==================== ro_freq_counter
`config.mk`:
```
export PLATFORM = sky130hd
export DESIGN_NAME = ro_freq_counter
export DESIGN_NICKNAME = d
export VERILOG_FILES = /design/src/rtl/ro_freq_counter.sv
export SDC_FILE = /design/constraint.sdc
export NUM_CORES = 1
export LEC_CHECK = 0
export CAP_MARGIN = 20
export CORE_UTILIZATION = 38
export CTS_CLUSTER_SIZE = 20
export DETAILED_ROUTE_END_ITERATION = 8
export GPL_ROUTABILITY_DRIVEN = 0
export SKIP_LAST_GASP = 1
export SYNTH_ARGS = -nofsm -noshare
export SYNTH_HDL_FRONTEND = slang
export SYNTH_SLANG_ARGS = --single-unit
```
`constraint.sdc`:
```
create_clock -name wb_clk_i -period 6.3 [get_ports wb_clk_i]
set_clock_uncertainty 0.1 [all_clocks]
set_input_delay 1.26 -clock wb_clk_i [delete_from_list [all_inputs] [get_ports wb_clk_i]]
set_output_delay 1.26 -clock wb_clk_i [all_outputs]
set_load 0.03 [all_outputs]
```
`src/rtl/ro_freq_counter.sv`:
```
// ro_freq_counter
//
// Counts rising edges of a selected ring oscillator over a gate window
// measured in wb_clk_i periods. A request in IDLE latches the oscillator
// select and the gate length, waits SETTLE_CYCLES clocks for the mux
// output to settle, counts edges for the gate length, then publishes the
// result with a one-cycle done pulse.
//
// Ports
//   wb_clk_i     clock; all state changes on its rising edge
//   wb_rst_i     synchronous active-high reset
//   start_i      measurement request, looked at only in IDLE
//   sel_i        oscillator index to measure (0..15)
//   gate_len_i   gate window length in clocks (0 = empty measurement)
//   ro_in        muxed oscillator output, asynchronous to wb_clk_i
//   ro_sel_o     oscillator mux select, held until the next accepted start
//   busy_o       high while settling or measuring
//   done_o       one-cycle completion pulse
//   count_o      edge count of the last completed measurement
//   overflow_o   last result saturated at 2^CNT_W-1
//
// state   | meaning
// --------+---------------------------------------------------------------
// IDLE    | waiting for start_i; outputs hold the previous result
// SETTLE  | mux select applied, waiting SETTLE_CYCLES clocks, no counting
// MEASURE | gate open, counting synchronised rising edges of ro_in
// DONE    | single cycle, done_o high, result published

module ro_freq_counter #(
   parameter int unsigned CNT_W         = 24,
   parameter int unsigned GATE_W        = 16,
   parameter int unsigned SETTLE_CYCLES = 16
) (
   input  logic              wb_clk_i,
   input  logic              wb_rst_i,
   input  logic              start_i,
   input  logic [3:0]        sel_i,
   input  logic [GATE_W-1:0] gate_len_i,
   input  logic              ro_in,
   output logic [3:0]        ro_sel_o,
   output logic              busy_o,
   output logic              done_o,
   output logic [CNT_W-1:0]  count_o,
   output logic              overflow_o
);

   typedef enum logic [1:0] {
      ST_IDLE,
      ST_SETTLE,
      ST_MEASURE,
      ST_DONE
   } state_e;

   state_e            state_q,  state_d;
   logic [2:0]        sync_q,   sync_d;
   logic [7:0]        settle_q, settle_d;
   logic [GATE_W-1:0] gate_q,   gate_d;
   logic [CNT_W-1:0]  cnt_q,    cnt_d;
   logic              sat_q,    sat_d;
   logic [3:0]        sel_q,    sel_d;
   logic              busy_q,   busy_d;
   logic              done_q,   done_d;
   logic [CNT_W-1:0]  count_q,  count_d;
   logic              ovf_q,    ovf_d;

   logic              edge_det;
   logic              cnt_full;

   // sync_q[1:0] is the metastability pair; sync_q[2] is the delayed copy
   // used only to find the 0->1 transition.
   assign edge_det = sync_q[1] & ~sync_q[2];
   assign cnt_full = (cnt_q == {CNT_W{1'b1}});

   always_comb begin
      state_d  = state_q;
      sync_d   = {sync_q[1:0], ro_in};
      settle_d = settle_q;
      gate_d   = gate_q;
      cnt_d    = cnt_q;
      sat_d    = sat_q;
      sel_d    = sel_q;
      busy_d   = busy_q;
      done_d   = 1'b0;
      count_d  = count_q;
      ovf_d    = ovf_q;

      case (state_q)
         ST_IDLE: begin
            if (start_i) begin
               sel_d = sel_i;
               if (gate_len_i != '0) begin
                  gate_d   = gate_len_i;
                  cnt_d    = '0;
                  sat_d    = 1'b0;
                  settle_d = 8'(SETTLE_CYCLES);
                  busy_d   = 1'b1;
                  state_d  = ST_SETTLE;
               end else begin
                  // Empty gate: publish a zero result straight away.
                  count_d = '0;
                  ovf_d   = 1'b0;
                  done_d  = 1'b1;
                  state_d = ST_DONE;
               end
            end
         end

         ST_SETTLE: begin
            if (settle_q == 8'd1) begin
               state_d = ST_MEASURE;
            end else begin
               settle_d = settle_q - 8'd1;
            end
         end

         ST_MEASURE: begin
            if (edge_det) begin
               if (cnt_full) begin
                  sat_d = 1'b1;
               end else begin
                  cnt_d = cnt_q + CNT_W'(1);
               end
            end
            gate_d = gate_q - GATE_W'(1);
            if (gate_q == GATE_W'(1)) begin
               // Publish the values including an edge seen in this last
               // gate cycle, so the result is ready as DONE is entered.
               count_d = cnt_d;
               ovf_d   = sat_d;
               busy_d  = 1'b0;
               done_d  = 1'b1;
               state_d = ST_DONE;
            end
         end

         ST_DONE: begin
            state_d = ST_IDLE;
         end

         default: begin
            state_d = ST_IDLE;
            busy_d  = 1'b0;
         end
      endcase
   end

   always_ff @(posedge wb_clk_i) begin
      if (wb_rst_i) begin
         state_q  <= ST_IDLE;
         sync_q   <= '0;
         settle_q <= '0;
         gate_q   <= '0;
         cnt_q    <= '0;
         sat_q    <= 1'b0;
         sel_q    <= '0;
         busy_q   <= 1'b0;
         done_q   <= 1'b0;
         count_q  <= '0;
         ovf_q    <= 1'b0;
      end else begin
         state_q  <= state_d;
         sync_q   <= sync_d;
         settle_q <= settle_d;
         gate_q   <= gate_d;
         cnt_q    <= cnt_d;
         sat_q    <= sat_d;
         sel_q    <= sel_d;
         busy_q   <= busy_d;
         done_q   <= done_d;
         count_q  <= count_d;
         ovf_q    <= ovf_d;
      end
   end

   assign ro_sel_o   = sel_q;
   assign busy_o     = busy_q;
   assign done_o     = done_q;
   assign count_o    = count_q;
   assign overflow_o = ovf_q;

endmodule

```
==================== screen_ram_arbiter
### src/rtl/screen_ram_arbiter.sv
// screen_ram_arbiter: shares the single screen RAM port between the video renderer and the CPU.
//
// Video has priority. A CPU request that has waited MAX_WAIT cycles takes one RAM cycle away
// from video. In that stolen cycle, video sees its previous byte repeated and vid_miss is raised.
//
// Ports:
//   clk, reset             system clock; synchronous active-high reset
//   vid_en, vid_addr       video read request and address
//   vid_data, vid_miss     video read data (1-cycle latency); stolen-cycle flag
//   cpu_req, cpu_we,       CPU level request held until cpu_ack; write flag, address, write data
//   cpu_addr, cpu_wdata
//   cpu_ack, cpu_rdata     one-cycle completion pulse; read data, valid with cpu_ack
//   ram_en, ram_we,        RAM port (synchronous RAM, read data valid one cycle after address)
//   ram_addr, ram_wdata,
//   ram_rdata
//   stat_steals,           (only with SCREEN_ARB_STATS_EN) saturating counts of stolen cycles
//   stat_cpu_wait          and of cycles where the CPU was eligible but not granted
//
// Optional feature macro: SCREEN_ARB_STATS_EN

module screen_ram_arbiter #(
  parameter int unsigned ADDR_WIDTH = 11,
  parameter int unsigned DATA_WIDTH = 8,
  parameter int unsigned MAX_WAIT   = 16,
  parameter int unsigned WAIT_WIDTH = 5
) (
  input  logic                  clk,
  input  logic                  reset,
  input  logic                  vid_en,
  input  logic [ADDR_WIDTH-1:0] vid_addr,
  output logic [DATA_WIDTH-1:0] vid_data,
  output logic                  vid_miss,
  input  logic                  cpu_req,
  input  logic                  cpu_we,
  input  logic [ADDR_WIDTH-1:0] cpu_addr,
  input  logic [DATA_WIDTH-1:0] cpu_wdata,
  output logic                  cpu_ack,
  output logic [DATA_WIDTH-1:0] cpu_rdata,
  output logic                  ram_en,
  output logic                  ram_we,
  output logic [ADDR_WIDTH-1:0] ram_addr,
  output logic [DATA_WIDTH-1:0] ram_wdata,
  input  logic [DATA_WIDTH-1:0] ram_rdata
`ifdef SCREEN_ARB_STATS_EN
  ,
  output logic [15:0]           stat_steals,
  output logic [15:0]           stat_cpu_wait
`endif
);

  localparam logic [WAIT_WIDTH-1:0] MaxWait = WAIT_WIDTH'(MAX_WAIT);

  logic [WAIT_WIDTH-1:0] wait_cnt;
  logic                  vid_fresh_q;
  logic                  stolen_q;
  logic [DATA_WIDTH-1:0] vid_hold;

  logic cpu_elig;
  logic starved;
  logic gnt_cpu;
  logic gnt_vid;

  // A request is not eligible in its own ack cycle, so it can never be granted twice.
  assign cpu_elig = cpu_req && !cpu_ack;
  assign starved  = (wait_cnt == MaxWait);
  assign gnt_cpu  = cpu_elig && (!vid_en || starved);
  assign gnt_vid  = vid_en && !gnt_cpu;

  always_comb begin
    ram_en    = 1'b0;
    ram_we    = 1'b0;
    ram_addr  = '0;
    ram_wdata = '0;
    if (gnt_cpu) begin
      ram_en    = 1'b1;
      ram_we    = cpu_we;
      ram_addr  = cpu_addr;
      ram_wdata = cpu_wdata;
    end else if (gnt_vid) begin
      ram_en    = 1'b1;
      ram_addr  = vid_addr;
    end
  end

  always_ff @(posedge clk) begin
    if (reset) begin
      wait_cnt    <= '0;
      vid_fresh_q <= 1'b0;
      stolen_q    <= 1'b0;
      cpu_ack     <= 1'b0;
      vid_hold    <= '0;
    end else begin
      if (gnt_cpu || !cpu_elig) begin
        wait_cnt <= '0;
      end else if (!starved) begin
        wait_cnt <= wait_cnt + 1'b1;
      end
      vid_fresh_q <= gnt_vid;
      stolen_q    <= vid_en && gnt_cpu;
      cpu_ack     <= gnt_cpu;
      // Remember the last fresh byte so a stolen cycle can repeat it.
      if (vid_fresh_q) begin
        vid_hold <= ram_rdata;
      end
    end
  end

  assign vid_data  = vid_fresh_q ? ram_rdata : vid_hold;
  assign vid_miss  = stolen_q;
  assign cpu_rdata = ram_rdata;

`ifdef SCREEN_ARB_STATS_EN
  logic [15:0] steals_q;
  logic [15:0] cpu_wait_q;

  always_ff @(posedge clk) begin
    if (reset) begin
      steals_q   <= '0;
      cpu_wait_q <= '0;
    end else begin
      if (vid_en && gnt_cpu && (steals_q != 16'hFFFF)) begin
        steals_q <= steals_q + 16'd1;
      end
      if (cpu_elig && !gnt_cpu && (cpu_wait_q != 16'hFFFF)) begin
        cpu_wait_q <= cpu_wait_q + 16'd1;
      end
    end
  end

  assign stat_steals   = steals_q;
  assign stat_cpu_wait = cpu_wait_q;
`endif

endmodule

### config.mk
export PLATFORM = sky130hd
export DESIGN_NAME = screen_ram_arbiter
export DESIGN_NICKNAME = d
export VERILOG_FILES = /design/src/rtl/screen_ram_arbiter.sv
export SDC_FILE = /design/constraint.sdc
export NUM_CORES = 1
export LEC_CHECK = 0
export CAP_MARGIN = 20
export CORE_AREA = 5 5 74 49
export CTS_CLUSTER_SIZE = 8
export DETAILED_ROUTE_END_ITERATION = 8
export DIE_AREA = 0 0 79 54
export PLACE_DENSITY = 0.83
export SLEW_MARGIN = 10
export SYNTH_ARGS = -nofsm -noshare
export SYNTH_HDL_FRONTEND = slang
export SYNTH_SLANG_ARGS = --single-unit
### constraint.sdc
create_clock -name clk -period 5.1 [get_ports clk]
set_clock_uncertainty 0.15 [all_clocks]
set_input_delay 1.02 -clock clk [delete_from_list [all_inputs] [get_ports clk]]
set_output_delay 1.02 -clock clk [all_outputs]
set_load 0.005 [all_outputs]

==> notes/layouts.md <==
Pictures saved along the way, in no particular order.

Placement by cell class.
Scale bar: 20 µm. Fill, decap, tap and diode cells in gray.
image #1
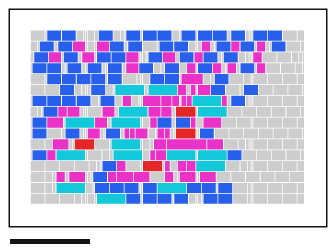
image #2
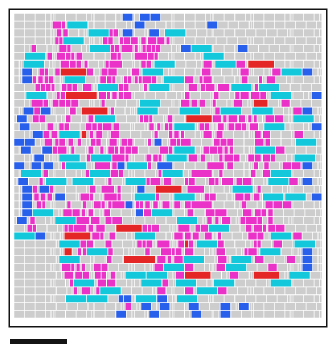
Image #1 comes from screen_ram_arbiter.
Image #2 comes from ro_freq_counter.

Key to image #2:
Key: registers = cyan [cells 85, share of their area 33%]; remaining buffers and delay cells = blue [cells 61, share of their area 11%]; clock drivers and dummy loads = red [cells 15, share of their area 6.1%]; remaining logic cells = magenta [cells 411, share of their area 50%]

Figure 1. Logic cells by family (ro_freq_counter).
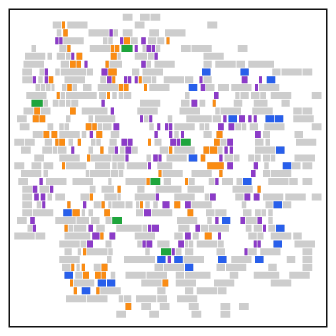
Key: mux cells = green [cells 6, most used mux2i_1]; xor and xnor cells = blue [cells 25, most used xor2_1]; nand cells = purple [cells 102, most used nand2_1]; nor cells = orange [cells 75, most used nor2_1]

==> flow_summary.html, ro_freq_counter <==
<h2>Synthesis and place &amp; route</h2>
<table>
<tr><th>Metric</th><th>Value</th></tr>
<tr><th colspan="2">Placed design</th></tr>
<tr><td>Detail Placement HPWL</td><td>7510 µm</td></tr>
<tr><th colspan="2">Pwr</th></tr>
<tr><td>Power Dens Cells</td><td>370 nW/µm²</td></tr>
<tr><td>Leakage Power</td><td>about 0.0018 µW</td></tr>
<tr><td>Largest vdd supply drop</td><td>around 0.00018 V</td></tr>
<tr><th colspan="2">Layout</th></tr>
<tr><td>Final design area excluding fillers</td><td>5370 µm²</td></tr>
<tr><td>Clock-cell share of area</td><td>5.87%</td></tr>
<tr><td>Fill cell instance count of the final layout</td><td>~1100</td></tr>
<tr><td>Most frequent logic cells in the routed design</td><td>sky130_fd_sc_hd__dfxtp_1, sky130_fd_sc_hd__nand2_1, sky130_fd_sc_hd__clkdlybuf4s50_1</td></tr>
<tr><th colspan="2">Global routing</th></tr>
<tr><td>Combined global-route utilization of all metal layers</td><td>around a fifth</td></tr>
<tr><td>Met1 track demand over resource in global routing</td><td>24.5%</td></tr>
<tr><th colspan="2">Run status</th></tr>
<tr><td>Outcome</td><td>complete, no violations</td></tr>
<tr><th colspan="2">Clock tree</th></tr>
<tr><td>Post-CTS setup buffer count</td><td>0</td></tr>
<tr><td>Number of sinks on the clock net</td><td>85</td></tr>
<tr><td>H-tree levels</td><td>3</td></tr>
<tr><th colspan="2">Die</th></tr>
<tr><td>Row Count</td><td>39</td></tr>
<tr><td>Initial Util</td><td>39.0%</td></tr>
<tr><th colspan="2">Critical path</th></tr>
<tr><td>Endpoint class of the critical path</td><td>flip-flop</td></tr>
<tr><th colspan="2">Detailed routing</th></tr>
<tr><td>Routed length per placed instance</td><td>15.5 µm</td></tr>
<tr><th colspan="2">Yosys</th></tr>
<tr><td>Most area-consuming cells after synthesis</td><td>sky130_fd_sc_hd__dfxtp_1, sky130_fd_sc_hd__a21oi_1, sky130_fd_sc_hd__nand2_1</td></tr>
<tr><td>Average size of a mapped cell</td><td>about 8.4 µm²</td></tr>
<tr><td>FA/HA/MAJ Cells, Area Fraction</td><td>2.26%</td></tr>
<tr><th colspan="2">STA</th></tr>
<tr><td>Period utilization</td><td>56.3%</td></tr>
</table>
==> ro_freq_counter: state kept, by name (all words and copies together) (netlist names) <==
register and cells:
gate_q 16, done_o 1, settle_q 8, busy_o 1, ro_sel_o 4, sync_q 3, state_q 2, cnt_q 24
count_o 24, overflow_o 1, sat_q 1
==> ro_freq_counter: report_power, final <==
group	switching, µW	internal, µW
clock network	210	355
logic	495	269
registers	59.7	600
==> ro_freq_counter: stage by stage <==
step | power [µW] | instances
after detailed placement | 1430 | 699
after floorplan | 1240 | 530
final | 1990 | 715
after CTS | 2000 | 714
after global routing | 2130 | 715
after global placement | 1420 | 699
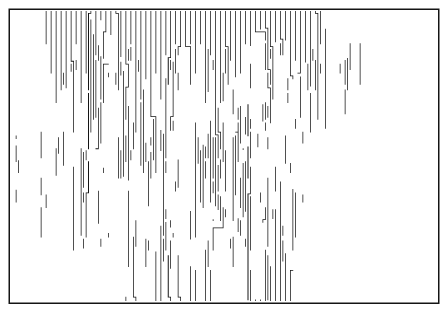
Figure 2: screen_ram_arbiter, signal wires on met2.
The longest straight run is 22.8 µm. 192 nets have wire on it.

==> flow_summary.html, screen_ram_arbiter <==
<h2>Synthesis and place &amp; route</h2>
<table>
<tr><th>Metric</th><th>Value</th></tr>
<tr><th colspan="2">Layout</th></tr>
<tr><td>Nonclk buf count</td><td>81</td></tr>
<tr><td>Clock buffer count in the final layout</td><td>4</td></tr>
<tr><td>Signal inverters</td><td>2</td></tr>
<tr><td>Fill cell instance count of the final layout</td><td>248</td></tr>
<tr><th colspan="2">Clock tree</th></tr>
<tr><td>Post-CTS setup buffer count</td><td>0</td></tr>
<tr><td>Clock latency on the worst-skew pair</td><td>around 250 ps</td></tr>
<tr><td>CTS Root Cell</td><td>sky130_fd_sc_hd__clkbuf_8</td></tr>
<tr><th colspan="2">Yosys</th></tr>
<tr><td>Syn Nets</td><td>between 100 and 150</td></tr>
<tr><td>Library cell occupying the most area in the post-synthesis netlist</td><td>sky130_fd_sc_hd__dfxtp_1</td></tr>
<tr><td>Leading cell type by number of instances after synthesis</td><td>sky130_fd_sc_hd__dfxtp_1</td></tr>
<tr><td>Distinct lib cells used</td><td>22</td></tr>
<tr><td>Compound-cell area share of the yosys netlist</td><td>14.3%</td></tr>
<tr><th colspan="2">Detailed routing</th></tr>
<tr><td>Uppermost metal layer occupied by signal nets</td><td>met4</td></tr>
<tr><td>Initial DRC count</td><td>14</td></tr>
<tr><td>Number of nets with antenna violations after detailed routing</td><td>0</td></tr>
<tr><td>DRT Pass-1 Iters</td><td>3</td></tr>
<tr><th colspan="2">Run status</th></tr>
<tr><td>Outcome</td><td>complete, no violations</td></tr>
<tr><th colspan="2">STA</th></tr>
<tr><td>Upper clock frequency limit</td><td>234 MHz</td></tr>
<tr><td>Final Worst Setup Slack</td><td>between 800 and 900 ps</td></tr>
<tr><td>Period utilization</td><td>83.9%</td></tr>
<tr><th colspan="2">Min path</th></tr>
<tr><td>Hold path endpoint</td><td>wait_cnt[0]$_SDFFE_PP0N_</td></tr>
<tr><th colspan="2">Critical path</th></tr>
<tr><td>Slowest cell on the critical path</td><td>sky130_fd_sc_hd__a21oi_2</td></tr>
<tr><th colspan="2">Global routing</th></tr>
<tr><td>Combined global-route utilization of all metal layers</td><td>12.5%</td></tr>
<tr><th colspan="2">Placed design</th></tr>
<tr><td>Global placement routability congestion</td><td>0.612</td></tr>
<tr><th colspan="2">Pwr</th></tr>
<tr><td>Power Clock</td><td>~110 µW</td></tr>
</table>
==> screen_ram_arbiter: sequential cells by signal, indices dropped and copies added (netlist names) <==
signal and count:
vid_fresh_q 1, vid_hold 8, cpu_ack 1, vid_miss 1
wait_cnt 5
==> screen_ram_arbiter: metrics by stage <==
| step | cell area, µm² | hold WS, ps | utilization, % |
|---|---|---|---|
| finish | 1710 | 321 | 57.5 |
| global route | 1710 | 376 | 57.5 |
| CTS | 1710 | 328 | 57.5 |
| detailed placement | 1660 | 313 | 55.6 |
| global placement | 1660 | 298 | 55.6 |
| floorplan | 892 | 280 | - |

==================== ogr_result_streamer
Figure 3. The clock network (ogr_result_streamer).
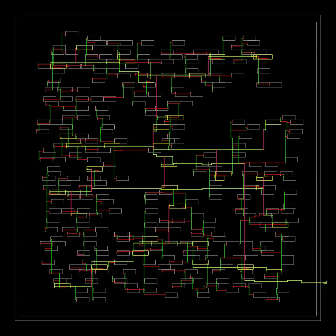

$ cat config.mk
export PLATFORM = sky130hd
export DESIGN_NAME = ogr_result_streamer
export DESIGN_NICKNAME = d
export VERILOG_FILES = /design/src/rtl/ogr_result_streamer_pkg.sv /design/src/rtl/ogr_result_streamer_mark_select.sv /design/src/rtl/ogr_result_streamer.sv
export SDC_FILE = /design/constraint.sdc
export NUM_CORES = 1
export LEC_CHECK = 0
export ABC_CLOCK_PERIOD_IN_PS = 8500
export CAP_MARGIN = 30
export CORE_MARGIN = 2
export CORE_UTILIZATION = 40
export CTS_CLUSTER_SIZE = 10
export DETAILED_ROUTE_END_ITERATION = 6
export GPL_ROUTABILITY_DRIVEN = 0
export PLACE_DENSITY = 0.66
export REMOVE_ABC_BUFFERS = 1
export SLEW_MARGIN = 15
export SYNTH_ARGS = -nofsm -noshare
export SYNTH_HDL_FRONTEND = slang
export SYNTH_SLANG_ARGS = --single-unit
$ cat constraint.sdc
create_clock -name FXCLK -period 8.5 [get_ports FXCLK]
set_clock_uncertainty 0.1 [all_clocks]
set_input_delay 0.85 -clock FXCLK [delete_from_list [all_inputs] [get_ports FXCLK]]
set_output_delay 0.85 -clock FXCLK [all_outputs]
set_load 0.05 [all_outputs]
$ cat src/rtl/ogr_result_streamer_pkg.sv
// Shared definitions for the result streamer: sync byte default, frame shape
// constants and FSM state encoding. The CSUM state exists only when the
// OGR_STREAM_CHECKSUM_EN macro is defined.
package ogr_result_streamer_pkg;

  localparam logic [7:0] SyncByteDefault = 8'hA5;

  // SYNC + COUNT lead every frame
  localparam int unsigned HeaderBytes = 2;

`ifdef OGR_STREAM_CHECKSUM_EN
  localparam int unsigned TrailerBytes = 1;

  typedef enum logic [2:0] {
    StIdle,
    StSync,
    StCount,
    StMark,
    StCsum,
    StHold
  } state_e;
`else
  localparam int unsigned TrailerBytes = 0;

  typedef enum logic [2:0] {
    StIdle,
    StSync,
    StCount,
    StMark,
    StHold
  } state_e;
`endif

endpackage

$ cat src/rtl/ogr_result_streamer_mark_select.sv
// Combinational mark picker: maps (slot, mark) indices to one zero-extended
// byte of the captured results snapshot. Slot 0 and mark 0 live in the MSBs.
module ogr_mark_select #(
  parameter int unsigned NUMPOSITIONS = 5,
  parameter int unsigned POS_W        = 8,
  parameter int unsigned NUM_RESULTS  = 5
) (
  input  logic [(NUMPOSITIONS+1)*POS_W*NUM_RESULTS-1:0] snap_i,
  input  logic [6:0]                                    slot_i,
  input  logic [7:0]                                    mark_i,
  output logic [7:0]                                    mark_byte_o
);

  localparam int unsigned NumMarks = (NUMPOSITIONS + 1) * NUM_RESULTS;

  int unsigned idx;
  int unsigned lsb;

  // Flatten (slot, mark) to a linear index, then count down from the MSB end
  always_comb begin
    mark_byte_o = '0;
    idx         = 32'(slot_i) * (NUMPOSITIONS + 1) + 32'(mark_i);
    lsb         = 0;
    if (idx < NumMarks) begin
      lsb                     = (NumMarks - 1 - idx) * POS_W;
      mark_byte_o[POS_W-1:0]  = snap_i[lsb +: POS_W];
    end
  end

endmodule

$ cat src/rtl/ogr_result_streamer.sv
// Host-facing result streamer: snapshots results when done rises and emits
// SYNC, COUNT, mark bytes (and a trailing XOR checksum when
// OGR_STREAM_CHECKSUM_EN is defined) over a valid/ready byte stream.
module ogr_result_streamer
  import ogr_result_streamer_pkg::*;
#(
  parameter int unsigned NUMPOSITIONS = 5,
  parameter int unsigned POS_W        = 8,
  parameter int unsigned NUM_RESULTS  = 5,
  parameter logic [7:0]  SYNC_BYTE    = SyncByteDefault
) (
  input  logic                                          FXCLK,
  input  logic                                          RESET_IN,
  input  logic                                          done,
  input  logic [(NUMPOSITIONS+1)*POS_W*NUM_RESULTS-1:0] results,
  input  logic [5:0]                                    numResultsObserved,
  output logic [7:0]                                    out_data,
  output logic                                          out_valid,
  input  logic                                          out_ready,
  output logic                                          busy,
  output logic                                          frame_sent
);

  localparam int unsigned ResW = (NUMPOSITIONS + 1) * POS_W * NUM_RESULTS;

  state_e            state_q, state_d;
  logic [ResW-1:0]   snap_q, snap_d;
  logic [5:0]        cnt_q, cnt_d;
  logic [6:0]        slot_q, slot_d;
  logic [7:0]        mark_q, mark_d;
  logic              sent_q, sent_d;
`ifdef OGR_STREAM_CHECKSUM_EN
  logic [7:0]        csum_q, csum_d;
`endif

  logic              over;
  logic [6:0]        clamp;
  logic [7:0]        count_byte;
  logic [7:0]        mark_byte;
  logic              accept;
  logic              last_mark;
  logic              last_slot;

  ogr_mark_select #(
    .NUMPOSITIONS (NUMPOSITIONS),
    .POS_W        (POS_W),
    .NUM_RESULTS  (NUM_RESULTS)
  ) u_mark_select (
    .snap_i      (snap_q),
    .slot_i      (slot_q),
    .mark_i      (mark_q),
    .mark_byte_o (mark_byte)
  );

  // Frame header derived from the captured count
  always_comb begin
    over       = 32'(cnt_q) > NUM_RESULTS;
    clamp      = over ? 7'(NUM_RESULTS) : 7'(cnt_q);
    count_byte = {over, clamp};
    last_mark  = (mark_q == 8'(NUMPOSITIONS));
    last_slot  = (slot_q == clamp - 7'd1);
  end

  // Byte presentation is purely a function of registered state, so data
  // and valid stay put while the sink stalls.
  always_comb begin
    out_valid  = 1'b0;
    out_data   = '0;
    busy       = (state_q != StIdle) && (state_q != StHold);
    frame_sent = sent_q;
    unique case (state_q)
      StSync: begin
        out_valid = 1'b1;
        out_data  = SYNC_BYTE;
      end
      StCount: begin
        out_valid = 1'b1;
        out_data  = count_byte;
      end
      StMark: begin
        out_valid = 1'b1;
        out_data  = mark_byte;
      end
`ifdef OGR_STREAM_CHECKSUM_EN
      StCsum: begin
        out_valid = 1'b1;
        out_data  = csum_q;
      end
`endif
      default: ;
    endcase
    accept = out_valid && out_ready;
  end

  // Next-state: advance one byte per accepted transfer
  always_comb begin
    state_d = state_q;
    snap_d  = snap_q;
    cnt_d   = cnt_q;
    slot_d  = slot_q;
    mark_d  = mark_q;
    sent_d  = 1'b0;
`ifdef OGR_STREAM_CHECKSUM_EN
    csum_d  = csum_q;
`endif
    unique case (state_q)
      StIdle: begin
        if (done) begin
          snap_d  = results;
          cnt_d   = numResultsObserved;
          slot_d  = '0;
          mark_d  = '0;
`ifdef OGR_STREAM_CHECKSUM_EN
          csum_d  = '0;
`endif
          state_d = StSync;
        end
      end
      StSync: begin
        if (accept) state_d = StCount;
      end
      StCount: begin
        if (accept) begin
`ifdef OGR_STREAM_CHECKSUM_EN
          csum_d = csum_q ^ count_byte;
`endif
          if (clamp == 7'd0) begin
`ifdef OGR_STREAM_CHECKSUM_EN
            state_d = StCsum;
`else
            state_d = StHold;
            sent_d  = 1'b1;
`endif
          end else begin
            state_d = StMark;
          end
        end
      end
      StMark: begin
        if (accept) begin
`ifdef OGR_STREAM_CHECKSUM_EN
          csum_d = csum_q ^ mark_byte;
`endif
          if (last_mark) begin
            mark_d = '0;
            if (last_slot) begin
`ifdef OGR_STREAM_CHECKSUM_EN
              state_d = StCsum;
`else
              state_d = StHold;
              sent_d  = 1'b1;
`endif
            end else begin
              slot_d = slot_q + 7'd1;
            end
          end else begin
            mark_d = mark_q + 8'd1;
          end
        end
      end
`ifdef OGR_STREAM_CHECKSUM_EN
      StCsum: begin
        if (accept) begin
          state_d = StHold;
          sent_d  = 1'b1;
        end
      end
`endif
      StHold: begin
        // One frame per done assertion
        if (!done) state_d = StIdle;
      end
      default: state_d = StIdle;
    endcase
  end

  // State registers with synchronous reset
  always_ff @(posedge FXCLK) begin
    if (RESET_IN) begin
      state_q <= StIdle;
      snap_q  <= '0;
      cnt_q   <= '0;
      slot_q  <= '0;
      mark_q  <= '0;
      sent_q  <= 1'b0;
`ifdef OGR_STREAM_CHECKSUM_EN
      csum_q  <= '0;
`endif
    end else begin
      state_q <= state_d;
      snap_q  <= snap_d;
      cnt_q   <= cnt_d;
      slot_q  <= slot_d;
      mark_q  <= mark_d;
      sent_q  <= sent_d;
`ifdef OGR_STREAM_CHECKSUM_EN
      csum_q  <= csum_d;
`endif
    end
  end

endmodule
==================== spike_net_interface_flat
--- config.mk ---
export PLATFORM = sky130hd
export DESIGN_NAME = spike_net_interface_flat
export DESIGN_NICKNAME = d
export VERILOG_FILES = /design/src/rtl/spike_net_interface_if.sv /design/src/rtl/spike_net_interface.sv /design/src/flat_wrapper.sv
export SDC_FILE = /design/constraint.sdc
export NUM_CORES = 1
export LEC_CHECK = 0
export ABC_AREA = 1
export CAP_MARGIN = 40
export CORE_MARGIN = 10
export CORE_UTILIZATION = 57
export DETAILED_ROUTE_END_ITERATION = 8
export GPL_TIMING_DRIVEN = 1
export HOLD_SLACK_MARGIN = 0.05
export PLACE_DENSITY = 0.76
export SKIP_CTS_REPAIR_TIMING = 1
export SLEW_MARGIN = 20
export SYNTH_ARGS = -nofsm -noshare
export SYNTH_HDL_FRONTEND = slang
export SYNTH_SLANG_ARGS = --single-unit
--- constraint.sdc ---
create_clock -name clk -period 2.85 [get_ports clk]
set_input_delay 0.57 -clock clk [delete_from_list [all_inputs] [get_ports clk]]
set_output_delay 0.57 -clock clk [all_outputs]
set_load 0.03 [all_outputs]
--- src/rtl/spike_net_interface_if.sv ---
// Spike/config/flit bundle between the neuron array, the node and the router.
// slave: the network interface; master: the neuron array and router side.
interface spike_net_interface_if #(
  parameter int NUM_NEURONS = 8,
  parameter int DATA_WIDTH  = 32
) ();
  logic [NUM_NEURONS-1:0] spike_vec;
  logic                   spike_valid;
  logic                   spike_ready;
  logic                   cfg_we;
  logic [7:0]             cfg_idx;
  logic [7:0]             cfg_dest;
  logic                   cfg_en;
  logic [DATA_WIDTH-1:0]  flit_out;
  logic                   flit_valid;
  logic                   flit_ready;
  logic                   busy;
  logic [7:0]             timestep;
  logic [15:0]            drop_count;

  modport slave (
    input  spike_vec, spike_valid,
    input  cfg_we, cfg_idx, cfg_dest, cfg_en,
    input  flit_ready,
    output spike_ready, flit_out, flit_valid,
    output busy, timestep, drop_count
  );

  modport master (
    output spike_vec, spike_valid,
    output cfg_we, cfg_idx, cfg_dest, cfg_en,
    output flit_ready,
    input  spike_ready, flit_out, flit_valid,
    input  busy, timestep, drop_count
  );
endinterface

--- src/rtl/spike_net_interface.sv ---
// Injection NI: serialises a spike bitmap into routed flits via a FWFT FIFO.
// Ports: clk, rst (async high), nif (slave: spike in, cfg, flit out, status).
module spike_net_interface #(
  parameter int NUM_NEURONS = 8,
  parameter int DATA_WIDTH  = 32,
  parameter int NODE_X      = 0,
  parameter int NODE_Y      = 0,
  parameter int FIFO_DEPTH  = 4
) (
  input logic clk,
  input logic rst,
  spike_net_interface_if.slave nif
);
  localparam int IW = (NUM_NEURONS > 1) ? $clog2(NUM_NEURONS) : 1;
  localparam int PW = $clog2(FIFO_DEPTH);

  typedef enum logic {IDLE, SCAN} state_e;

  state_e                 state_q;
  logic [NUM_NEURONS-1:0] pending_q;
  logic [7:0]             ts_q;
  logic [15:0]            drop_q;
  logic [7:0]             dest_q [NUM_NEURONS];
  logic [NUM_NEURONS-1:0] en_q;
  logic [DATA_WIDTH-1:0]  mem_q [FIFO_DEPTH];
  logic [PW-1:0]          wr_q;
  logic [PW-1:0]          rd_q;
  logic [PW:0]            cnt_q;

  logic [IW-1:0]          k;
  logic [DATA_WIDTH-1:0]  flit_d;
  logic                   full, empty, hit, push, drop, pop, cfg_ok;

  // Lowest set bit of pending wins (scan downwards, last hit overrides).
  always_comb begin
    k = '0;
    for (int i = NUM_NEURONS - 1; i >= 0; i--)
      if (pending_q[i]) k = IW'(i);
  end

  assign full   = (cnt_q == (PW+1)'(FIFO_DEPTH));
  assign empty  = (cnt_q == '0);
  assign hit    = (state_q == SCAN) && (|pending_q);
  assign push   = hit && en_q[k] && !full;
  assign drop   = hit && !en_q[k];
  assign pop    = !empty && nif.flit_ready;
  assign cfg_ok = nif.cfg_we && ({1'b0, nif.cfg_idx} < 9'(NUM_NEURONS));

  assign flit_d = {dest_q[k], 4'(NODE_X), 4'(NODE_Y), ts_q, 8'(k)};

  assign nif.spike_ready = (state_q == IDLE);
  assign nif.flit_valid  = !empty;
  assign nif.flit_out    = empty ? '0 : mem_q[rd_q];
  assign nif.busy        = (state_q == SCAN) || !empty;
  assign nif.timestep    = ts_q;
  assign nif.drop_count  = drop_q;

  always_ff @(posedge clk or posedge rst) begin
    if (rst) begin
      state_q   <= IDLE;
      pending_q <= '0;
      ts_q      <= '0;
      drop_q    <= '0;
    end else begin
      unique case (state_q)
        IDLE: begin
          if (nif.spike_valid) begin
            pending_q <= nif.spike_vec;
            state_q   <= SCAN;
          end
        end
        SCAN: begin
          if (!(|pending_q)) begin
            state_q <= IDLE;
            ts_q    <= ts_q + 8'd1;
          end else if (push || drop) begin
            pending_q[k] <= 1'b0;
          end
          if (drop && (drop_q != 16'hFFFF))
            drop_q <= drop_q + 16'd1;
        end
        default: state_q <= IDLE;
      endcase
    end
  end

  always_ff @(posedge clk or posedge rst) begin
    if (rst) begin
      en_q <= '0;
    end else if (cfg_ok) begin
      en_q[nif.cfg_idx[IW-1:0]] <= nif.cfg_en;
    end
  end

  // Data storage needs no reset: valid bits and FIFO count gate its use.
  always_ff @(posedge clk) begin
    if (cfg_ok)
      dest_q[nif.cfg_idx[IW-1:0]] <= nif.cfg_dest;
    if (push)
      mem_q[wr_q] <= flit_d;
  end

  always_ff @(posedge clk or posedge rst) begin
    if (rst) begin
      wr_q  <= '0;
      rd_q  <= '0;
      cnt_q <= '0;
    end else begin
      if (push) wr_q <= wr_q + 1'b1;
      if (pop)  rd_q <= rd_q + 1'b1;
      unique case ({push, pop})
        2'b10:   cnt_q <= cnt_q + 1'b1;
        2'b01:   cnt_q <= cnt_q - 1'b1;
        default: cnt_q <= cnt_q;
      endcase
    end
  end
endmodule
--- src/flat_wrapper.sv ---
// flat-port wrapper written by rule: the top's interface ports become plain ports
module spike_net_interface_flat 
#(
  parameter int NUM_NEURONS = 8,
  parameter int DATA_WIDTH  = 32,
  parameter int NODE_X      = 0,
  parameter int NODE_Y      = 0,
  parameter int FIFO_DEPTH  = 4
)
  (clk, rst, nif_spike_vec, nif_spike_valid, nif_cfg_we, nif_cfg_idx, nif_cfg_dest, nif_cfg_en, nif_flit_ready, nif_spike_ready, nif_flit_out, nif_flit_valid, nif_busy, nif_timestep, nif_drop_count);
  spike_net_interface_if #(.NUM_NEURONS(NUM_NEURONS), .DATA_WIDTH(DATA_WIDTH)) nif_i ();
  input logic clk;
  input logic rst;
  input wire logic [$bits(nif_i.spike_vec)-1:0] nif_spike_vec;
  input wire logic [$bits(nif_i.spike_valid)-1:0] nif_spike_valid;
  input wire logic [$bits(nif_i.cfg_we)-1:0] nif_cfg_we;
  input wire logic [$bits(nif_i.cfg_idx)-1:0] nif_cfg_idx;
  input wire logic [$bits(nif_i.cfg_dest)-1:0] nif_cfg_dest;
  input wire logic [$bits(nif_i.cfg_en)-1:0] nif_cfg_en;
  input wire logic [$bits(nif_i.flit_ready)-1:0] nif_flit_ready;
  output wire logic [$bits(nif_i.spike_ready)-1:0] nif_spike_ready;
  output wire logic [$bits(nif_i.flit_out)-1:0] nif_flit_out;
  output wire logic [$bits(nif_i.flit_valid)-1:0] nif_flit_valid;
  output wire logic [$bits(nif_i.busy)-1:0] nif_busy;
  output wire logic [$bits(nif_i.timestep)-1:0] nif_timestep;
  output wire logic [$bits(nif_i.drop_count)-1:0] nif_drop_count;
  assign nif_i.spike_vec = nif_spike_vec;
  assign nif_i.spike_valid = nif_spike_valid;
  assign nif_i.cfg_we = nif_cfg_we;
  assign nif_i.cfg_idx = nif_cfg_idx;
  assign nif_i.cfg_dest = nif_cfg_dest;
  assign nif_i.cfg_en = nif_cfg_en;
  assign nif_i.flit_ready = nif_flit_ready;
  assign nif_spike_ready = nif_i.spike_ready;
  assign nif_flit_out = nif_i.flit_out;
  assign nif_flit_valid = nif_i.flit_valid;
  assign nif_busy = nif_i.busy;
  assign nif_timestep = nif_i.timestep;
  assign nif_drop_count = nif_i.drop_count;
  spike_net_interface #(.NUM_NEURONS(NUM_NEURONS), .DATA_WIDTH(DATA_WIDTH), .NODE_X(NODE_X), .NODE_Y(NODE_Y), .FIFO_DEPTH(FIFO_DEPTH)) u_core (.clk(clk), .rst(rst), .nif(nif_i));
endmodule
==================== feedback_arbiter_flat
===== src/rtl/feedback_arbiter_if.sv =====
// Feedback path bundle: requester handshakes in, granted note and status out.
// The arbiter takes the slave side; requesters and benches take the master side.
interface feedback_arbiter_if;
    logic       simon_req;
    logic [1:0] simon_num;
    logic       simon_ack;
    logic       player_req;
    logic [1:0] player_num;
    logic       over_req;
    logic [1:0] num;
    logic       pressed;
    logic       busy;
    logic       jingle_done;

    modport master (
        output simon_req, simon_num, player_req, player_num, over_req,
        input  simon_ack, num, pressed, busy, jingle_done
    );

    modport slave (
        input  simon_req, simon_num, player_req, player_num, over_req,
        output simon_ack, num, pressed, busy, jingle_done
    );
endinterface


===== src/rtl/feedback_arbiter.sv =====
// feedback_arbiter: shares the num/pressed LED+tone path between Simon playback,
// the player buttons and the game-over jingle, enforcing a minimum tone length
// and a silent gap after every tone.
// Optional feature macro: FEEDBACK_JINGLE_EN (jingle sequencer and pending flag).
// Without it, over_req only produces a jingle_done pulse on the next cycle.
module feedback_arbiter #(
    parameter int unsigned ON_CYCLES  = 8,
    parameter int unsigned GAP_CYCLES = 4
) (
    input  logic              clk,
    input  logic              reset,
    feedback_arbiter_if.slave bus
);
    typedef enum logic [2:0] {
        ST_IDLE  = 3'd0,
        ST_TONE  = 3'd1,
        ST_GAP   = 3'd2,
        ST_JTONE = 3'd3,
        ST_JGAP  = 3'd4
    } state_t;

    localparam logic [23:0] ON_LAST  = 24'(ON_CYCLES - 1);
    localparam logic [23:0] GAP_LAST = 24'(GAP_CYCLES - 1);

    state_t      state_r, state_s;
    logic [23:0] cnt_r, cnt_s;
    logic        src_simon_r, src_simon_s;
    logic        rearm_r, rearm_s;
    logic        jingle_req_s;
    logic        tone_grant_s, simon_grant_s, player_grant_s;

    logic [1:0]  num_r, num_s;
    logic        pressed_r, pressed_s;
    logic        ack_r, ack_s;
    logic        busy_r, busy_s;
    logic        jdone_r, jdone_s;

`ifdef FEEDBACK_JINGLE_EN
    logic [1:0]  idx_r, idx_s;
    logic        over_pend_r, over_pend_s;
    logic        jingle_start_s;

    assign jingle_req_s   = over_pend_r | bus.over_req;
    assign jingle_start_s = (state_r == ST_IDLE) && (state_s == ST_JTONE);
`else
    assign jingle_req_s   = 1'b0;
`endif

    // A tone grant is the IDLE->TONE step; Simon outranks the player there
    assign tone_grant_s   = (state_r == ST_IDLE) && (state_s == ST_TONE);
    assign simon_grant_s  = tone_grant_s & bus.simon_req;
    assign player_grant_s = tone_grant_s & ~bus.simon_req;

    // State and bookkeeping registers
    always_ff @(posedge clk) begin
        if (reset) begin
            state_r     <= ST_IDLE;
            cnt_r       <= 24'd0;
            src_simon_r <= 1'b0;
            rearm_r     <= 1'b1;
`ifdef FEEDBACK_JINGLE_EN
            idx_r       <= 2'd0;
            over_pend_r <= 1'b0;
`endif
        end else begin
            state_r     <= state_s;
            cnt_r       <= cnt_s;
            src_simon_r <= src_simon_s;
            rearm_r     <= rearm_s;
`ifdef FEEDBACK_JINGLE_EN
            idx_r       <= idx_s;
            over_pend_r <= over_pend_s;
`endif
        end
    end

    // Next-state decode: IDLE arbitration, tone/gap timing, jingle sequencing
    always_comb begin
        state_s = state_r;
        case (state_r)
            ST_IDLE: begin
                if (jingle_req_s)                      state_s = ST_JTONE;
                else if (bus.simon_req)                state_s = ST_TONE;
                else if (bus.player_req && rearm_r)    state_s = ST_TONE;
                else                                   state_s = ST_IDLE;
            end
            ST_TONE: begin
                if ((cnt_r == ON_LAST) && (src_simon_r || !bus.player_req)) state_s = ST_GAP;
                else                                                       state_s = ST_TONE;
            end
            ST_GAP: begin
                if (cnt_r == GAP_LAST) state_s = ST_IDLE;
                else                   state_s = ST_GAP;
            end
`ifdef FEEDBACK_JINGLE_EN
            ST_JTONE: begin
                if (cnt_r == ON_LAST) state_s = ST_JGAP;
                else                  state_s = ST_JTONE;
            end
            ST_JGAP: begin
                if (cnt_r == GAP_LAST) begin
                    if (idx_r == 2'd3) state_s = ST_IDLE;
                    else               state_s = ST_JTONE;
                end else begin
                    state_s = ST_JGAP;
                end
            end
`endif
            default: state_s = ST_IDLE;
        endcase
    end

    // Counter (cleared on every state entry, saturating in tones), source and rearm tracking
    always_comb begin
        if (state_s != state_r)                    cnt_s = 24'd0;
        else if (state_r == ST_IDLE)               cnt_s = 24'd0;
        else if (((state_r == ST_TONE) || (state_r == ST_JTONE)) && (cnt_r == ON_LAST))
                                                   cnt_s = cnt_r;
        else                                       cnt_s = cnt_r + 24'd1;

        if (tone_grant_s) src_simon_s = bus.simon_req;
        else              src_simon_s = src_simon_r;

        // A held button must be seen released before it may start another tone
        if (!bus.player_req)    rearm_s = 1'b1;
        else if (player_grant_s) rearm_s = 1'b0;
        else                    rearm_s = rearm_r;

`ifdef FEEDBACK_JINGLE_EN
        if (state_r == ST_IDLE)                              idx_s = 2'd0;
        else if ((state_r == ST_JGAP) && (state_s == ST_JTONE)) idx_s = idx_r + 2'd1;
        else                                                 idx_s = idx_r;

        if (jingle_start_s)    over_pend_s = 1'b0;
        else if (bus.over_req) over_pend_s = 1'b1;
        else                   over_pend_s = over_pend_r;
`endif
    end

    // Next values of the registered outputs
    always_comb begin
        num_s = num_r;
        case (state_s)
            ST_TONE: begin
                if (simon_grant_s)       num_s = bus.simon_num;
                else if (player_grant_s) num_s = bus.player_num;
                else                     num_s = num_r;
            end
`ifdef FEEDBACK_JINGLE_EN
            // Jingle notes run 3,2,1,0 as the index runs 0..3
            ST_JTONE: num_s = ~idx_s;
`endif
            default: num_s = num_r;
        endcase
        pressed_s = (state_s == ST_TONE) || (state_s == ST_JTONE);
        ack_s     = simon_grant_s;
`ifdef FEEDBACK_JINGLE_EN
        busy_s    = (state_s != ST_IDLE) || over_pend_s;
        jdone_s   = (state_r == ST_JGAP) && (state_s == ST_IDLE);
`else
        busy_s    = (state_s != ST_IDLE);
        jdone_s   = bus.over_req;
`endif
    end

    // Output registers
    always_ff @(posedge clk) begin
        if (reset) begin
            num_r     <= 2'd0;
            pressed_r <= 1'b0;
            ack_r     <= 1'b0;
            busy_r    <= 1'b0;
            jdone_r   <= 1'b0;
        end else begin
            num_r     <= num_s;
            pressed_r <= pressed_s;
            ack_r     <= ack_s;
            busy_r    <= busy_s;
            jdone_r   <= jdone_s;
        end
    end

    assign bus.num         = num_r;
    assign bus.pressed     = pressed_r;
    assign bus.simon_ack   = ack_r;
    assign bus.busy        = busy_r;
    assign bus.jingle_done = jdone_r;
endmodule


===== src/flat_wrapper.sv =====
// flat-port wrapper written by rule: the top's interface ports become plain ports
module feedback_arbiter_flat 
#(
    parameter int unsigned ON_CYCLES  = 8,
    parameter int unsigned GAP_CYCLES = 4
)
  (clk, reset, bus_simon_req, bus_simon_num, bus_player_req, bus_player_num, bus_over_req, bus_simon_ack, bus_num, bus_pressed, bus_busy, bus_jingle_done);
  feedback_arbiter_if bus_i ();
  input  logic clk;
  input  logic reset;
  input wire logic [$bits(bus_i.simon_req)-1:0] bus_simon_req;
  input wire logic [$bits(bus_i.simon_num)-1:0] bus_simon_num;
  input wire logic [$bits(bus_i.player_req)-1:0] bus_player_req;
  input wire logic [$bits(bus_i.player_num)-1:0] bus_player_num;
  input wire logic [$bits(bus_i.over_req)-1:0] bus_over_req;
  output wire logic [$bits(bus_i.simon_ack)-1:0] bus_simon_ack;
  output wire logic [$bits(bus_i.num)-1:0] bus_num;
  output wire logic [$bits(bus_i.pressed)-1:0] bus_pressed;
  output wire logic [$bits(bus_i.busy)-1:0] bus_busy;
  output wire logic [$bits(bus_i.jingle_done)-1:0] bus_jingle_done;
  assign bus_i.simon_req = bus_simon_req;
  assign bus_i.simon_num = bus_simon_num;
  assign bus_i.player_req = bus_player_req;
  assign bus_i.player_num = bus_player_num;
  assign bus_i.over_req = bus_over_req;
  assign bus_simon_ack = bus_i.simon_ack;
  assign bus_num = bus_i.num;
  assign bus_pressed = bus_i.pressed;
  assign bus_busy = bus_i.busy;
  assign bus_jingle_done = bus_i.jingle_done;
  feedback_arbiter #(.ON_CYCLES(ON_CYCLES), .GAP_CYCLES(GAP_CYCLES)) u_core (.clk(clk), .reset(reset), .bus(bus_i));
endmodule

===== config.mk =====
export PLATFORM = sky130hd
export DESIGN_NAME = feedback_arbiter_flat
export DESIGN_NICKNAME = d
export VERILOG_FILES = /design/src/rtl/feedback_arbiter_if.sv /design/src/rtl/feedback_arbiter.sv /design/src/flat_wrapper.sv
export SDC_FILE = /design/constraint.sdc
export NUM_CORES = 1
export LEC_CHECK = 0
export CAP_MARGIN = 20
export CORE_MARGIN = 10
export CORE_UTILIZATION = 53
export CTS_BUF_LIST = sky130_fd_sc_hd__clkbuf_2 sky130_fd_sc_hd__clkbuf_4 sky130_fd_sc_hd__clkbuf_8
export CTS_CLUSTER_DIAMETER = 120
export DETAILED_ROUTE_END_ITERATION = 12
export GPL_TIMING_DRIVEN = 0
export PLACE_DENSITY = 0.76
export SETUP_SLACK_MARGIN = 0.02
export SKIP_CTS_REPAIR_TIMING = 1
export SYNTH_ARGS = -nofsm -noshare
export SYNTH_HDL_FRONTEND = slang
export SYNTH_SLANG_ARGS = --single-unit

===== constraint.sdc =====
create_clock -name clk -period 2.6 [get_ports clk]
set_clock_uncertainty 0.1 [all_clocks]
set_input_delay 0.26 -clock clk [delete_from_list [all_inputs] [get_ports clk]]
set_output_delay 0.26 -clock clk [all_outputs]
set_load 0.01 [all_outputs]

==================== fifo_umbrales
===== config.mk =====
export PLATFORM = sky130hd
export DESIGN_NAME = fifo_umbrales
export DESIGN_NICKNAME = d
export VERILOG_FILES = /design/src/rtl/fifo_umbrales.sv
export SDC_FILE = /design/constraint.sdc
export NUM_CORES = 1
export LEC_CHECK = 0
export CORE_MARGIN = 3
export CORE_UTILIZATION = 56
export CTS_CLUSTER_SIZE = 14
export DETAILED_ROUTE_END_ITERATION = 12
export MAX_ROUTING_LAYER = met4
export PLACE_DENSITY = 0.89
export SLEW_MARGIN = 10
export SYNTH_ARGS = -nofsm -noshare
export SYNTH_HDL_FRONTEND = slang
export SYNTH_SLANG_ARGS = --single-unit

===== constraint.sdc =====
create_clock -name clk -period 2.9 [get_ports clk]
set_input_delay 0.29 -clock clk [delete_from_list [all_inputs] [get_ports clk]]
set_output_delay 0.29 -clock clk [all_outputs]
set_load 0.05 [all_outputs]

===== src/rtl/fifo_umbrales.sv =====
// Synchronous FIFO with programmable almost-full/almost-empty thresholds,
// sticky overflow/underflow flag and a registered read port.
module fifo_umbrales #(
  parameter int DATA_WIDTH = 8,
  parameter int ADDR_WIDTH = 3
) (
  input  logic                  clk,
  input  logic                  reset_L,
  input  logic                  init,
  input  logic [ADDR_WIDTH:0]   umbral_alto,
  input  logic [ADDR_WIDTH:0]   umbral_bajo,
  input  logic                  push,
  input  logic [DATA_WIDTH-1:0] data_in,
  input  logic                  pop,
  output logic [DATA_WIDTH-1:0] data_out,
  output logic                  valid_out,
  output logic                  fifo_empty,
  output logic                  fifo_full,
  output logic                  almost_full,
  output logic                  almost_empty,
  output logic                  error,
  output logic [ADDR_WIDTH:0]   count
);
  localparam int DEPTH = 2**ADDR_WIDTH;
  localparam logic [ADDR_WIDTH:0] DEPTH_C = (ADDR_WIDTH+1)'(DEPTH);

  typedef enum logic {IDLE, ACTIVE} state_t;
  state_t state, state_nxt;

  logic [DATA_WIDTH-1:0] mem [DEPTH];
  logic [ADDR_WIDTH-1:0] wr_ptr, rd_ptr;
  logic [ADDR_WIDTH:0]   alto, bajo;
  logic                  active, pop_ok, push_ok, ovf, udf;

  assign active  = (state == ACTIVE);
  assign pop_ok  = active && pop && (count != '0);
  // A full FIFO still takes a push when a pop frees a slot on the same edge.
  assign push_ok = active && push && ((count < DEPTH_C) || pop_ok);
  assign ovf     = active && push && !push_ok;
  assign udf     = active && pop && (count == '0);

  always_ff @(posedge clk or negedge reset_L)
    if (!reset_L) state <= IDLE;
    else          state <= state_nxt;

  always_comb begin
    state_nxt = state;
    if (state == IDLE && init) state_nxt = ACTIVE;
  end

  always_ff @(posedge clk or negedge reset_L) begin
    if (!reset_L) begin
      alto <= DEPTH_C - (ADDR_WIDTH+1)'(1);
      bajo <= (ADDR_WIDTH+1)'(1);
    end else if (init) begin
      alto <= umbral_alto;
      bajo <= umbral_bajo;
    end
  end

  // Storage carries no reset; contents are meaningless until written.
  always_ff @(posedge clk)
    if (push_ok) mem[wr_ptr] <= data_in;

  always_ff @(posedge clk or negedge reset_L) begin
    if (!reset_L) begin
      wr_ptr    <= '0;
      rd_ptr    <= '0;
      count     <= '0;
      data_out  <= '0;
      valid_out <= 1'b0;
      error     <= 1'b0;
    end else begin
      valid_out <= pop_ok;
      if (push_ok) wr_ptr <= wr_ptr + ADDR_WIDTH'(1);
      if (pop_ok) begin
        rd_ptr   <= rd_ptr + ADDR_WIDTH'(1);
        data_out <= mem[rd_ptr];
      end
      case ({push_ok, pop_ok})
        2'b10:   count <= count + (ADDR_WIDTH+1)'(1);
        2'b01:   count <= count - (ADDR_WIDTH+1)'(1);
        default: count <= count;
      endcase
      error <= (error && !(active && init)) || ovf || udf;
    end
  end

  assign fifo_empty   = (count == '0);
  assign fifo_full    = (count == DEPTH_C);
  assign almost_full  = active && (count >= alto);
  assign almost_empty = active && (count <= bajo);
endmodule



## Gallery

Signal wires on met2.
panel A
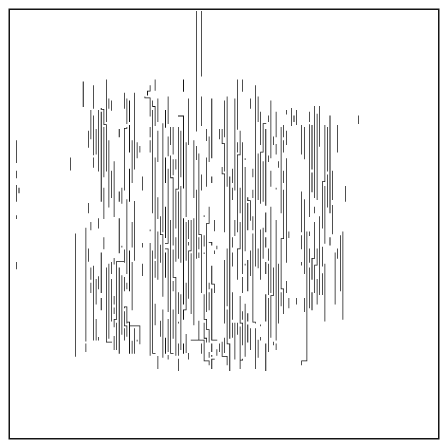
panel B
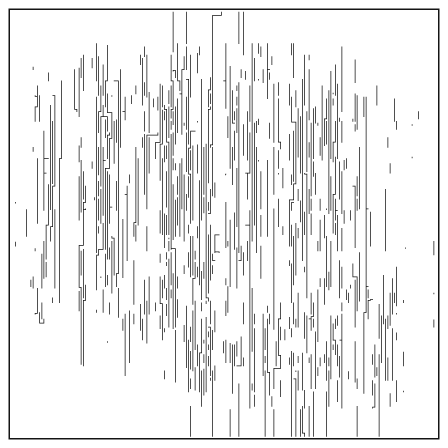
panel C
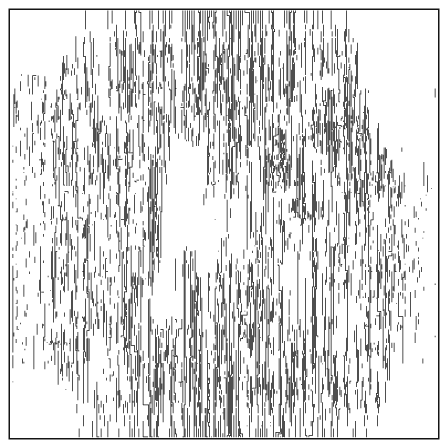
panel D
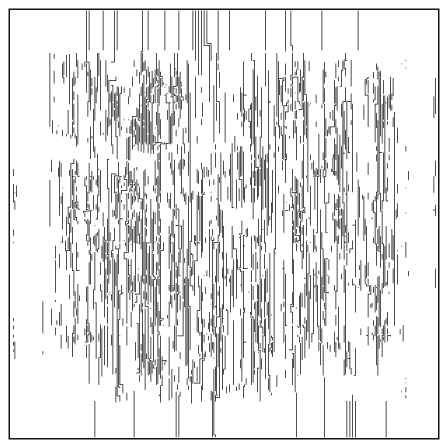
panel A -> feedback_arbiter_flat
panel D -> spike_net_interface_flat
panel C -> ogr_result_streamer
panel B -> fifo_umbrales

Figure 4. Logic cells by family (ogr_result_streamer).
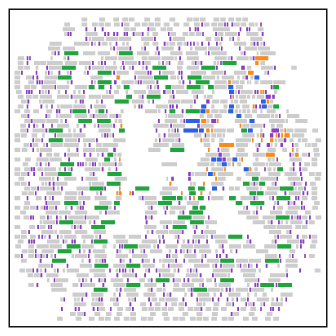
Key: mux cells = green [cells 91, most used mux4_2]; nor cells = orange [cells 48, most used nor2_1]; nand cells = purple [cells 532, most used nand2_1, where spread over the die]; xor and xnor cells = blue [cells 22, most used xnor2_1]

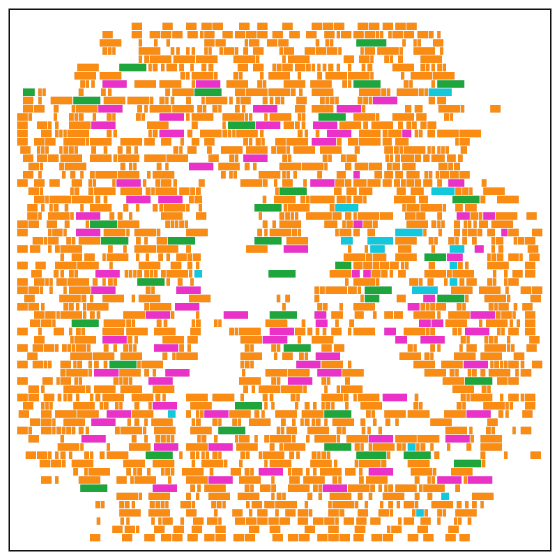
Figure 5: ogr_result_streamer, sizing map.
Key: x6 and larger = green [cells 37, share 2.3%]; x3 and x4 = cyan [cells 16, share 0.98%]; x2 = magenta [cells 80, share 4.9%]; x1 and smaller = orange [cells 1494, share 92%]

## Picture notes: Figure 3
clock buffer count in the final layout: 36
clock latency on the worst-skew pair: 540 ps
number of sinks on the clock net: 265
Power Clock: 1110 µW

==> flow_summary.html, ogr_result_streamer <==
<h2>Synthesis and place &amp; route</h2>
<table>
<tr><th>Metric</th><th>Value</th></tr>
<tr><th colspan="2">Run status</th></tr>
<tr><td>Outcome</td><td>complete, no violations</td></tr>
<tr><th colspan="2">Pwr</th></tr>
<tr><td>Biggest power consumer among the groups</td><td>sequential cells</td></tr>
<tr><td>NetSw</td><td>1380 µW</td></tr>
<tr><td>Power attributed to sequential cells</td><td>1630 µW</td></tr>
<tr><td>Cell internal pwr</td><td>2730 µW</td></tr>
<tr><th colspan="2">Clock tree</th></tr>
<tr><td>CTS buffer count</td><td>30</td></tr>
<tr><th colspan="2">Layout</th></tr>
<tr><td>Most frequent logic cells in the routed design</td><td>sky130_fd_sc_hd__nand2_1, sky130_fd_sc_hd__dfxtp_1, sky130_fd_sc_hd__a21oi_1</td></tr>
<tr><td>Share of cell area taken by flip-flops and latches</td><td>33.7%</td></tr>
<tr><td>Cell group occupying the most layout area</td><td>logic gates</td></tr>
<tr><td>Register cell area after layout</td><td>about 5300 µm²</td></tr>
<tr><td>Largest registers</td><td>snap_q: 240 flops, mark_q: 8 flops, slot_q: 7 flops</td></tr>
<tr><td>Fill cell instance count of the final layout</td><td>2756</td></tr>
<tr><th colspan="2">Critical path</th></tr>
<tr><td>Critical path class</td><td>reg -&gt; out</td></tr>
<tr><td>Register-to-register setup slack</td><td>slightly above 5000 ps</td></tr>
<tr><th colspan="2">Die</th></tr>
<tr><td>Die boundary width</td><td>178 µm</td></tr>
<tr><td>Row Count</td><td>63</td></tr>
<tr><th colspan="2">Detailed routing</th></tr>
<tr><td>M1 wire length</td><td>14300 µm</td></tr>
<tr><td>DRT Pass-1 Iters</td><td>5</td></tr>
<tr><th colspan="2">Yosys</th></tr>
<tr><td>Yosys synthesis warning count</td><td>0</td></tr>
<tr><td>Main logic family after synthesis</td><td>simple AND/OR/NAND/NOR gates</td></tr>
<tr><th colspan="2">Placed design</th></tr>
<tr><td>Worst slack after detailed placement</td><td>2980 ps</td></tr>
<tr><th colspan="2">Run</th></tr>
<tr><td>Number of OpenROAD warnings</td><td>31</td></tr>
</table>
ogr_result_streamer: path summary, 6_finish.rpt:
| kind | startpoint | end | cells past startpoint |
|---|---|---|---|
| worst min register to register | snap_q[107]$_SDFFE_PP0P_ | snap_q[107]$_SDFFE_PP0P_ | 2 |
| worst max-delay path | slot_q[0]$_SDFFE_PP0P_ | out_data[5] | 10 |
| worst min-delay path | snap_q[107]$_SDFFE_PP0P_ | snap_q[107]$_SDFFE_PP0P_ | 2 |
| worst max register to register | mark_q[0]$_SDFFE_PP0P_ | slot_q[2]$_SDFFE_PP0P_ | 8 |
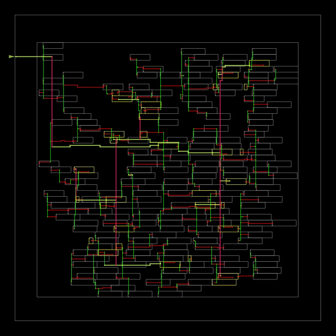
Figure 6: spike_net_interface_flat, the clock network.
clock latency on the worst-skew pair: 430 ps
CTS buffer count: 17
number of sinks on the clock net: 188

==> flow_summary.html, spike_net_interface_flat <==
<h2>Synthesis and place &amp; route</h2>
<table>
<tr><th>Metric</th><th>Value</th></tr>
<tr><th colspan="2">Run status</th></tr>
<tr><td>Outcome</td><td>complete, no violations</td></tr>
<tr><th colspan="2">Layout</th></tr>
<tr><td>Most common cell after layout, fill and taps aside</td><td>sky130_fd_sc_hd__edfxtp_1</td></tr>
<tr><td>Fin util</td><td>70.0%</td></tr>
<tr><td>Signal inverters</td><td>61</td></tr>
<tr><td>Final design area excluding fillers</td><td>~9800 µm²</td></tr>
<tr><td>Flop count</td><td>188</td></tr>
<tr><td>Final antenna diode count</td><td>0</td></tr>
<tr><td>Count of nets after finishing</td><td>904</td></tr>
<tr><th colspan="2">Critical path</th></tr>
<tr><td>Slowest stage delay, CP</td><td>710 ps</td></tr>
<tr><td>Crit-path most repeated cell</td><td>sky130_fd_sc_hd__nor2_1</td></tr>
<tr><td>Cell-by-cell listing of the critical path</td><td>buf_4 &gt; nor2_1 &gt; nor2_1 &gt; o21ai_0 &gt; a21oi_1 &gt; clkdlybuf4s50_1</td></tr>
<tr><td>Worst endpoint data arrival time</td><td>2160 ps</td></tr>
<tr><td>Maximum fanout along the worst path</td><td>15</td></tr>
<tr><th colspan="2">Placed design</th></tr>
<tr><td>Placed insts</td><td>1027</td></tr>
<tr><td>Worst slack after detailed placement</td><td>322 ps</td></tr>
<tr><th colspan="2">Run</th></tr>
<tr><td>Number of OpenROAD warnings</td><td>29</td></tr>
<tr><th colspan="2">STA</th></tr>
<tr><td>Accumulated negative setup slack</td><td>0 ps</td></tr>
<tr><td>Minimum hold slack</td><td>464 ps</td></tr>
<tr><th colspan="2">Yosys</th></tr>
<tr><td>Area of the synthesized netlist per yosys stat</td><td>8280 µm²</td></tr>
<tr><td>Library cell occupying the most area in the post-synthesis netlist</td><td>sky130_fd_sc_hd__edfxtp_1</td></tr>
<tr><td>Mux cell area share</td><td>0%</td></tr>
<tr><td>Top flip-flop cell by instance count after synthesis</td><td>sky130_fd_sc_hd__edfxtp_1</td></tr>
<tr><th colspan="2">Detailed routing</th></tr>
<tr><td>Routed length on met3</td><td>1150 µm</td></tr>
<tr><td>Remaining DRCs</td><td>0</td></tr>
</table>
[spike_net_interface_flat: flip-flops by register name, indices dropped and copies added (netlist names)]
| signal | count |
|---|---|
| u_core.cnt_q | 3 |
| u_core.wr_q | 2 |
| u_core.nif.drop_count | 16 |
| u_core.rd_q | 2 |
| u_core.dest_q | 64 |
| u_core.pending_q | 8 |
| u_core.mem_q | 76 |
| u_core.state_q | 1 |
| u_core.en_q | 8 |
| u_core.nif.timestep | 8 |
[spike_net_interface_flat: power breakdown]
group	internal, µW	switching [µW]	leakage [µW]
clock network	1290	962	0.000269
registers	3820	277	0.00189
logic	1680	3540	0.00180
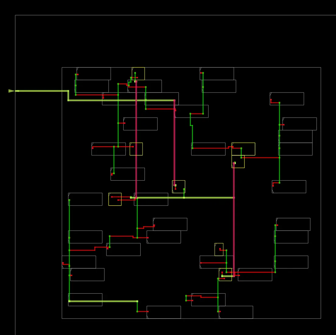
Figure 7: feedback_arbiter_flat, the clock network.
CTS buffer count: 5
clock buffer count in the final layout: 7
number of sinks on the clock net: 34
flop count: 34
clock latency on the worst-skew pair: 340 ps

==> flow_summary.html, feedback_arbiter_flat <==
<h2>Synthesis and place &amp; route</h2>
<table>
<tr><th>Metric</th><th>Value</th></tr>
<tr><th colspan="2">Layout</th></tr>
<tr><td>Final cell count without fillers</td><td>253</td></tr>
<tr><td>Share of cells above drive strength 1</td><td>about a tenth</td></tr>
<tr><td>Register cell area after layout</td><td>681 µm²</td></tr>
<tr><td>Area grow syn2layout</td><td>16.1%</td></tr>
<tr><td>Nonclk buf count</td><td>26</td></tr>
<tr><td>Register with the most flip-flops</td><td>u_core.cnt_r</td></tr>
<tr><th colspan="2">Yosys</th></tr>
<tr><td>Yosys synthesis warning count</td><td>0</td></tr>
<tr><td>Most area-consuming cells after synthesis</td><td>sky130_fd_sc_hd__dfxtp_1, sky130_fd_sc_hd__a211oi_1, sky130_fd_sc_hd__a221oi_1</td></tr>
<tr><td>Area of the mapped netlist</td><td>around 1700 µm²</td></tr>
<tr><th colspan="2">Critical path</th></tr>
<tr><td>Endpoint class of the critical path</td><td>flip-flop</td></tr>
<tr><td>Cell-by-cell listing of the critical path</td><td>nand4_4 &gt; or4_1 &gt; buf_2 &gt; or4_1 &gt; a221oi_2</td></tr>
<tr><th colspan="2">Run status</th></tr>
<tr><td>Outcome</td><td>complete, no violations</td></tr>
<tr><th colspan="2">Pwr</th></tr>
<tr><td>NetSw</td><td>234 µW</td></tr>
<tr><td>Largest vdd supply drop</td><td>0.000340 V</td></tr>
<tr><th colspan="2">Clock tree</th></tr>
<tr><td>H-tree levels</td><td>2</td></tr>
<tr><td>Worst-path clk slew</td><td>100 ps</td></tr>
<tr><th colspan="2">Global routing</th></tr>
<tr><td>Combined global-route utilization of all metal layers</td><td>14.8%</td></tr>
<tr><th colspan="2">Die</th></tr>
<tr><td>I/O pin cnt</td><td>15</td></tr>
<tr><th colspan="2">Detailed routing</th></tr>
<tr><td>Number of vias after detailed routing</td><td>approximately 1600</td></tr>
</table>
[feedback_arbiter_flat: final timing paths]
kind                                        start                                end  slack [ps]  cells past startpoint
setup / recovery     u_core.cnt_r[4]$_SDFFE_PP0N_      u_core.cnt_r[18]$_SDFFE_PP0N_         200                      5
hold / removal                              reset  u_core.bus.jingle_done$_SDFF_PP0_         120                      2
setup reg to reg     u_core.cnt_r[4]$_SDFFE_PP0N_      u_core.cnt_r[18]$_SDFFE_PP0N_         200                      5
hold reg to reg   u_core.src_simon_r$_SDFFE_PP0N_    u_core.src_simon_r$_SDFFE_PP0N_         380                      2
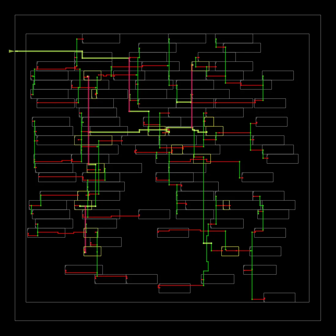
Figure 8: fifo_umbrales, the clock network.
Power Clock: 871 µW
clock latency on the worst-skew pair: 360 ps

==> flow_summary.html, fifo_umbrales <==
<h2>Synthesis and place &amp; route</h2>
<table>
<tr><th>Metric</th><th>Value</th></tr>
<tr><th colspan="2">Yosys</th></tr>
<tr><td>Async SR Flop Fraction</td><td>31.2%</td></tr>
<tr><td>Area of the synthesized netlist per yosys stat</td><td>3940 µm²</td></tr>
<tr><td>Leading cell type by number of instances after synthesis</td><td>sky130_fd_sc_hd__edfxtp_1</td></tr>
<tr><td>XOR-XNOR Cells, Area Fraction</td><td>1.78%</td></tr>
<tr><th colspan="2">Min path</th></tr>
<tr><td>Min-delay worst type</td><td>in -&gt; async</td></tr>
<tr><th colspan="2">STA</th></tr>
<tr><td>Minimum period implied by the final worst setup slack</td><td>2630 ps</td></tr>
<tr><th colspan="2">Critical path</th></tr>
<tr><td>Worst endpoint data arrival time</td><td>2870 ps</td></tr>
<tr><td>Cell-by-cell listing of the critical path</td><td>or4_4 &gt; nand3_2 &gt; inv_2 &gt; ha_1 &gt; xor2_1 &gt; ha_1 &gt; a21oi_1 &gt; xor2_1 &gt; nor2_1 &gt; xor2_1</td></tr>
<tr><th colspan="2">Pwr</th></tr>
<tr><td>Leakage Power</td><td>0.00191 µW</td></tr>
<tr><th colspan="2">Layout</th></tr>
<tr><td>Clock-cell share of area</td><td>around 4.2%</td></tr>
<tr><td>Logic share of the area</td><td>25.0%</td></tr>
<tr><td>Nonclk buf count</td><td>55</td></tr>
<tr><td>Non-clock buffer area fraction after layout</td><td>10.9%</td></tr>
<tr><td>Flop count</td><td>roughly 93</td></tr>
<tr><td>Clock buffer count in the final layout</td><td>10</td></tr>
<tr><th colspan="2">Run status</th></tr>
<tr><td>Outcome</td><td>complete, no violations</td></tr>
<tr><th colspan="2">Detailed routing</th></tr>
<tr><td>M1 wire length</td><td>approximately 3300 µm</td></tr>
<tr><td>Met2 wirelength from detailed routing</td><td>3750 µm</td></tr>
<tr><th colspan="2">Die</th></tr>
<tr><td>Die boundary width</td><td>between 80 and 90 µm</td></tr>
<tr><td>Well-Tap Cells</td><td>93</td></tr>
<tr><th colspan="2">Clock tree</th></tr>
<tr><td>Number of sinks on the clock net</td><td>93</td></tr>
<tr><th colspan="2">Global routing</th></tr>
<tr><td>Initial antenna violation count</td><td>0</td></tr>
</table>
-- fifo_umbrales: cell families (layout without fill, tap and decap cells) --
family          Yosys count  in the layout
flops                    93             93
simple gates             75             75
mux                      35             35
compound gates           34             34
buf+inv                  23             84
fa+ha+maj                13             13
xor+xnor                  8              8
-- fifo_umbrales: where the power goes --
group | internal [µW] | switching [µW] | total [µW]
Sequential | 1680 | 189 | 1870
Clock | 410 | 461 | 871
Combinational | 729 | 1170 | 1900
Total | 2820 | 1820 | 4650

==================== sprite_register_writer
Figure 9. Placement by cell class (sprite_register_writer).
Scale bar: 100 µm. Fill, decap, tap and diode cells in gray.
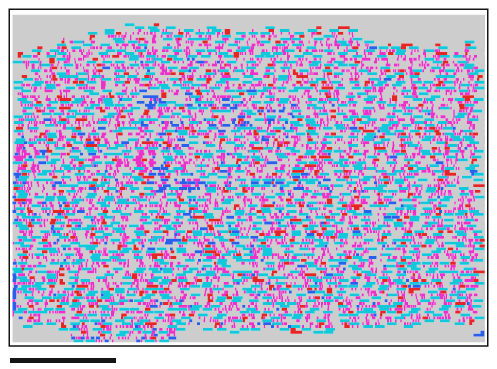

===== src/rtl/sprite_register_writer.sv =====
// sprite_register_writer: buffers sprite/background register writes in a
// small FIFO and commits them one per clk only while the print path is idle.
// Ports: clk, reset (async, active low); wr_en/wr_reg/wr_data/wr_ready
// write offer; printtingScreen blocks commits; rd_addr -> data_reg (1 clk);
// pending = buffered writes; overflow = sticky dropped-write flag.
module sprite_register_writer #(
  parameter int NUM_REGS   = 32,
  parameter int ADDR_BITS  = 5,
  parameter int FIFO_DEPTH = 4
) (
  input  logic                          clk,
  input  logic                          reset,
  input  logic                          wr_en,
  input  logic [ADDR_BITS-1:0]          wr_reg,
  input  logic [31:0]                   wr_data,
  output logic                          wr_ready,
  input  logic                          printtingScreen,
  input  logic [ADDR_BITS-1:0]          rd_addr,
  output logic [31:0]                   data_reg,
  output logic [$clog2(FIFO_DEPTH):0]   pending,
  output logic                          overflow
);

  localparam int PW = $clog2(FIFO_DEPTH);
  localparam logic [PW:0] FULL = (PW+1)'(FIFO_DEPTH);
  localparam logic [ADDR_BITS:0] NREGS = (ADDR_BITS+1)'(NUM_REGS);

  typedef struct packed {
    logic [ADDR_BITS-1:0] idx;
    logic [31:0]          data;
  } wr_req_t;

  typedef enum logic [1:0] {
    IDLE,
    HOLD,
    COMMIT
  } state_t;

  state_t        state;
  state_t        state_next;
  wr_req_t       fifo [FIFO_DEPTH];
  logic [PW-1:0] wr_ptr;
  logic [PW-1:0] rd_ptr;
  logic [PW:0]   count;
  logic [PW:0]   count_next;
  logic [31:0]   regs [NUM_REGS];
  logic          push;
  logic          pop;
  wr_req_t       head;
  logic          head_ok;
  logic          rd_ok;

  // Full is judged on the current count only, so a commit in the
  // same cycle never lets a full buffer take another write.
  assign wr_ready = (count != FULL);
  assign pending  = count;
  assign head     = fifo[rd_ptr];
  assign head_ok  = {1'b0, head.idx} < NREGS;
  assign rd_ok    = {1'b0, rd_addr} < NREGS;

  always_comb begin
    push       = wr_en && wr_ready;
    pop        = (state == COMMIT);
    count_next = count;
    state_next = state;
    if (push && !pop) begin
      count_next = count + 1'b1;
    end else if (!push && pop) begin
      count_next = count - 1'b1;
    end
    // Decided on the post-edge occupancy, so COMMIT always has an entry.
    unique case (1'b1)
      (count_next == '0):
        state_next = IDLE;
      (count_next != '0) && printtingScreen:
        state_next = HOLD;
      (count_next != '0) && !printtingScreen:
        state_next = COMMIT;
      default:
        state_next = IDLE;
    endcase
  end

  always_ff @(posedge clk or negedge reset) begin
    if (!reset) begin
      state <= IDLE;
    end else begin
      state <= state_next;
    end
  end

  always_ff @(posedge clk or negedge reset) begin
    if (!reset) begin
      for (int i = 0; i < FIFO_DEPTH; i++) begin
        fifo[i] <= '0;
      end
      for (int i = 0; i < NUM_REGS; i++) begin
        regs[i] <= '0;
      end
      wr_ptr   <= '0;
      rd_ptr   <= '0;
      count    <= '0;
      data_reg <= '0;
      overflow <= 1'b0;
    end else begin
      if (push) begin
        fifo[wr_ptr] <= {wr_reg, wr_data};
        wr_ptr       <= wr_ptr + 1'b1;
      end
      if (wr_en && !wr_ready) begin
        overflow <= 1'b1;
      end
      if (pop) begin
        rd_ptr <= rd_ptr + 1'b1;
      end
      // Out-of-range targets are consumed without touching the array.
      if (pop && head_ok) begin
        regs[head.idx] <= head.data;
      end
      count <= count_next;
      // Samples the pre-commit value on a same-index commit edge.
      data_reg <= rd_ok ? regs[rd_addr] : '0;
    end
  end

endmodule

===== config.mk =====
export PLATFORM = sky130hd
export DESIGN_NAME = sprite_register_writer
export DESIGN_NICKNAME = d
export VERILOG_FILES = /design/src/rtl/sprite_register_writer.sv
export SDC_FILE = /design/constraint.sdc
export NUM_CORES = 2
export LEC_CHECK = 0
export ABC_AREA = 1
export CAP_MARGIN = 20
export CORE_ASPECT_RATIO = 0.7
export CORE_MARGIN = 2
export CORE_UTILIZATION = 40
export CTS_BUF_LIST = sky130_fd_sc_hd__clkbuf_8
export CTS_CLUSTER_DIAMETER = 30
export DETAILED_ROUTE_END_ITERATION = 10
export DONT_BUFFER_PORTS = 1
export PLACE_DENSITY_LB_ADDON = 0.08
export SETUP_SLACK_MARGIN = 0.1
export SLEW_MARGIN = 20
export SYNTH_ARGS = -nofsm -noshare
export SYNTH_HDL_FRONTEND = slang
export SYNTH_SLANG_ARGS = --single-unit

===== constraint.sdc =====
create_clock -name clk -period 3 [get_ports clk]
set_clock_uncertainty 0.2 [all_clocks]
set_input_delay 0.9 -clock clk [delete_from_list [all_inputs] [get_ports clk]]
set_output_delay 0.9 -clock clk [all_outputs]
set_load 0.03 [all_outputs]

==================== exmem_mem_access
## config.mk

```make
export PLATFORM = sky130hd
export DESIGN_NAME = exmem_mem_access
export DESIGN_NICKNAME = d
export VERILOG_FILES = /design/src/rtl/exmem_mem_access.sv
export SDC_FILE = /design/constraint.sdc
export NUM_CORES = 1
export LEC_CHECK = 0
export CAP_MARGIN = 25
export CORE_ASPECT_RATIO = 1.75
export CORE_MARGIN = 2
export CORE_UTILIZATION = 52
export DETAILED_ROUTE_END_ITERATION = 12
export GPL_ROUTABILITY_DRIVEN = 0
export PLACE_DENSITY = 0.81
export SETUP_SLACK_MARGIN = 0.15
export SYNTH_ARGS = -nofsm -noshare
export SYNTH_HDL_FRONTEND = slang
export SYNTH_SLANG_ARGS = --single-unit
```

## constraint.sdc

```tcl
create_clock -name clk -period 13.5 [get_ports clk]
set_clock_uncertainty 0.2 [all_clocks]
set_input_delay 1.35 -clock clk [delete_from_list [all_inputs] [get_ports clk]]
set_output_delay 1.35 -clock clk [all_outputs]
set_load 0.05 [all_outputs]
```

## src/rtl/exmem_mem_access.sv

```systemverilog
// EX/MEM pipeline register with a data-memory access engine (req/ack, up to two aligned beats).
// Optional macro UNALIGNED_ACCESS_EN enables word-crossing (split) accesses; otherwise they are dropped.
module exmem_mem_access #(
   parameter logic [31:0] NOP_INSTR    = 32'h00000013,
   parameter logic [6:0]  LOAD_OPCODE  = 7'b0000011,
   parameter logic [6:0]  STORE_OPCODE = 7'b0100011
) (
   input  logic        clk,
   input  logic        rst,
   input  logic        ex_valid_i,
   input  logic [31:0] ex_ir_i,
   input  logic [31:0] ex_pc_i,
   input  logic [31:0] ex_alu_out_i,
   input  logic [31:0] ex_store_data_i,
   output logic        stall_o,
   output logic        dmem_req_o,
   output logic        dmem_we_o,
   output logic [31:0] dmem_addr_o,
   output logic [31:0] dmem_wdata_o,
   output logic [3:0]  dmem_be_o,
   input  logic        dmem_ack_i,
   input  logic [31:0] dmem_rdata_i,
   output logic [31:0] exmem_ir_o,
   output logic [31:0] exmem_pc_o,
   output logic [31:0] exmem_alu_out_o,
   output logic [31:0] read_data_o,
   output logic [31:0] merged_word_o,
   output logic        memory_operation_o
);

   typedef enum logic [2:0] {
      ST_IDLE  = 3'd0,
      ST_BEAT0 = 3'd1,
      ST_BEAT1 = 3'd2,
      ST_DROP  = 3'd3,
      ST_DONE  = 3'd4
   } state_t;

   function automatic logic [3:0] size_mask(input logic [1:0] f3_lo);
      case (f3_lo)
         2'b00:   size_mask = 4'b0001;
         2'b01:   size_mask = 4'b0011;
         default: size_mask = 4'b1111;
      endcase
   endfunction

   function automatic logic is_split(input logic [1:0] off, input logic [1:0] f3_lo);
      logic [2:0] v_size;
      case (f3_lo)
         2'b00:   v_size = 3'd1;
         2'b01:   v_size = 3'd2;
         default: v_size = 3'd4;
      endcase
      is_split = (({1'b0, off} + v_size) > 3'd4);
   endfunction

   function automatic logic [3:0] beat0_be(input logic [3:0] mask, input logic [1:0] off);
      logic [7:0] v_wide;
      v_wide   = {4'b0000, mask} << off;
      beat0_be = v_wide[3:0];
   endfunction

   function automatic logic [31:0] normalize(input logic [31:0] w, input logic [2:0] f3);
      case (f3)
         3'b000:  normalize = {{24{w[7]}}, w[7:0]};
         3'b001:  normalize = {{16{w[15]}}, w[15:0]};
         3'b100:  normalize = {24'h000000, w[7:0]};
         3'b101:  normalize = {16'h0000, w[15:0]};
         default: normalize = w;
      endcase
   endfunction

   function automatic logic [31:0] merge(input logic [31:0] hi, input logic [31:0] lo,
                                         input logic [1:0] off);
      logic [63:0] v_cat;
      v_cat = {hi, lo} >> {off, 3'b000};
      merge = v_cat[31:0];
   endfunction

   state_t      r_state;
   logic [31:0] r_ir;
   logic [31:0] r_pc;
   logic [31:0] r_addr;
   logic [31:0] r_sdata;
   logic [31:0] r_lo;

   logic [6:0]  w_opcode;
   logic        w_is_load;
   logic        w_is_store;
   logic        w_is_mem;
   logic [1:0]  w_in_off;
   logic [3:0]  w_in_mask;
   logic [1:0]  w_off;
   logic [2:0]  w_f3;
   logic [3:0]  w_mask;
   logic        w_split;
   logic [2:0]  w_hi_shift;
   logic [3:0]  w_be1;
   logic [31:0] w_wdata1;
`ifndef UNALIGNED_ACCESS_EN
   logic        w_in_split;
`endif

   assign w_opcode   = ex_ir_i[6:0];
   assign w_is_load  = (w_opcode == LOAD_OPCODE);
   assign w_is_store = (w_opcode == STORE_OPCODE);
   assign w_is_mem   = w_is_load | w_is_store;
   assign w_in_off   = ex_alu_out_i[1:0];
   assign w_in_mask  = size_mask(ex_ir_i[13:12]);
`ifndef UNALIGNED_ACCESS_EN
   assign w_in_split = is_split(w_in_off, ex_ir_i[13:12]);
`endif

   // Second-beat lanes carry the bytes that spilled past the first word.
   assign w_off      = r_addr[1:0];
   assign w_f3       = r_ir[14:12];
   assign w_mask     = size_mask(w_f3[1:0]);
   assign w_split    = is_split(w_off, w_f3[1:0]);
   assign w_hi_shift = 3'd4 - {1'b0, w_off};
   assign w_be1      = w_mask >> w_hi_shift;
   assign w_wdata1   = r_sdata >> {w_hi_shift, 3'b000};

   // Access sequencer, pipeline register and all registered outputs.
   always_ff @(posedge clk or posedge rst) begin
      if (rst) begin
         r_state            <= ST_IDLE;
         r_ir               <= NOP_INSTR;
         r_pc               <= 32'h0000_0000;
         r_addr             <= 32'h0000_0000;
         r_sdata            <= 32'h0000_0000;
         r_lo               <= 32'h0000_0000;
         stall_o            <= 1'b0;
         dmem_req_o         <= 1'b0;
         dmem_we_o          <= 1'b0;
         dmem_addr_o        <= 32'h0000_0000;
         dmem_wdata_o       <= 32'h0000_0000;
         dmem_be_o          <= 4'b0000;
         exmem_ir_o         <= NOP_INSTR;
         exmem_pc_o         <= 32'h0000_0000;
         exmem_alu_out_o    <= 32'h0000_0000;
         read_data_o        <= 32'h0000_0000;
         merged_word_o      <= 32'h0000_0000;
         memory_operation_o <= 1'b0;
      end else begin
         case (r_state)
            ST_IDLE, ST_DONE: begin
               if (ex_valid_i && w_is_mem) begin
                  r_ir               <= ex_ir_i;
                  r_pc               <= ex_pc_i;
                  r_addr             <= ex_alu_out_i;
                  r_sdata            <= ex_store_data_i;
                  stall_o            <= 1'b1;
                  exmem_ir_o         <= NOP_INSTR;
                  memory_operation_o <= 1'b0;
`ifndef UNALIGNED_ACCESS_EN
                  if (w_in_split) begin
                     r_state    <= ST_DROP;
                     dmem_req_o <= 1'b0;
                  end else
`endif
                  begin
                     r_state      <= ST_BEAT0;
                     dmem_req_o   <= 1'b1;
                     dmem_we_o    <= w_is_store;
                     dmem_addr_o  <= {ex_alu_out_i[31:2], 2'b00};
                     dmem_be_o    <= beat0_be(w_in_mask, w_in_off);
                     dmem_wdata_o <= w_is_store ? (ex_store_data_i << {w_in_off, 3'b000})
                                                : 32'h0000_0000;
                  end
               end else begin
                  r_state            <= ST_IDLE;
                  stall_o            <= 1'b0;
                  exmem_ir_o         <= ex_valid_i ? ex_ir_i : NOP_INSTR;
                  exmem_pc_o         <= ex_pc_i;
                  exmem_alu_out_o    <= ex_alu_out_i;
                  memory_operation_o <= 1'b0;
               end
            end
            ST_BEAT0: begin
               if (dmem_ack_i) begin
                  r_lo <= dmem_rdata_i;
                  if (w_split) begin
                     r_state      <= ST_BEAT1;
                     dmem_addr_o  <= dmem_addr_o + 32'd4;
                     dmem_be_o    <= w_be1;
                     dmem_wdata_o <= dmem_we_o ? w_wdata1 : 32'h0000_0000;
                  end else begin
                     r_state            <= ST_DONE;
                     stall_o            <= 1'b0;
                     dmem_req_o         <= 1'b0;
                     dmem_we_o          <= 1'b0;
                     dmem_be_o          <= 4'b0000;
                     exmem_ir_o         <= r_ir;
                     exmem_pc_o         <= r_pc;
                     exmem_alu_out_o    <= r_addr;
                     memory_operation_o <= 1'b1;
                     read_data_o        <= dmem_rdata_i;
                     merged_word_o      <= normalize(merge(32'h0000_0000, dmem_rdata_i, w_off), w_f3);
                  end
               end else begin
                  r_state <= ST_BEAT0;
               end
            end
            ST_BEAT1: begin
               if (dmem_ack_i) begin
                  r_state            <= ST_DONE;
                  stall_o            <= 1'b0;
                  dmem_req_o         <= 1'b0;
                  dmem_we_o          <= 1'b0;
                  dmem_be_o          <= 4'b0000;
                  exmem_ir_o         <= r_ir;
                  exmem_pc_o         <= r_pc;
                  exmem_alu_out_o    <= r_addr;
                  memory_operation_o <= 1'b1;
                  read_data_o        <= r_lo;
                  merged_word_o      <= normalize(merge(dmem_rdata_i, r_lo, w_off), w_f3);
               end else begin
                  r_state <= ST_BEAT1;
               end
            end
            ST_DROP: begin
               // Unsupported word-crossing access retires as a bubble.
               r_state            <= ST_DONE;
               stall_o            <= 1'b0;
               exmem_ir_o         <= NOP_INSTR;
               exmem_pc_o         <= r_pc;
               exmem_alu_out_o    <= r_addr;
               memory_operation_o <= 1'b0;
            end
            default: begin
               r_state    <= ST_IDLE;
               stall_o    <= 1'b0;
               dmem_req_o <= 1'b0;
            end
         endcase
      end
   end

endmodule

```


==> notes/layouts.md <==
Pictures saved along the way, in no particular order.

The clock network.
(a)
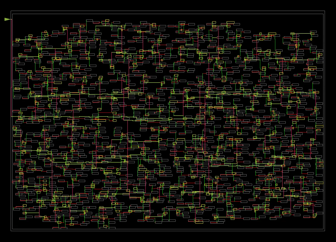
(b)
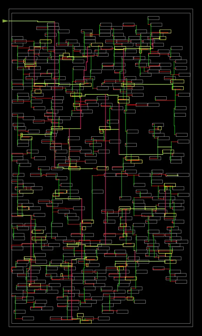
sprite_register_writer -> (a)
exmem_mem_access -> (b)

Figure 10. Logic cells by family (exmem_mem_access).
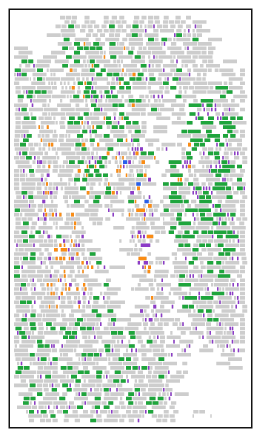
Key: nor cells = orange [cells 102, most used nor2_1]; mux cells = green [cells 358, most used mux2_2, where spread over the die]; xor and xnor cells = blue [cells 3, most used xor2_1]; nand cells = purple [cells 257, most used nand2_1, where spread over the die]

==> flow_summary.html, exmem_mem_access <==
<h2>Synthesis and place &amp; route</h2>
<table>
<tr><th>Metric</th><th>Value</th></tr>
<tr><th colspan="2">Layout</th></tr>
<tr><td>Clock buffer count in the final layout</td><td>56</td></tr>
<tr><td>Fin util</td><td>68.0%</td></tr>
<tr><th colspan="2">Critical path</th></tr>
<tr><td>Slowest stage delay, CP</td><td>between 800 and 900 ps</td></tr>
<tr><td>CP top delay family</td><td>buffers and inverters</td></tr>
<tr><th colspan="2">Pwr</th></tr>
<tr><td>Comb power</td><td>approximately 1100 µW</td></tr>
<tr><td>Part of the power in the clock network</td><td>30.9%</td></tr>
<tr><th colspan="2">Run status</th></tr>
<tr><td>Outcome</td><td>complete, no violations</td></tr>
<tr><th colspan="2">Run</th></tr>
<tr><td>Count of max-cap constraint violations</td><td>0</td></tr>
<tr><th colspan="2">Die</th></tr>
<tr><td>Height of the die</td><td>259 µm</td></tr>
<tr><th colspan="2">Global routing</th></tr>
<tr><td>Met1 track demand over resource in global routing</td><td>33.3%</td></tr>
<tr><th colspan="2">Yosys</th></tr>
<tr><td>Sequential element share of the synthesized area</td><td>between 50% and 60%</td></tr>
<tr><td>Async SR Flop Fraction</td><td>100%</td></tr>
<tr><td># Cells Yosys</td><td>1750</td></tr>
<tr><td>Portion of synthesized cell area occupied by the leading cell type</td><td>50.1%</td></tr>
<tr><th colspan="2">STA</th></tr>
<tr><td>Minimum period implied by the final worst setup slack</td><td>5200 ps</td></tr>
<tr><th colspan="2">Placed design</th></tr>
<tr><td>Number of I/O port buffers</td><td>393</td></tr>
</table>
-- exmem_mem_access: flip-flops by register name (all words and copies together), names as in the netlist --
signal              count
dmem_wdata_o           32
exmem_alu_out_o        32
exmem_ir_o             32
exmem_pc_o             32
merged_word_o          32
r_addr                 32
r_ir                   32
r_lo                   32
r_pc                   32
r_sdata                32
read_data_o            32
dmem_addr_o            30
dmem_be_o               4
r_state                 3
dmem_req_o              1
dmem_we_o               1
memory_operation_o      1
stall_o                 1
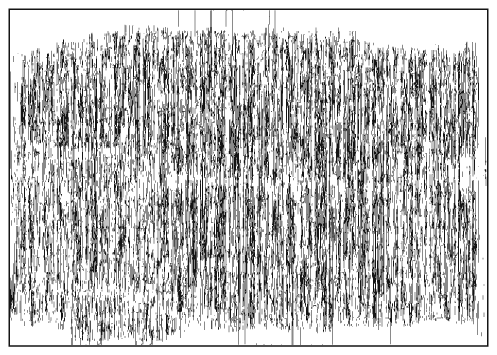
Figure 11: sprite_register_writer, signal wires on met2.
The layer carries 87.0 mm of wire. The layer holds 42% of the routed length. The wires run mostly vertical. 4970 nets have wire on it. The longest straight run is 168 µm.

Notes on Figure 9 above:
Key: remaining logic cells = magenta [cells 5534, share of their area 37%]; registers = cyan [cells 1214, share of their area 48%]; remaining buffers and delay cells = blue [cells 322, share of their area 5.8%]; clock drivers and dummy loads = red [cells 468, share of their area 9.7%]

==> flow_summary.html, sprite_register_writer <==
<h2>Synthesis and place &amp; route</h2>
<table>
<tr><th>Metric</th><th>Value</th></tr>
<tr><th colspan="2">Critical path</th></tr>
<tr><td>Cell-by-cell listing of the critical path</td><td>inv_8 &gt; buf_12 &gt; buf_4 &gt; buf_4 &gt; nand2_1 &gt; nand3_1 &gt; nand3_1 &gt; nand2_1 &gt; nand2_1 &gt; nand2_1 &gt; nand2_1 &gt; dlygate4sd3_1 &gt; nand2_1</td></tr>
<tr><th colspan="2">Run status</th></tr>
<tr><td>Outcome</td><td>complete, but fails checks</td></tr>
<tr><td>Failing checks</td><td>slew limit</td></tr>
<tr><th colspan="2">Die</th></tr>
<tr><td>Initial Util</td><td>40.4%</td></tr>
<tr><td>Die boundary width</td><td>452 µm</td></tr>
<tr><td>Well-Tap Cells</td><td>1856</td></tr>
<tr><th colspan="2">STA</th></tr>
<tr><td>Final max-slew violation count</td><td>152</td></tr>
<tr><th colspan="2">Placed design</th></tr>
<tr><td>Worst slack after detailed placement</td><td>150 ps</td></tr>
<tr><th colspan="2">Layout</th></tr>
<tr><td>Count of nets after finishing</td><td>7404</td></tr>
<tr><td>Clock buffer count in the final layout</td><td>325</td></tr>
<tr><td>Share of cells above drive strength 1</td><td>10.4%</td></tr>
<tr><td>Flop count</td><td>1214</td></tr>
<tr><td>Number of flip-flops under the largest register name</td><td>1024</td></tr>
<tr><th colspan="2">Yosys</th></tr>
<tr><td>Most area-consuming cells after synthesis</td><td>sky130_fd_sc_hd__dfrtp_1, sky130_fd_sc_hd__nand2_1, sky130_fd_sc_hd__nand3_1</td></tr>
<tr><td>XOR-XNOR Cells, Area Fraction</td><td>0.0469%</td></tr>
<tr><td>Compound-cell area share of the yosys netlist</td><td>5.92%</td></tr>
<tr><th colspan="2">Clock tree</th></tr>
<tr><td>Worst-path clk slew</td><td>60 ps</td></tr>
<tr><th colspan="2">Pwr</th></tr>
<tr><td>Largest vdd supply drop</td><td>0.000809 V</td></tr>
</table>
-- sprite_register_writer: how the worst max path moves through the flow --
stage,slack (ps),depth (start not counted),end
after global placement,170,10,data_reg[9]$_DFF_PN0_
after CTS,110,3,wr_ready
final,130,13,data_reg[17]$_DFF_PN0_
after global routing,110,3,wr_ready
after floorplan,550,12,data_reg[14]$_DFF_PN0_
after detailed placement,150,10,data_reg[9]$_DFF_PN0_

==================== decodificador
==> config.mk <==
export PLATFORM = sky130hd
export DESIGN_NAME = decodificador
export DESIGN_NICKNAME = d
export VERILOG_FILES = /design/src/rtl/decodificador.sv
export SDC_FILE = /design/constraint.sdc
export NUM_CORES = 1
export LEC_CHECK = 0
export ABC_AREA = 1
export CAP_MARGIN = 0
export CORE_UTILIZATION = 40
export DETAILED_ROUTE_END_ITERATION = 8
export GPL_ROUTABILITY_DRIVEN = 0
export SLEW_MARGIN = 20
export SYNTH_ARGS = -nofsm -noshare
export SYNTH_HDL_FRONTEND = slang
export SYNTH_SLANG_ARGS = --single-unit
==> constraint.sdc <==
create_clock -name Clock -period 4.2 [get_ports Clock]
set_clock_uncertainty 0.05 [all_clocks]
set_input_delay 0.84 -clock Clock [delete_from_list [all_inputs] [get_ports Clock]]
set_output_delay 0.84 -clock Clock [all_outputs]
set_load 0.01 [all_outputs]
==> src/rtl/decodificador.sv <==
// decodificador: Excess-3 to BCD / seven-segment decoder driven by an
// asynchronous request strobe.
//
// Ports:
//   Clock   in   system clock, rising edge
//   Reset   in   asynchronous, active-low reset
//   Code    in   [3:0] Excess-3 digit, sampled when a Ready rise is accepted
//   Ready   in   asynchronous request strobe, one decode per 0->1 transition
//   Digit   out  [3:0] decoded BCD value, held between decodes
//   Display out  [6:0] segments {a,b,c,d,e,f,g}, active-high, held
//   Valid   out  one-cycle pulse after a legal decode
//   Error   out  level, set when the latest decode saw an illegal code
//   Busy    out  high whenever the FSM is not idle
//   Count   out  [3:0] legal decodes since reset, modulo 16
module decodificador (
    input  logic       Clock,
    input  logic       Reset,
    input  logic [3:0] Code,
    input  logic       Ready,
    output logic [3:0] Digit,
    output logic [6:0] Display,
    output logic       Valid,
    output logic       Error,
    output logic       Busy,
    output logic [3:0] Count
);

    typedef enum logic [1:0] {
        IDLE  = 2'b00,
        CHECK = 2'b01,
        SHOW  = 2'b10
    } state_t;

    state_t     state, state_next;
    logic       s1, s2, s3;
    logic       rise;
    logic       load_code;
    logic       commit;
    logic [3:0] code_q;
    logic       legal;
    logic [3:0] digit_next;
    logic [6:0] seg_next;

    // Synchroniser plus edge detector. Flops reset to 1 so that Ready
    // already high when reset releases does not look like a new request.
    always_ff @(posedge Clock or negedge Reset) begin
        if (!Reset) begin
            s1 <= 1'b1;
            s2 <= 1'b1;
            s3 <= 1'b1;
        end else begin
            s1 <= Ready;
            s2 <= s1;
            s3 <= s2;
        end
    end

    assign rise = s2 & ~s3;

    always_ff @(posedge Clock or negedge Reset) begin
        if (!Reset) begin
            state <= IDLE;
        end else begin
            state <= state_next;
        end
    end

    // Rises seen outside IDLE are dropped, not queued.
    always_comb begin
        state_next = state;
        load_code  = 1'b0;
        commit     = 1'b0;
        case (state)
            IDLE: begin
                if (rise) begin
                    state_next = CHECK;
                    load_code  = 1'b1;
                end
            end
            CHECK: begin
                state_next = SHOW;
                commit     = 1'b1;
            end
            SHOW: begin
                state_next = IDLE;
            end
            default: begin
                state_next = IDLE;
            end
        endcase
    end

    assign Busy = (state != IDLE);

    always_comb begin
        legal      = (code_q >= 4'd3) && (code_q <= 4'd12);
        digit_next = code_q - 4'd3;
        case (digit_next)
            4'd0:    seg_next = 7'b1111110;
            4'd1:    seg_next = 7'b0110000;
            4'd2:    seg_next = 7'b1101101;
            4'd3:    seg_next = 7'b1111001;
            4'd4:    seg_next = 7'b0110011;
            4'd5:    seg_next = 7'b1011011;
            4'd6:    seg_next = 7'b1011111;
            4'd7:    seg_next = 7'b1110000;
            4'd8:    seg_next = 7'b1111111;
            4'd9:    seg_next = 7'b1111011;
            default: seg_next = 7'b1001111;
        endcase
    end

    // Valid defaults low every cycle, so it is high only for the cycle
    // spent in SHOW after a legal decode.
    always_ff @(posedge Clock or negedge Reset) begin
        if (!Reset) begin
            code_q  <= '0;
            Digit   <= '0;
            Display <= '0;
            Valid   <= 1'b0;
            Error   <= 1'b0;
            Count   <= '0;
        end else begin
            Valid <= 1'b0;
            if (load_code) begin
                code_q <= Code;
            end
            if (commit) begin
                if (legal) begin
                    Digit   <= digit_next;
                    Display <= seg_next;
                    Error   <= 1'b0;
                    Count   <= Count + 4'd1;
                    Valid   <= 1'b1;
                end else begin
                    Error   <= 1'b1;
                    Display <= 7'b1001111;
                end
            end
        end
    end

endmodule

==================== instr_sequencer
**src/rtl/seq_pkg.sv**
```systemverilog
// Shared definitions for the instruction sequencer.
// Holds the state encoding, the NOOP opcode and the instruction-word width helper.
package seq_pkg;

   typedef enum logic [2:0] {
      ST_IDLE,
      ST_FETCH,
      ST_WAIT_I,
      ST_EXEC,
      ST_MEM,
      ST_HALT
   } seq_state_e;

   localparam int OPC_WIDTH = 6;
   localparam int CNT_WIDTH = 3;
   localparam logic [OPC_WIDTH-1:0] OPC_NOOP = 6'b000001;

   function automatic int instrWidth(input int immWidth);
      return OPC_WIDTH + immWidth;
   endfunction

endpackage

```
**src/rtl/seq_wait_counter.sv**
```systemverilog
// Loadable 3-bit down-counter used for both instruction-fetch latency and data-memory wait states.
module seq_wait_counter
   import seq_pkg::*;
(
   input  logic                 clk_i,
   input  logic                 rst_i,
   input  logic                 load_i,
   input  logic [CNT_WIDTH-1:0] loadVal_i,
   input  logic                 dec_i,
   output logic [CNT_WIDTH-1:0] count_o,
   output logic                 zero_o
);

   logic [CNT_WIDTH-1:0] count_q, count_d;

   // Load takes priority over decrement; the count saturates at zero.
   always_comb begin
      count_d = count_q;
      if (load_i) begin
         count_d = loadVal_i;
      end else if (dec_i && (count_q != '0)) begin
         count_d = count_q - CNT_WIDTH'(1);
      end
   end

   always_ff @(posedge clk_i) begin
      if (rst_i) begin
         count_q <= '0;
      end else begin
         count_q <= count_d;
      end
   end

   assign count_o = count_q;
   assign zero_o  = (count_q == '0);

endmodule

```
**src/rtl/instr_sequencer.sv**
```systemverilog
// Multi-cycle fetch/execute controller: drives PC and instruction-RAM reads, holds the IR,
// and turns decoder flags into the execute strobe, PC updates and data-memory write wait states.
module instr_sequencer
   import seq_pkg::*;
#(
   parameter int PC_WIDTH     = 8,
   parameter int IMM_WIDTH    = 8,
   parameter int IRAM_LATENCY = 1,
   parameter int DRAM_WAIT    = 2
)(
   input  logic                                 clk,
   input  logic                                 rst,
   input  logic                                 start,
   input  logic [instrWidth(IMM_WIDTH)-1:0]     iram_data,
   input  logic                                 pc_en,
   input  logic                                 stop_flag,
   input  logic                                 data_write_en,
   input  logic                                 jump_load,
   input  logic [PC_WIDTH-1:0]                  jump_target,
   output logic [PC_WIDTH-1:0]                  pc,
   output logic                                 iram_rd_en,
   output logic [OPC_WIDTH-1:0]                 opcode,
   output logic [IMM_WIDTH-1:0]                 imm,
   output logic                                 exec_en,
   output logic                                 data_we,
   output logic                                 busy,
   output logic                                 done
);

   localparam int IW = instrWidth(IMM_WIDTH);

   seq_state_e            state_q, state_d;
   logic [PC_WIDTH-1:0]   pc_q, pc_d;
   logic [OPC_WIDTH-1:0]  opcode_q, opcode_d;
   logic [IMM_WIDTH-1:0]  imm_q, imm_d;

   logic                  cntLoad;
   logic                  cntDec;
   logic [CNT_WIDTH-1:0]  cntLoadVal;
   logic [CNT_WIDTH-1:0]  cntValue;
   logic                  cntZero;
   logic                  cntLast;

   seq_wait_counter uWaitCounter (
      .clk_i     (clk),
      .rst_i     (rst),
      .load_i    (cntLoad),
      .loadVal_i (cntLoadVal),
      .dec_i     (cntDec),
      .count_o   (cntValue),
      .zero_o    (cntZero)
   );

   // A zero count also ends a wait, so a misloaded counter can never stall the sequencer.
   assign cntLast = (cntValue == CNT_WIDTH'(1)) || cntZero;

   // Next-state, PC/IR update and strobe generation.
   always_comb begin
      state_d    = state_q;
      pc_d       = pc_q;
      opcode_d   = opcode_q;
      imm_d      = imm_q;
      cntLoad    = 1'b0;
      cntDec     = 1'b0;
      cntLoadVal = '0;
      iram_rd_en = 1'b0;
      exec_en    = 1'b0;
      data_we    = 1'b0;

      case (state_q)
         ST_IDLE, ST_HALT: begin
            if (start) begin
               state_d = ST_FETCH;
               pc_d    = '0;
            end
         end

         ST_FETCH: begin
            iram_rd_en = 1'b1;
            cntLoad    = 1'b1;
            cntLoadVal = CNT_WIDTH'(IRAM_LATENCY);
            state_d    = ST_WAIT_I;
         end

         ST_WAIT_I: begin
            cntDec = 1'b1;
            if (cntLast) begin
               opcode_d = iram_data[IW-1 -: OPC_WIDTH];
               imm_d    = iram_data[IMM_WIDTH-1:0];
               state_d  = ST_EXEC;
            end
         end

         // Halt beats write, write beats jump, jump beats sequential advance.
         ST_EXEC: begin
            exec_en = 1'b1;
            if (stop_flag) begin
               state_d = ST_HALT;
            end else if (data_write_en) begin
               cntLoad    = 1'b1;
               cntLoadVal = CNT_WIDTH'(DRAM_WAIT);
               state_d    = ST_MEM;
            end else begin
               if (jump_load) begin
                  pc_d = jump_target;
               end else if (pc_en) begin
                  pc_d = pc_q + PC_WIDTH'(1);
               end
               state_d = ST_FETCH;
            end
         end

         ST_MEM: begin
            data_we = 1'b1;
            cntDec  = 1'b1;
            if (cntLast) begin
               pc_d    = pc_q + PC_WIDTH'(1);
               state_d = ST_FETCH;
            end
         end

         default: begin
            state_d = ST_IDLE;
         end
      endcase
   end

   always_ff @(posedge clk) begin
      if (rst) begin
         state_q  <= ST_IDLE;
         pc_q     <= '0;
         opcode_q <= OPC_NOOP;
         imm_q    <= '0;
      end else begin
         state_q  <= state_d;
         pc_q     <= pc_d;
         opcode_q <= opcode_d;
         imm_q    <= imm_d;
      end
   end

   assign pc     = pc_q;
   assign opcode = opcode_q;
   assign imm    = imm_q;
   assign busy   = (state_q != ST_IDLE) && (state_q != ST_HALT);
   assign done   = (state_q == ST_HALT);

endmodule

```
**config.mk**
```make
export PLATFORM = sky130hd
export DESIGN_NAME = instr_sequencer
export DESIGN_NICKNAME = d
export VERILOG_FILES = /design/src/rtl/seq_pkg.sv /design/src/rtl/seq_wait_counter.sv /design/src/rtl/instr_sequencer.sv
export SDC_FILE = /design/constraint.sdc
export NUM_CORES = 1
export LEC_CHECK = 0
export CORE_AREA = 10 10 73 75
export CTS_BUF_LIST = sky130_fd_sc_hd__clkbuf_8 sky130_fd_sc_hd__clkbuf_16
export CTS_CLUSTER_SIZE = 30
export DETAILED_ROUTE_END_ITERATION = 12
export DIE_AREA = 0 0 83 85
export GPL_ROUTABILITY_DRIVEN = 0
export PLACE_DENSITY = 0.77
export SLEW_MARGIN = 10
export SYNTH_ARGS = -nofsm -noshare
export SYNTH_HDL_FRONTEND = slang
export SYNTH_SLANG_ARGS = --single-unit
```
**constraint.sdc**
```tcl
create_clock -name clk -period 2.1 [get_ports clk]
set_input_delay 0.42 -clock clk [delete_from_list [all_inputs] [get_ports clk]]
set_output_delay 0.42 -clock clk [all_outputs]
set_load 0.02 [all_outputs]
```
==================== y86_fetch_queue
$ cat config.mk
export PLATFORM = sky130hd
export DESIGN_NAME = y86_fetch_queue
export DESIGN_NICKNAME = d
export VERILOG_FILES = /design/src/rtl/y86_fetch_queue.sv
export SDC_FILE = /design/constraint.sdc
export NUM_CORES = 2
export LEC_CHECK = 0
export CORE_ASPECT_RATIO = 0.8
export CORE_MARGIN = 3
export CORE_UTILIZATION = 46
export CTS_BUF_LIST = sky130_fd_sc_hd__clkbuf_4 sky130_fd_sc_hd__clkbuf_8
export DETAILED_ROUTE_END_ITERATION = 16
export PLACE_DENSITY = 0.71
export REMOVE_ABC_BUFFERS = 1
export SLEW_MARGIN = 20
export SYNTH_ARGS = -nofsm -noshare
export SYNTH_HDL_FRONTEND = slang
export SYNTH_SLANG_ARGS = --single-unit
$ cat constraint.sdc
create_clock -name clk -period 13.01 [get_ports clk]
set_input_delay 2.602 -clock clk [delete_from_list [all_inputs] [get_ports clk]]
set_output_delay 2.602 -clock clk [all_outputs]
set_load 0.01 [all_outputs]
$ cat src/rtl/y86_fetch_queue.sv
// Prefetching Y86-64 fetch unit: aligned FETCH_BYTES-wide reads fill a byte FIFO,
// and the head instruction is decoded combinationally and handed out by valid/ready.
module y86_fetch_queue #(
  parameter int unsigned FETCH_BYTES = 4,
  parameter int unsigned BUF_DEPTH   = 16,
  parameter int unsigned MEM_BYTES   = 2048,
  parameter logic [63:0] RESET_PC    = 64'd0
) (
  input  logic                     clk,
  input  logic                     reset,
  output logic                     mem_req_valid,
  input  logic                     mem_req_ready,
  output logic [63:0]              mem_req_addr,
  input  logic                     mem_rsp_valid,
  input  logic [8*FETCH_BYTES-1:0] mem_rsp_data,
  input  logic                     redirect_valid,
  input  logic [63:0]              redirect_pc,
  output logic                     out_valid,
  input  logic                     out_ready,
  output logic [63:0]              out_pc,
  output logic [63:0]              out_valP,
  output logic [63:0]              out_valC,
  output logic [63:0]              out_pred_pc,
  output logic [3:0]               out_icode,
  output logic [3:0]               out_ifun,
  output logic [3:0]               out_rA,
  output logic [3:0]               out_rB,
  output logic                     out_instr_valid,
  output logic                     out_imem_error
);
  localparam int unsigned PW  = $clog2(BUF_DEPTH);
  localparam int unsigned CW  = $clog2(BUF_DEPTH + 1);
  localparam int unsigned CW1 = CW + 1;
  localparam int unsigned SW  = (FETCH_BYTES > 1) ? $clog2(FETCH_BYTES) : 1;
  localparam logic [63:0] OFS_MASK   = 64'(FETCH_BYTES) - 64'd1;
  localparam logic [63:0] ALIGN_MASK = ~OFS_MASK;

  logic [7:0]    buf_q [BUF_DEPTH];
  logic [7:0]    buf_d [BUF_DEPTH];
  logic [PW-1:0] head_q, head_d, tail_q, tail_d;
  logic [CW-1:0] count_q, count_d;
  logic [63:0]   head_pc_q, head_pc_d, fetch_addr_q, fetch_addr_d;
  logic [SW-1:0] skip_q, skip_d;
  logic          inflight_q, inflight_d;
  logic          stopped_q, stopped_d;
  logic          err_pending_q, err_pending_d;

  logic [7:0]  b [10];
  logic [3:0]  icode, ifun, len;
  logic        need_regids, need_valc;
  logic [63:0] valc, valp;

  always_comb begin
    for (int unsigned i = 0; i < 10; i++) b[i] = buf_q[head_q + PW'(i)];
    icode       = b[0][7:4];
    ifun        = b[0][3:0];
    need_regids = icode inside {4'h2, 4'h3, 4'h4, 4'h5, 4'h6, 4'hA, 4'hB};
    need_valc   = icode inside {4'h3, 4'h4, 4'h5, 4'h7, 4'h8};
    len         = 4'd1 + {3'd0, need_regids} + (need_valc ? 4'd8 : 4'd0);
    valc        = '0;
    if (need_valc) begin
      for (int unsigned k = 0; k < 8; k++) valc[8*k +: 8] = need_regids ? b[k+2] : b[k+1];
    end
    valp = head_pc_q + 64'(len);
  end

  logic have_instr, err_pkt, room, accept, rsp_take, pop;
  logic [CW-1:0] wr_n;

  always_comb begin
    have_instr = count_q >= CW'(len);
    // Once fetching has run past memory, an instruction that cannot complete becomes an error packet.
    err_pkt    = err_pending_q && !have_instr;
    out_valid  = !reset && !redirect_valid && !stopped_q && (have_instr || err_pkt);
    room       = ({1'b0, count_q} + (inflight_q ? CW1'(FETCH_BYTES) : '0) + CW1'(FETCH_BYTES))
                 <= CW1'(BUF_DEPTH);
    mem_req_valid = !reset && !redirect_valid && !stopped_q && !err_pending_q
                    && (fetch_addr_q < 64'(MEM_BYTES)) && room;
    mem_req_addr  = fetch_addr_q;
    accept     = mem_req_valid && mem_req_ready;
    rsp_take   = mem_rsp_valid && inflight_q && !redirect_valid;
    pop        = out_valid && out_ready;
    wr_n       = CW'(FETCH_BYTES) - CW'(skip_q);

    out_pc = '0; out_valP = '0; out_valC = '0; out_pred_pc = '0;
    out_icode = '0; out_ifun = '0; out_rA = '0; out_rB = '0;
    out_instr_valid = 1'b0; out_imem_error = 1'b0;
    if (err_pkt) begin
      out_pc          = head_pc_q;
      out_valP        = head_pc_q;
      out_pred_pc     = head_pc_q;
      out_icode       = 4'h1;
      out_rA          = 4'hF;
      out_rB          = 4'hF;
      out_instr_valid = 1'b1;
      out_imem_error  = 1'b1;
    end else if (count_q != '0) begin
      out_pc          = head_pc_q;
      out_valP        = valp;
      out_valC        = valc;
      out_pred_pc     = (icode == 4'h7 || icode == 4'h8) ? valc : valp;
      out_icode       = icode;
      out_ifun        = ifun;
      out_rA          = need_regids ? b[1][7:4] : 4'hF;
      out_rB          = need_regids ? b[1][3:0] : 4'hF;
      out_instr_valid = icode <= 4'hB;
    end
  end

  always_comb begin
    buf_d         = buf_q;
    head_d        = head_q;
    tail_d        = tail_q;
    count_d       = count_q;
    head_pc_d     = head_pc_q;
    fetch_addr_d  = fetch_addr_q;
    skip_d        = skip_q;
    inflight_d    = inflight_q;
    stopped_d     = stopped_q;
    err_pending_d = err_pending_q;
    if (redirect_valid) begin
      head_d        = '0;
      tail_d        = '0;
      count_d       = '0;
      head_pc_d     = redirect_pc;
      fetch_addr_d  = redirect_pc & ALIGN_MASK;
      skip_d        = SW'(redirect_pc & OFS_MASK);
      inflight_d    = 1'b0;
      stopped_d     = 1'b0;
      err_pending_d = 1'b0;
    end else begin
      if (fetch_addr_q >= 64'(MEM_BYTES)) err_pending_d = 1'b1;
      if (rsp_take) inflight_d = 1'b0;
      if (accept) begin
        fetch_addr_d = fetch_addr_q + 64'(FETCH_BYTES);
        inflight_d   = 1'b1;
      end
      // Leading bytes below the redirect target are dropped from the first response.
      if (rsp_take) begin
        for (int unsigned j = 0; j < FETCH_BYTES; j++) begin
          if (SW'(j) >= skip_q) buf_d[tail_q + PW'(j) - PW'(skip_q)] = mem_rsp_data[8*j +: 8];
        end
        tail_d = tail_q + PW'(FETCH_BYTES) - PW'(skip_q);
        skip_d = '0;
      end
      if (pop && !err_pkt) begin
        head_d    = head_q + PW'(len);
        head_pc_d = valp;
      end
      if (pop && (err_pkt || icode == 4'h0)) stopped_d = 1'b1;
      count_d = count_q + (rsp_take ? wr_n : '0) - ((pop && !err_pkt) ? CW'(len) : '0);
    end
  end

  always_ff @(posedge clk) begin
    if (reset) begin
      head_q        <= '0;
      tail_q        <= '0;
      count_q       <= '0;
      head_pc_q     <= RESET_PC;
      fetch_addr_q  <= RESET_PC & ALIGN_MASK;
      skip_q        <= SW'(RESET_PC & OFS_MASK);
      inflight_q    <= 1'b0;
      stopped_q     <= 1'b0;
      err_pending_q <= 1'b0;
    end else begin
      head_q        <= head_d;
      tail_q        <= tail_d;
      count_q       <= count_d;
      head_pc_q     <= head_pc_d;
      fetch_addr_q  <= fetch_addr_d;
      skip_q        <= skip_d;
      inflight_q    <= inflight_d;
      stopped_q     <= stopped_d;
      err_pending_q <= err_pending_d;
    end
  end

  always_ff @(posedge clk) buf_q <= buf_d;

endmodule

Figure 12. Signal wires on met2 (instr_sequencer).
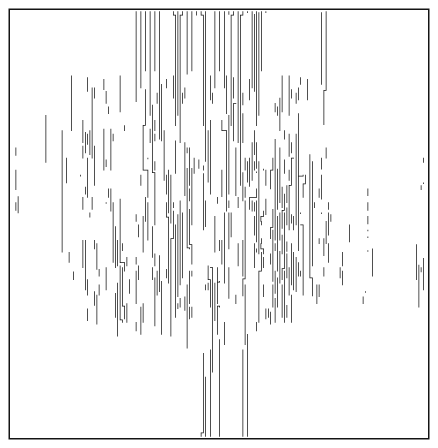
The layer carries 2190 µm of wire. The wires run mostly vertical. 230 nets have wire on it.

==> flow_summary.html, instr_sequencer <==
<h2>Synthesis and place &amp; route</h2>
<table>
<tr><th>Metric</th><th>Value</th></tr>
<tr><th colspan="2">Run status</th></tr>
<tr><td>Outcome</td><td>complete, no violations</td></tr>
<tr><th colspan="2">Pwr</th></tr>
<tr><td>Comb power</td><td>1040 µW</td></tr>
<tr><td>Largest vdd supply drop</td><td>0.000579 V</td></tr>
<tr><td>Switching share of total power</td><td>36.1%</td></tr>
<tr><td>Total Power</td><td>2210 µW</td></tr>
<tr><td>Power attributed to sequential cells</td><td>between 700 and 800 µW</td></tr>
<tr><td>Part of the power in the clock network</td><td>19.4%</td></tr>
<tr><th colspan="2">Die</th></tr>
<tr><td>Initial Util</td><td>roughly 39%</td></tr>
<tr><td>I/O pin cnt</td><td>56</td></tr>
<tr><th colspan="2">Clock tree</th></tr>
<tr><td>Worst-path clk slew</td><td>100 ps</td></tr>
<tr><td>Gates resized, CTS repair</td><td>5</td></tr>
<tr><td>Number of sinks on the clock net</td><td>28</td></tr>
<tr><th colspan="2">Yosys</th></tr>
<tr><td>Portion of synthesized cell area occupied by the leading cell type</td><td>37.1%</td></tr>
<tr><td>Number of synthesized register bits</td><td>28</td></tr>
<tr><td>Async SR Flop Fraction</td><td>0%</td></tr>
<tr><th colspan="2">Global routing</th></tr>
<tr><td>GRT met3 Usage</td><td>3.54%</td></tr>
<tr><td>Via count of the first global-routing pass</td><td>1529</td></tr>
<tr><td>Maximum number of pins on one net before global-route repair</td><td>29</td></tr>
<tr><th colspan="2">Min path</th></tr>
<tr><td>Min-delay worst type</td><td>reg -&gt; reg</td></tr>
<tr><td>Hold path endpoint</td><td>opcode[0]$_SDFFE_PP1P_</td></tr>
<tr><td>Worst Min Path Start</td><td>opcode[0]$_SDFFE_PP1P_</td></tr>
<tr><th colspan="2">Critical path</th></tr>
<tr><td>Buffers and inverters on the worst path</td><td>2</td></tr>
<tr><td>Slowest cell on the critical path</td><td>sky130_fd_sc_hd__or3b_2</td></tr>
<tr><th colspan="2">Layout</th></tr>
<tr><td>Cell group occupying the most layout area</td><td>logic gates</td></tr>
<tr><td>Fill cell instance count of the final layout</td><td>381</td></tr>
<tr><th colspan="2">Detailed routing</th></tr>
<tr><td>M1 wire length</td><td>1780 µm</td></tr>
<tr><td>Met2 wirelength from detailed routing</td><td>2190 µm</td></tr>
<tr><th colspan="2">Run</th></tr>
<tr><td>Number of OpenROAD warnings</td><td>28</td></tr>
</table>
-- instr_sequencer: cell families (layout without fill, tap and decap cells) --
group           after synthesis  in the layout  synth area share [%]
compound gates               35             35                  18.9
flops                        28             28                  37.1
xor+xnor                      5              5                  2.89
mux                          14             14                  9.35
fa+ha+maj                     4              4                  3.31
buf+inv                      20             83                  6.53
simple gates                 67             67                  21.9
-- instr_sequencer: registers in the layout, indices dropped and copies added, names as in the netlist --
name and cells:
pc 8, opcode 6, state_q 3, uWaitCounter.count_o 3
imm 8
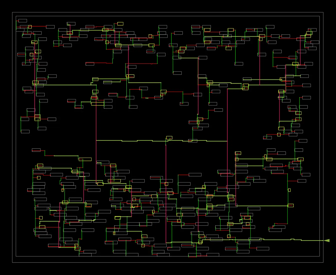
Figure 13: y86_fetch_queue, the clock network.
clock latency on the worst-skew pair: 680 ps
CTS buffer count: 50

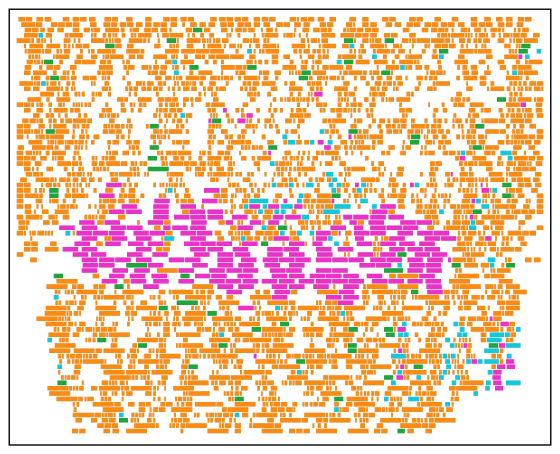
Figure 14: y86_fetch_queue, sizing map.
Key: x1 and smaller = orange [cells 3030, share 87%]; x3 and x4 = cyan [cells 116, share 3.3%]; x6 and larger = green [cells 69, share 2.0%]; x2 = magenta [cells 248, share 7.2%]

==> flow_summary.html, y86_fetch_queue <==
<h2>Synthesis and place &amp; route</h2>
<table>
<tr><th>Metric</th><th>Value</th></tr>
<tr><th colspan="2">Run status</th></tr>
<tr><td>Outcome</td><td>complete, no violations</td></tr>
<tr><th colspan="2">Yosys</th></tr>
<tr><td># Cells Yosys</td><td>between 3000 and 4000</td></tr>
<tr><td>AND/OR/NAND/NOR Cells, Area Fraction</td><td>19.5%</td></tr>
<tr><td>Most area-consuming cells after synthesis</td><td>sky130_fd_sc_hd__mux4_2, sky130_fd_sc_hd__edfxtp_1, sky130_fd_sc_hd__dfxtp_1</td></tr>
<tr><td>Compound-cell area share of the yosys netlist</td><td>20.9%</td></tr>
<tr><td>Mux cell area share</td><td>24.3%</td></tr>
<tr><td>Library cell occupying the most area in the post-synthesis netlist</td><td>sky130_fd_sc_hd__mux4_2</td></tr>
<tr><th colspan="2">Die</th></tr>
<tr><td>Placeable core region</td><td>56900 µm²</td></tr>
<tr><td>Die boundary width</td><td>approximately 270 µm</td></tr>
<tr><td>Total die area</td><td>60700 µm²</td></tr>
<tr><th colspan="2">Layout</th></tr>
<tr><td>Nonclk buf count</td><td>517</td></tr>
<tr><td>Number of flip-flops under the largest register name</td><td>128</td></tr>
<tr><td>Final design area excluding fillers</td><td>32500 µm²</td></tr>
<tr><td>Fin util</td><td>57.1%</td></tr>
<tr><td>Most frequent logic cells in the routed design</td><td>sky130_fd_sc_hd__clkdlybuf4s50_1, sky130_fd_sc_hd__nor2_1, sky130_fd_sc_hd__nand2_1</td></tr>
<tr><td>Area occupied by multi-input gates</td><td>around 19000 µm²</td></tr>
<tr><th colspan="2">Pwr</th></tr>
<tr><td>Power Dens Cells</td><td>81.2 nW/µm²</td></tr>
<tr><th colspan="2">Clock tree</th></tr>
<tr><td>Post-CTS setup buffer count</td><td>0</td></tr>
<tr><th colspan="2">Critical path</th></tr>
<tr><td>Required @ worst endpoint</td><td>10410 ps</td></tr>
<tr><td>Endpoint class of the critical path</td><td>primary output</td></tr>
<tr><td>Source of the critical timing path</td><td>head_q[1]$_SDFFE_PP0N_</td></tr>
<tr><td>Category of the worst setup path launch point</td><td>flip-flop</td></tr>
<tr><td>Maximum fanout along the worst path</td><td>66</td></tr>
</table>
y86_fetch_queue: per-stage QoR:
step,hold WS [ps],cells
global route,503,4223
global placement,448,4127
CTS,474,4220
finish,482,4227
detailed placement,462,4127
floorplan,437,2853
y86_fetch_queue: logic make-up (layout without fill, tap and decap cells):
family / Yosys count / in the layout
AND/OR/NAND/NOR: 1115 / 1115
flip-flops: 272 / 272
buffers and inverters: 368 / 655
adder cells (fa/ha/maj): 48 / 48
XOR/XNOR: 56 / 56
AND-OR/OR-AND: 914 / 914
multiplexers: 401 / 401
other: 1 / 6
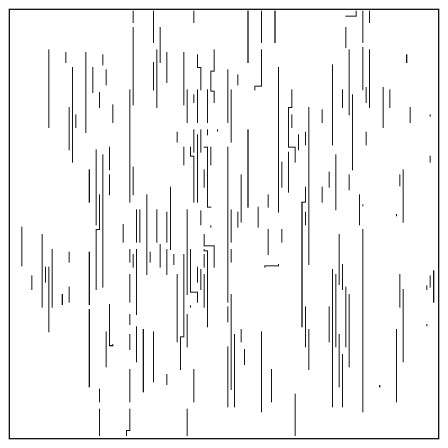
Figure 15: decodificador, signal wires on met2.
The layer carries 983 µm of wire. 129 nets have wire on it. The wires run mostly vertical. The longest straight run is 24.8 µm. The layer holds 45% of the routed length.

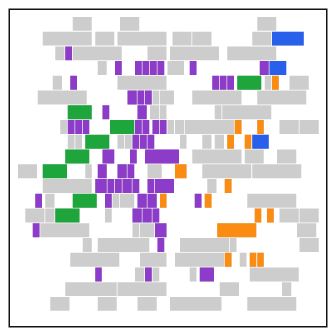
Figure 16: decodificador, logic cells by family.
Key: nor cells = orange [cells 15, most used nor2_1]; fa/ha/maj cells = green [cells 8, most used ha_1, where left middle]; nand cells = purple [cells 54, most used nand2_1]; xor and xnor cells = blue [cells 3, most used xor2_1]

==> flow_summary.html, decodificador <==
<h2>Synthesis and place &amp; route</h2>
<table>
<tr><th>Metric</th><th>Value</th></tr>
<tr><th colspan="2">Run status</th></tr>
<tr><td>Outcome</td><td>complete, no violations</td></tr>
<tr><th colspan="2">Placed design</th></tr>
<tr><td>Number of I/O port buffers</td><td>24</td></tr>
<tr><td>Placement-stage cell area</td><td>1550 µm²</td></tr>
<tr><th colspan="2">Layout</th></tr>
<tr><td>Share of cell area taken by flip-flops and latches</td><td>41.3%</td></tr>
<tr><td>Non-clock buffer area fraction after layout</td><td>14.8%</td></tr>
<tr><th colspan="2">Detailed routing</th></tr>
<tr><td>Remaining DRCs</td><td>0</td></tr>
<tr><td>DRT Pass-1 Iters</td><td>4</td></tr>
<tr><td>Routed length per placed instance</td><td>10.3 µm</td></tr>
<tr><td>Number of nets with antenna violations after detailed routing</td><td>0</td></tr>
<tr><th colspan="2">Critical path</th></tr>
<tr><td>Maximum fanout along the worst path</td><td>2</td></tr>
<tr><td>Slowest stage delay, CP</td><td>470 ps</td></tr>
<tr><th colspan="2">Run</th></tr>
<tr><td>Number of OpenROAD warnings</td><td>32</td></tr>
<tr><th colspan="2">Pwr</th></tr>
<tr><td>Largest vdd supply drop</td><td>0.000191 V</td></tr>
<tr><th colspan="2">Clock tree</th></tr>
<tr><td>Worst-path clk slew</td><td>130 ps</td></tr>
<tr><td>CTS buffer count</td><td>3</td></tr>
<tr><td>CTS max path bufs</td><td>2</td></tr>
<tr><th colspan="2">Min path</th></tr>
<tr><td>Worst Hold Depth</td><td>0</td></tr>
<tr><td>Hold path endpoint</td><td>s2$_DFF_PN1_</td></tr>
<tr><th colspan="2">Yosys</th></tr>
<tr><td>XOR-XNOR Cells, Area Fraction</td><td>under 10%</td></tr>
<tr><td>Sequential element share of the synthesized area</td><td>between 50% and 60%</td></tr>
<tr><td>Async SR Flop Fraction</td><td>100%</td></tr>
<tr><th colspan="2">Die</th></tr>
<tr><td>Total die area</td><td>3400 µm²</td></tr>
</table>
[decodificador: worst max path at each step]
stage	from	end	slack (ps)	depth (start not counted)
floorplan	state[1]$_DFFE_PN0P_	Busy	2690	2
global placement	Reset	Digit[0]$_DFFE_PN0P_	1970	1
detailed placement	Reset	Digit[1]$_DFFE_PN0P_	1890	1
CTS	state[1]$_DFFE_PN0P_	Busy	1830	3
global route	state[1]$_DFFE_PN0P_	Busy	1760	3
finish	state[1]$_DFFE_PN0P_	Busy	1840	3


==> layout pictures side by side <==
Sizing map.
shot_01.png
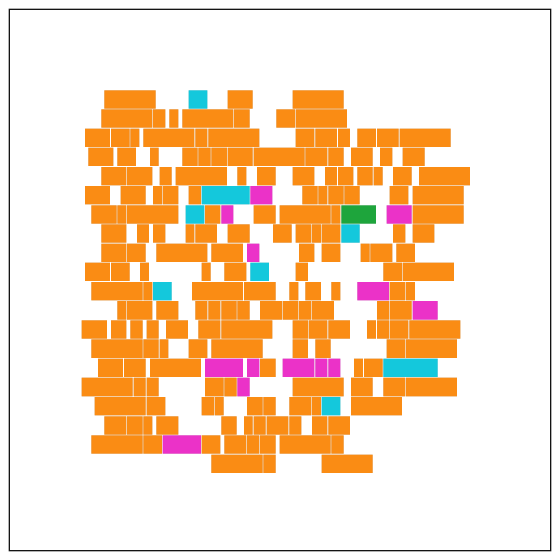
shot_02.png
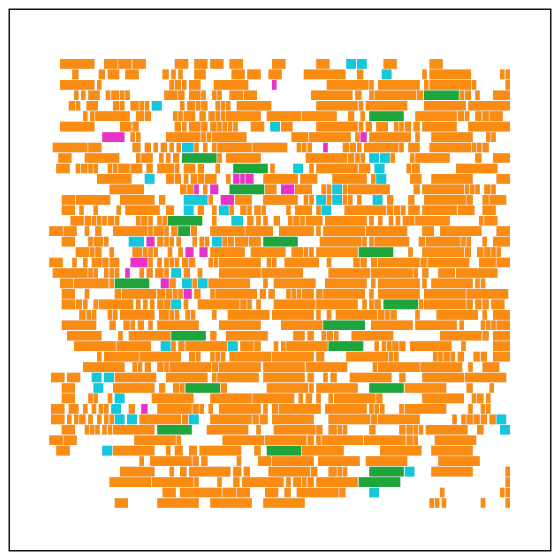
shot_03.png
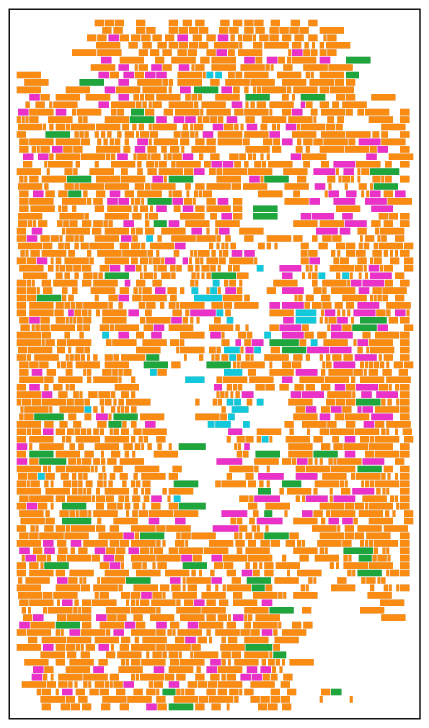
shot_04.png
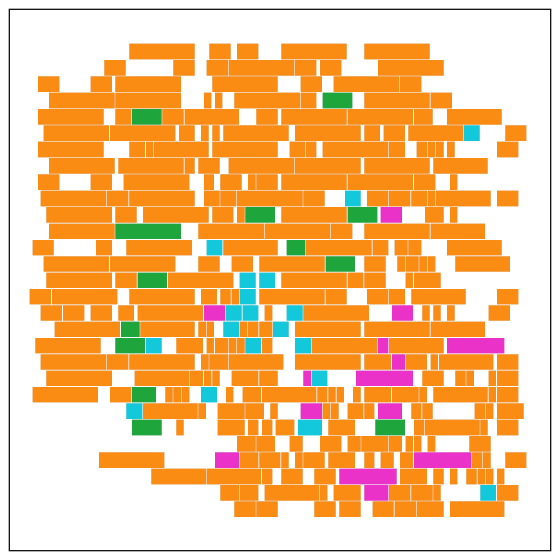
shot_05.png
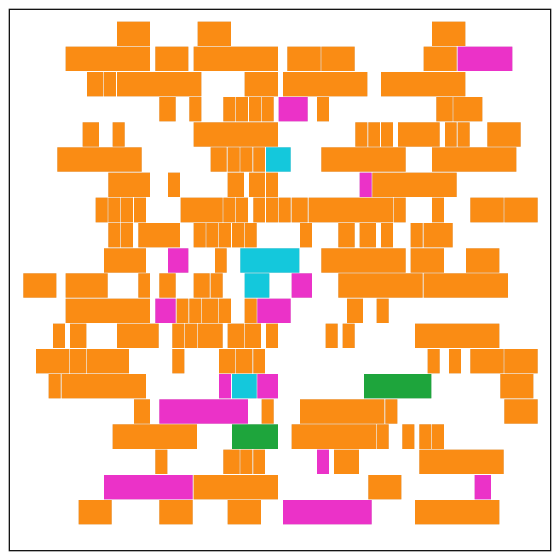
shot_06.png
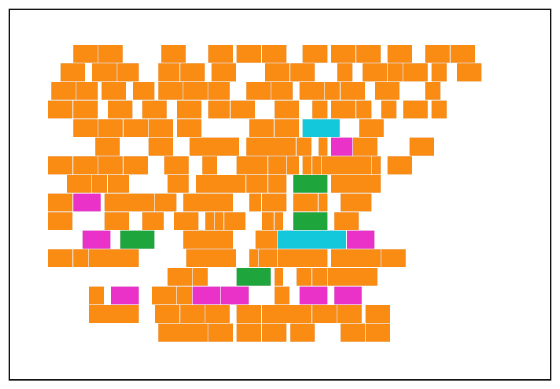
shot_03.png: exmem_mem_access
shot_05.png: decodificador
shot_04.png: fifo_umbrales
shot_01.png: feedback_arbiter_flat
shot_02.png: spike_net_interface_flat
shot_06.png: screen_ram_arbiter


==> notes/layouts.md <==
Pictures saved along the way, in no particular order.

The clock network.
picture 1
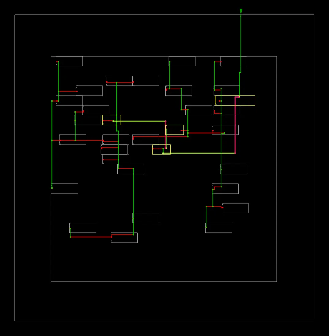
picture 2
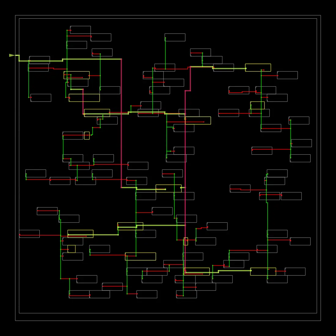
picture 3
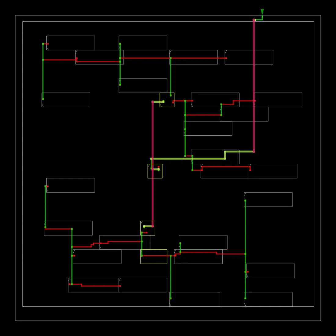
decodificador is picture 3.
instr_sequencer is picture 1.
ro_freq_counter is picture 2.
Of these, most sequential cells: picture 2
Of these, most clock buffers: picture 2

Power is estimated from default activity; no workload was simulated.
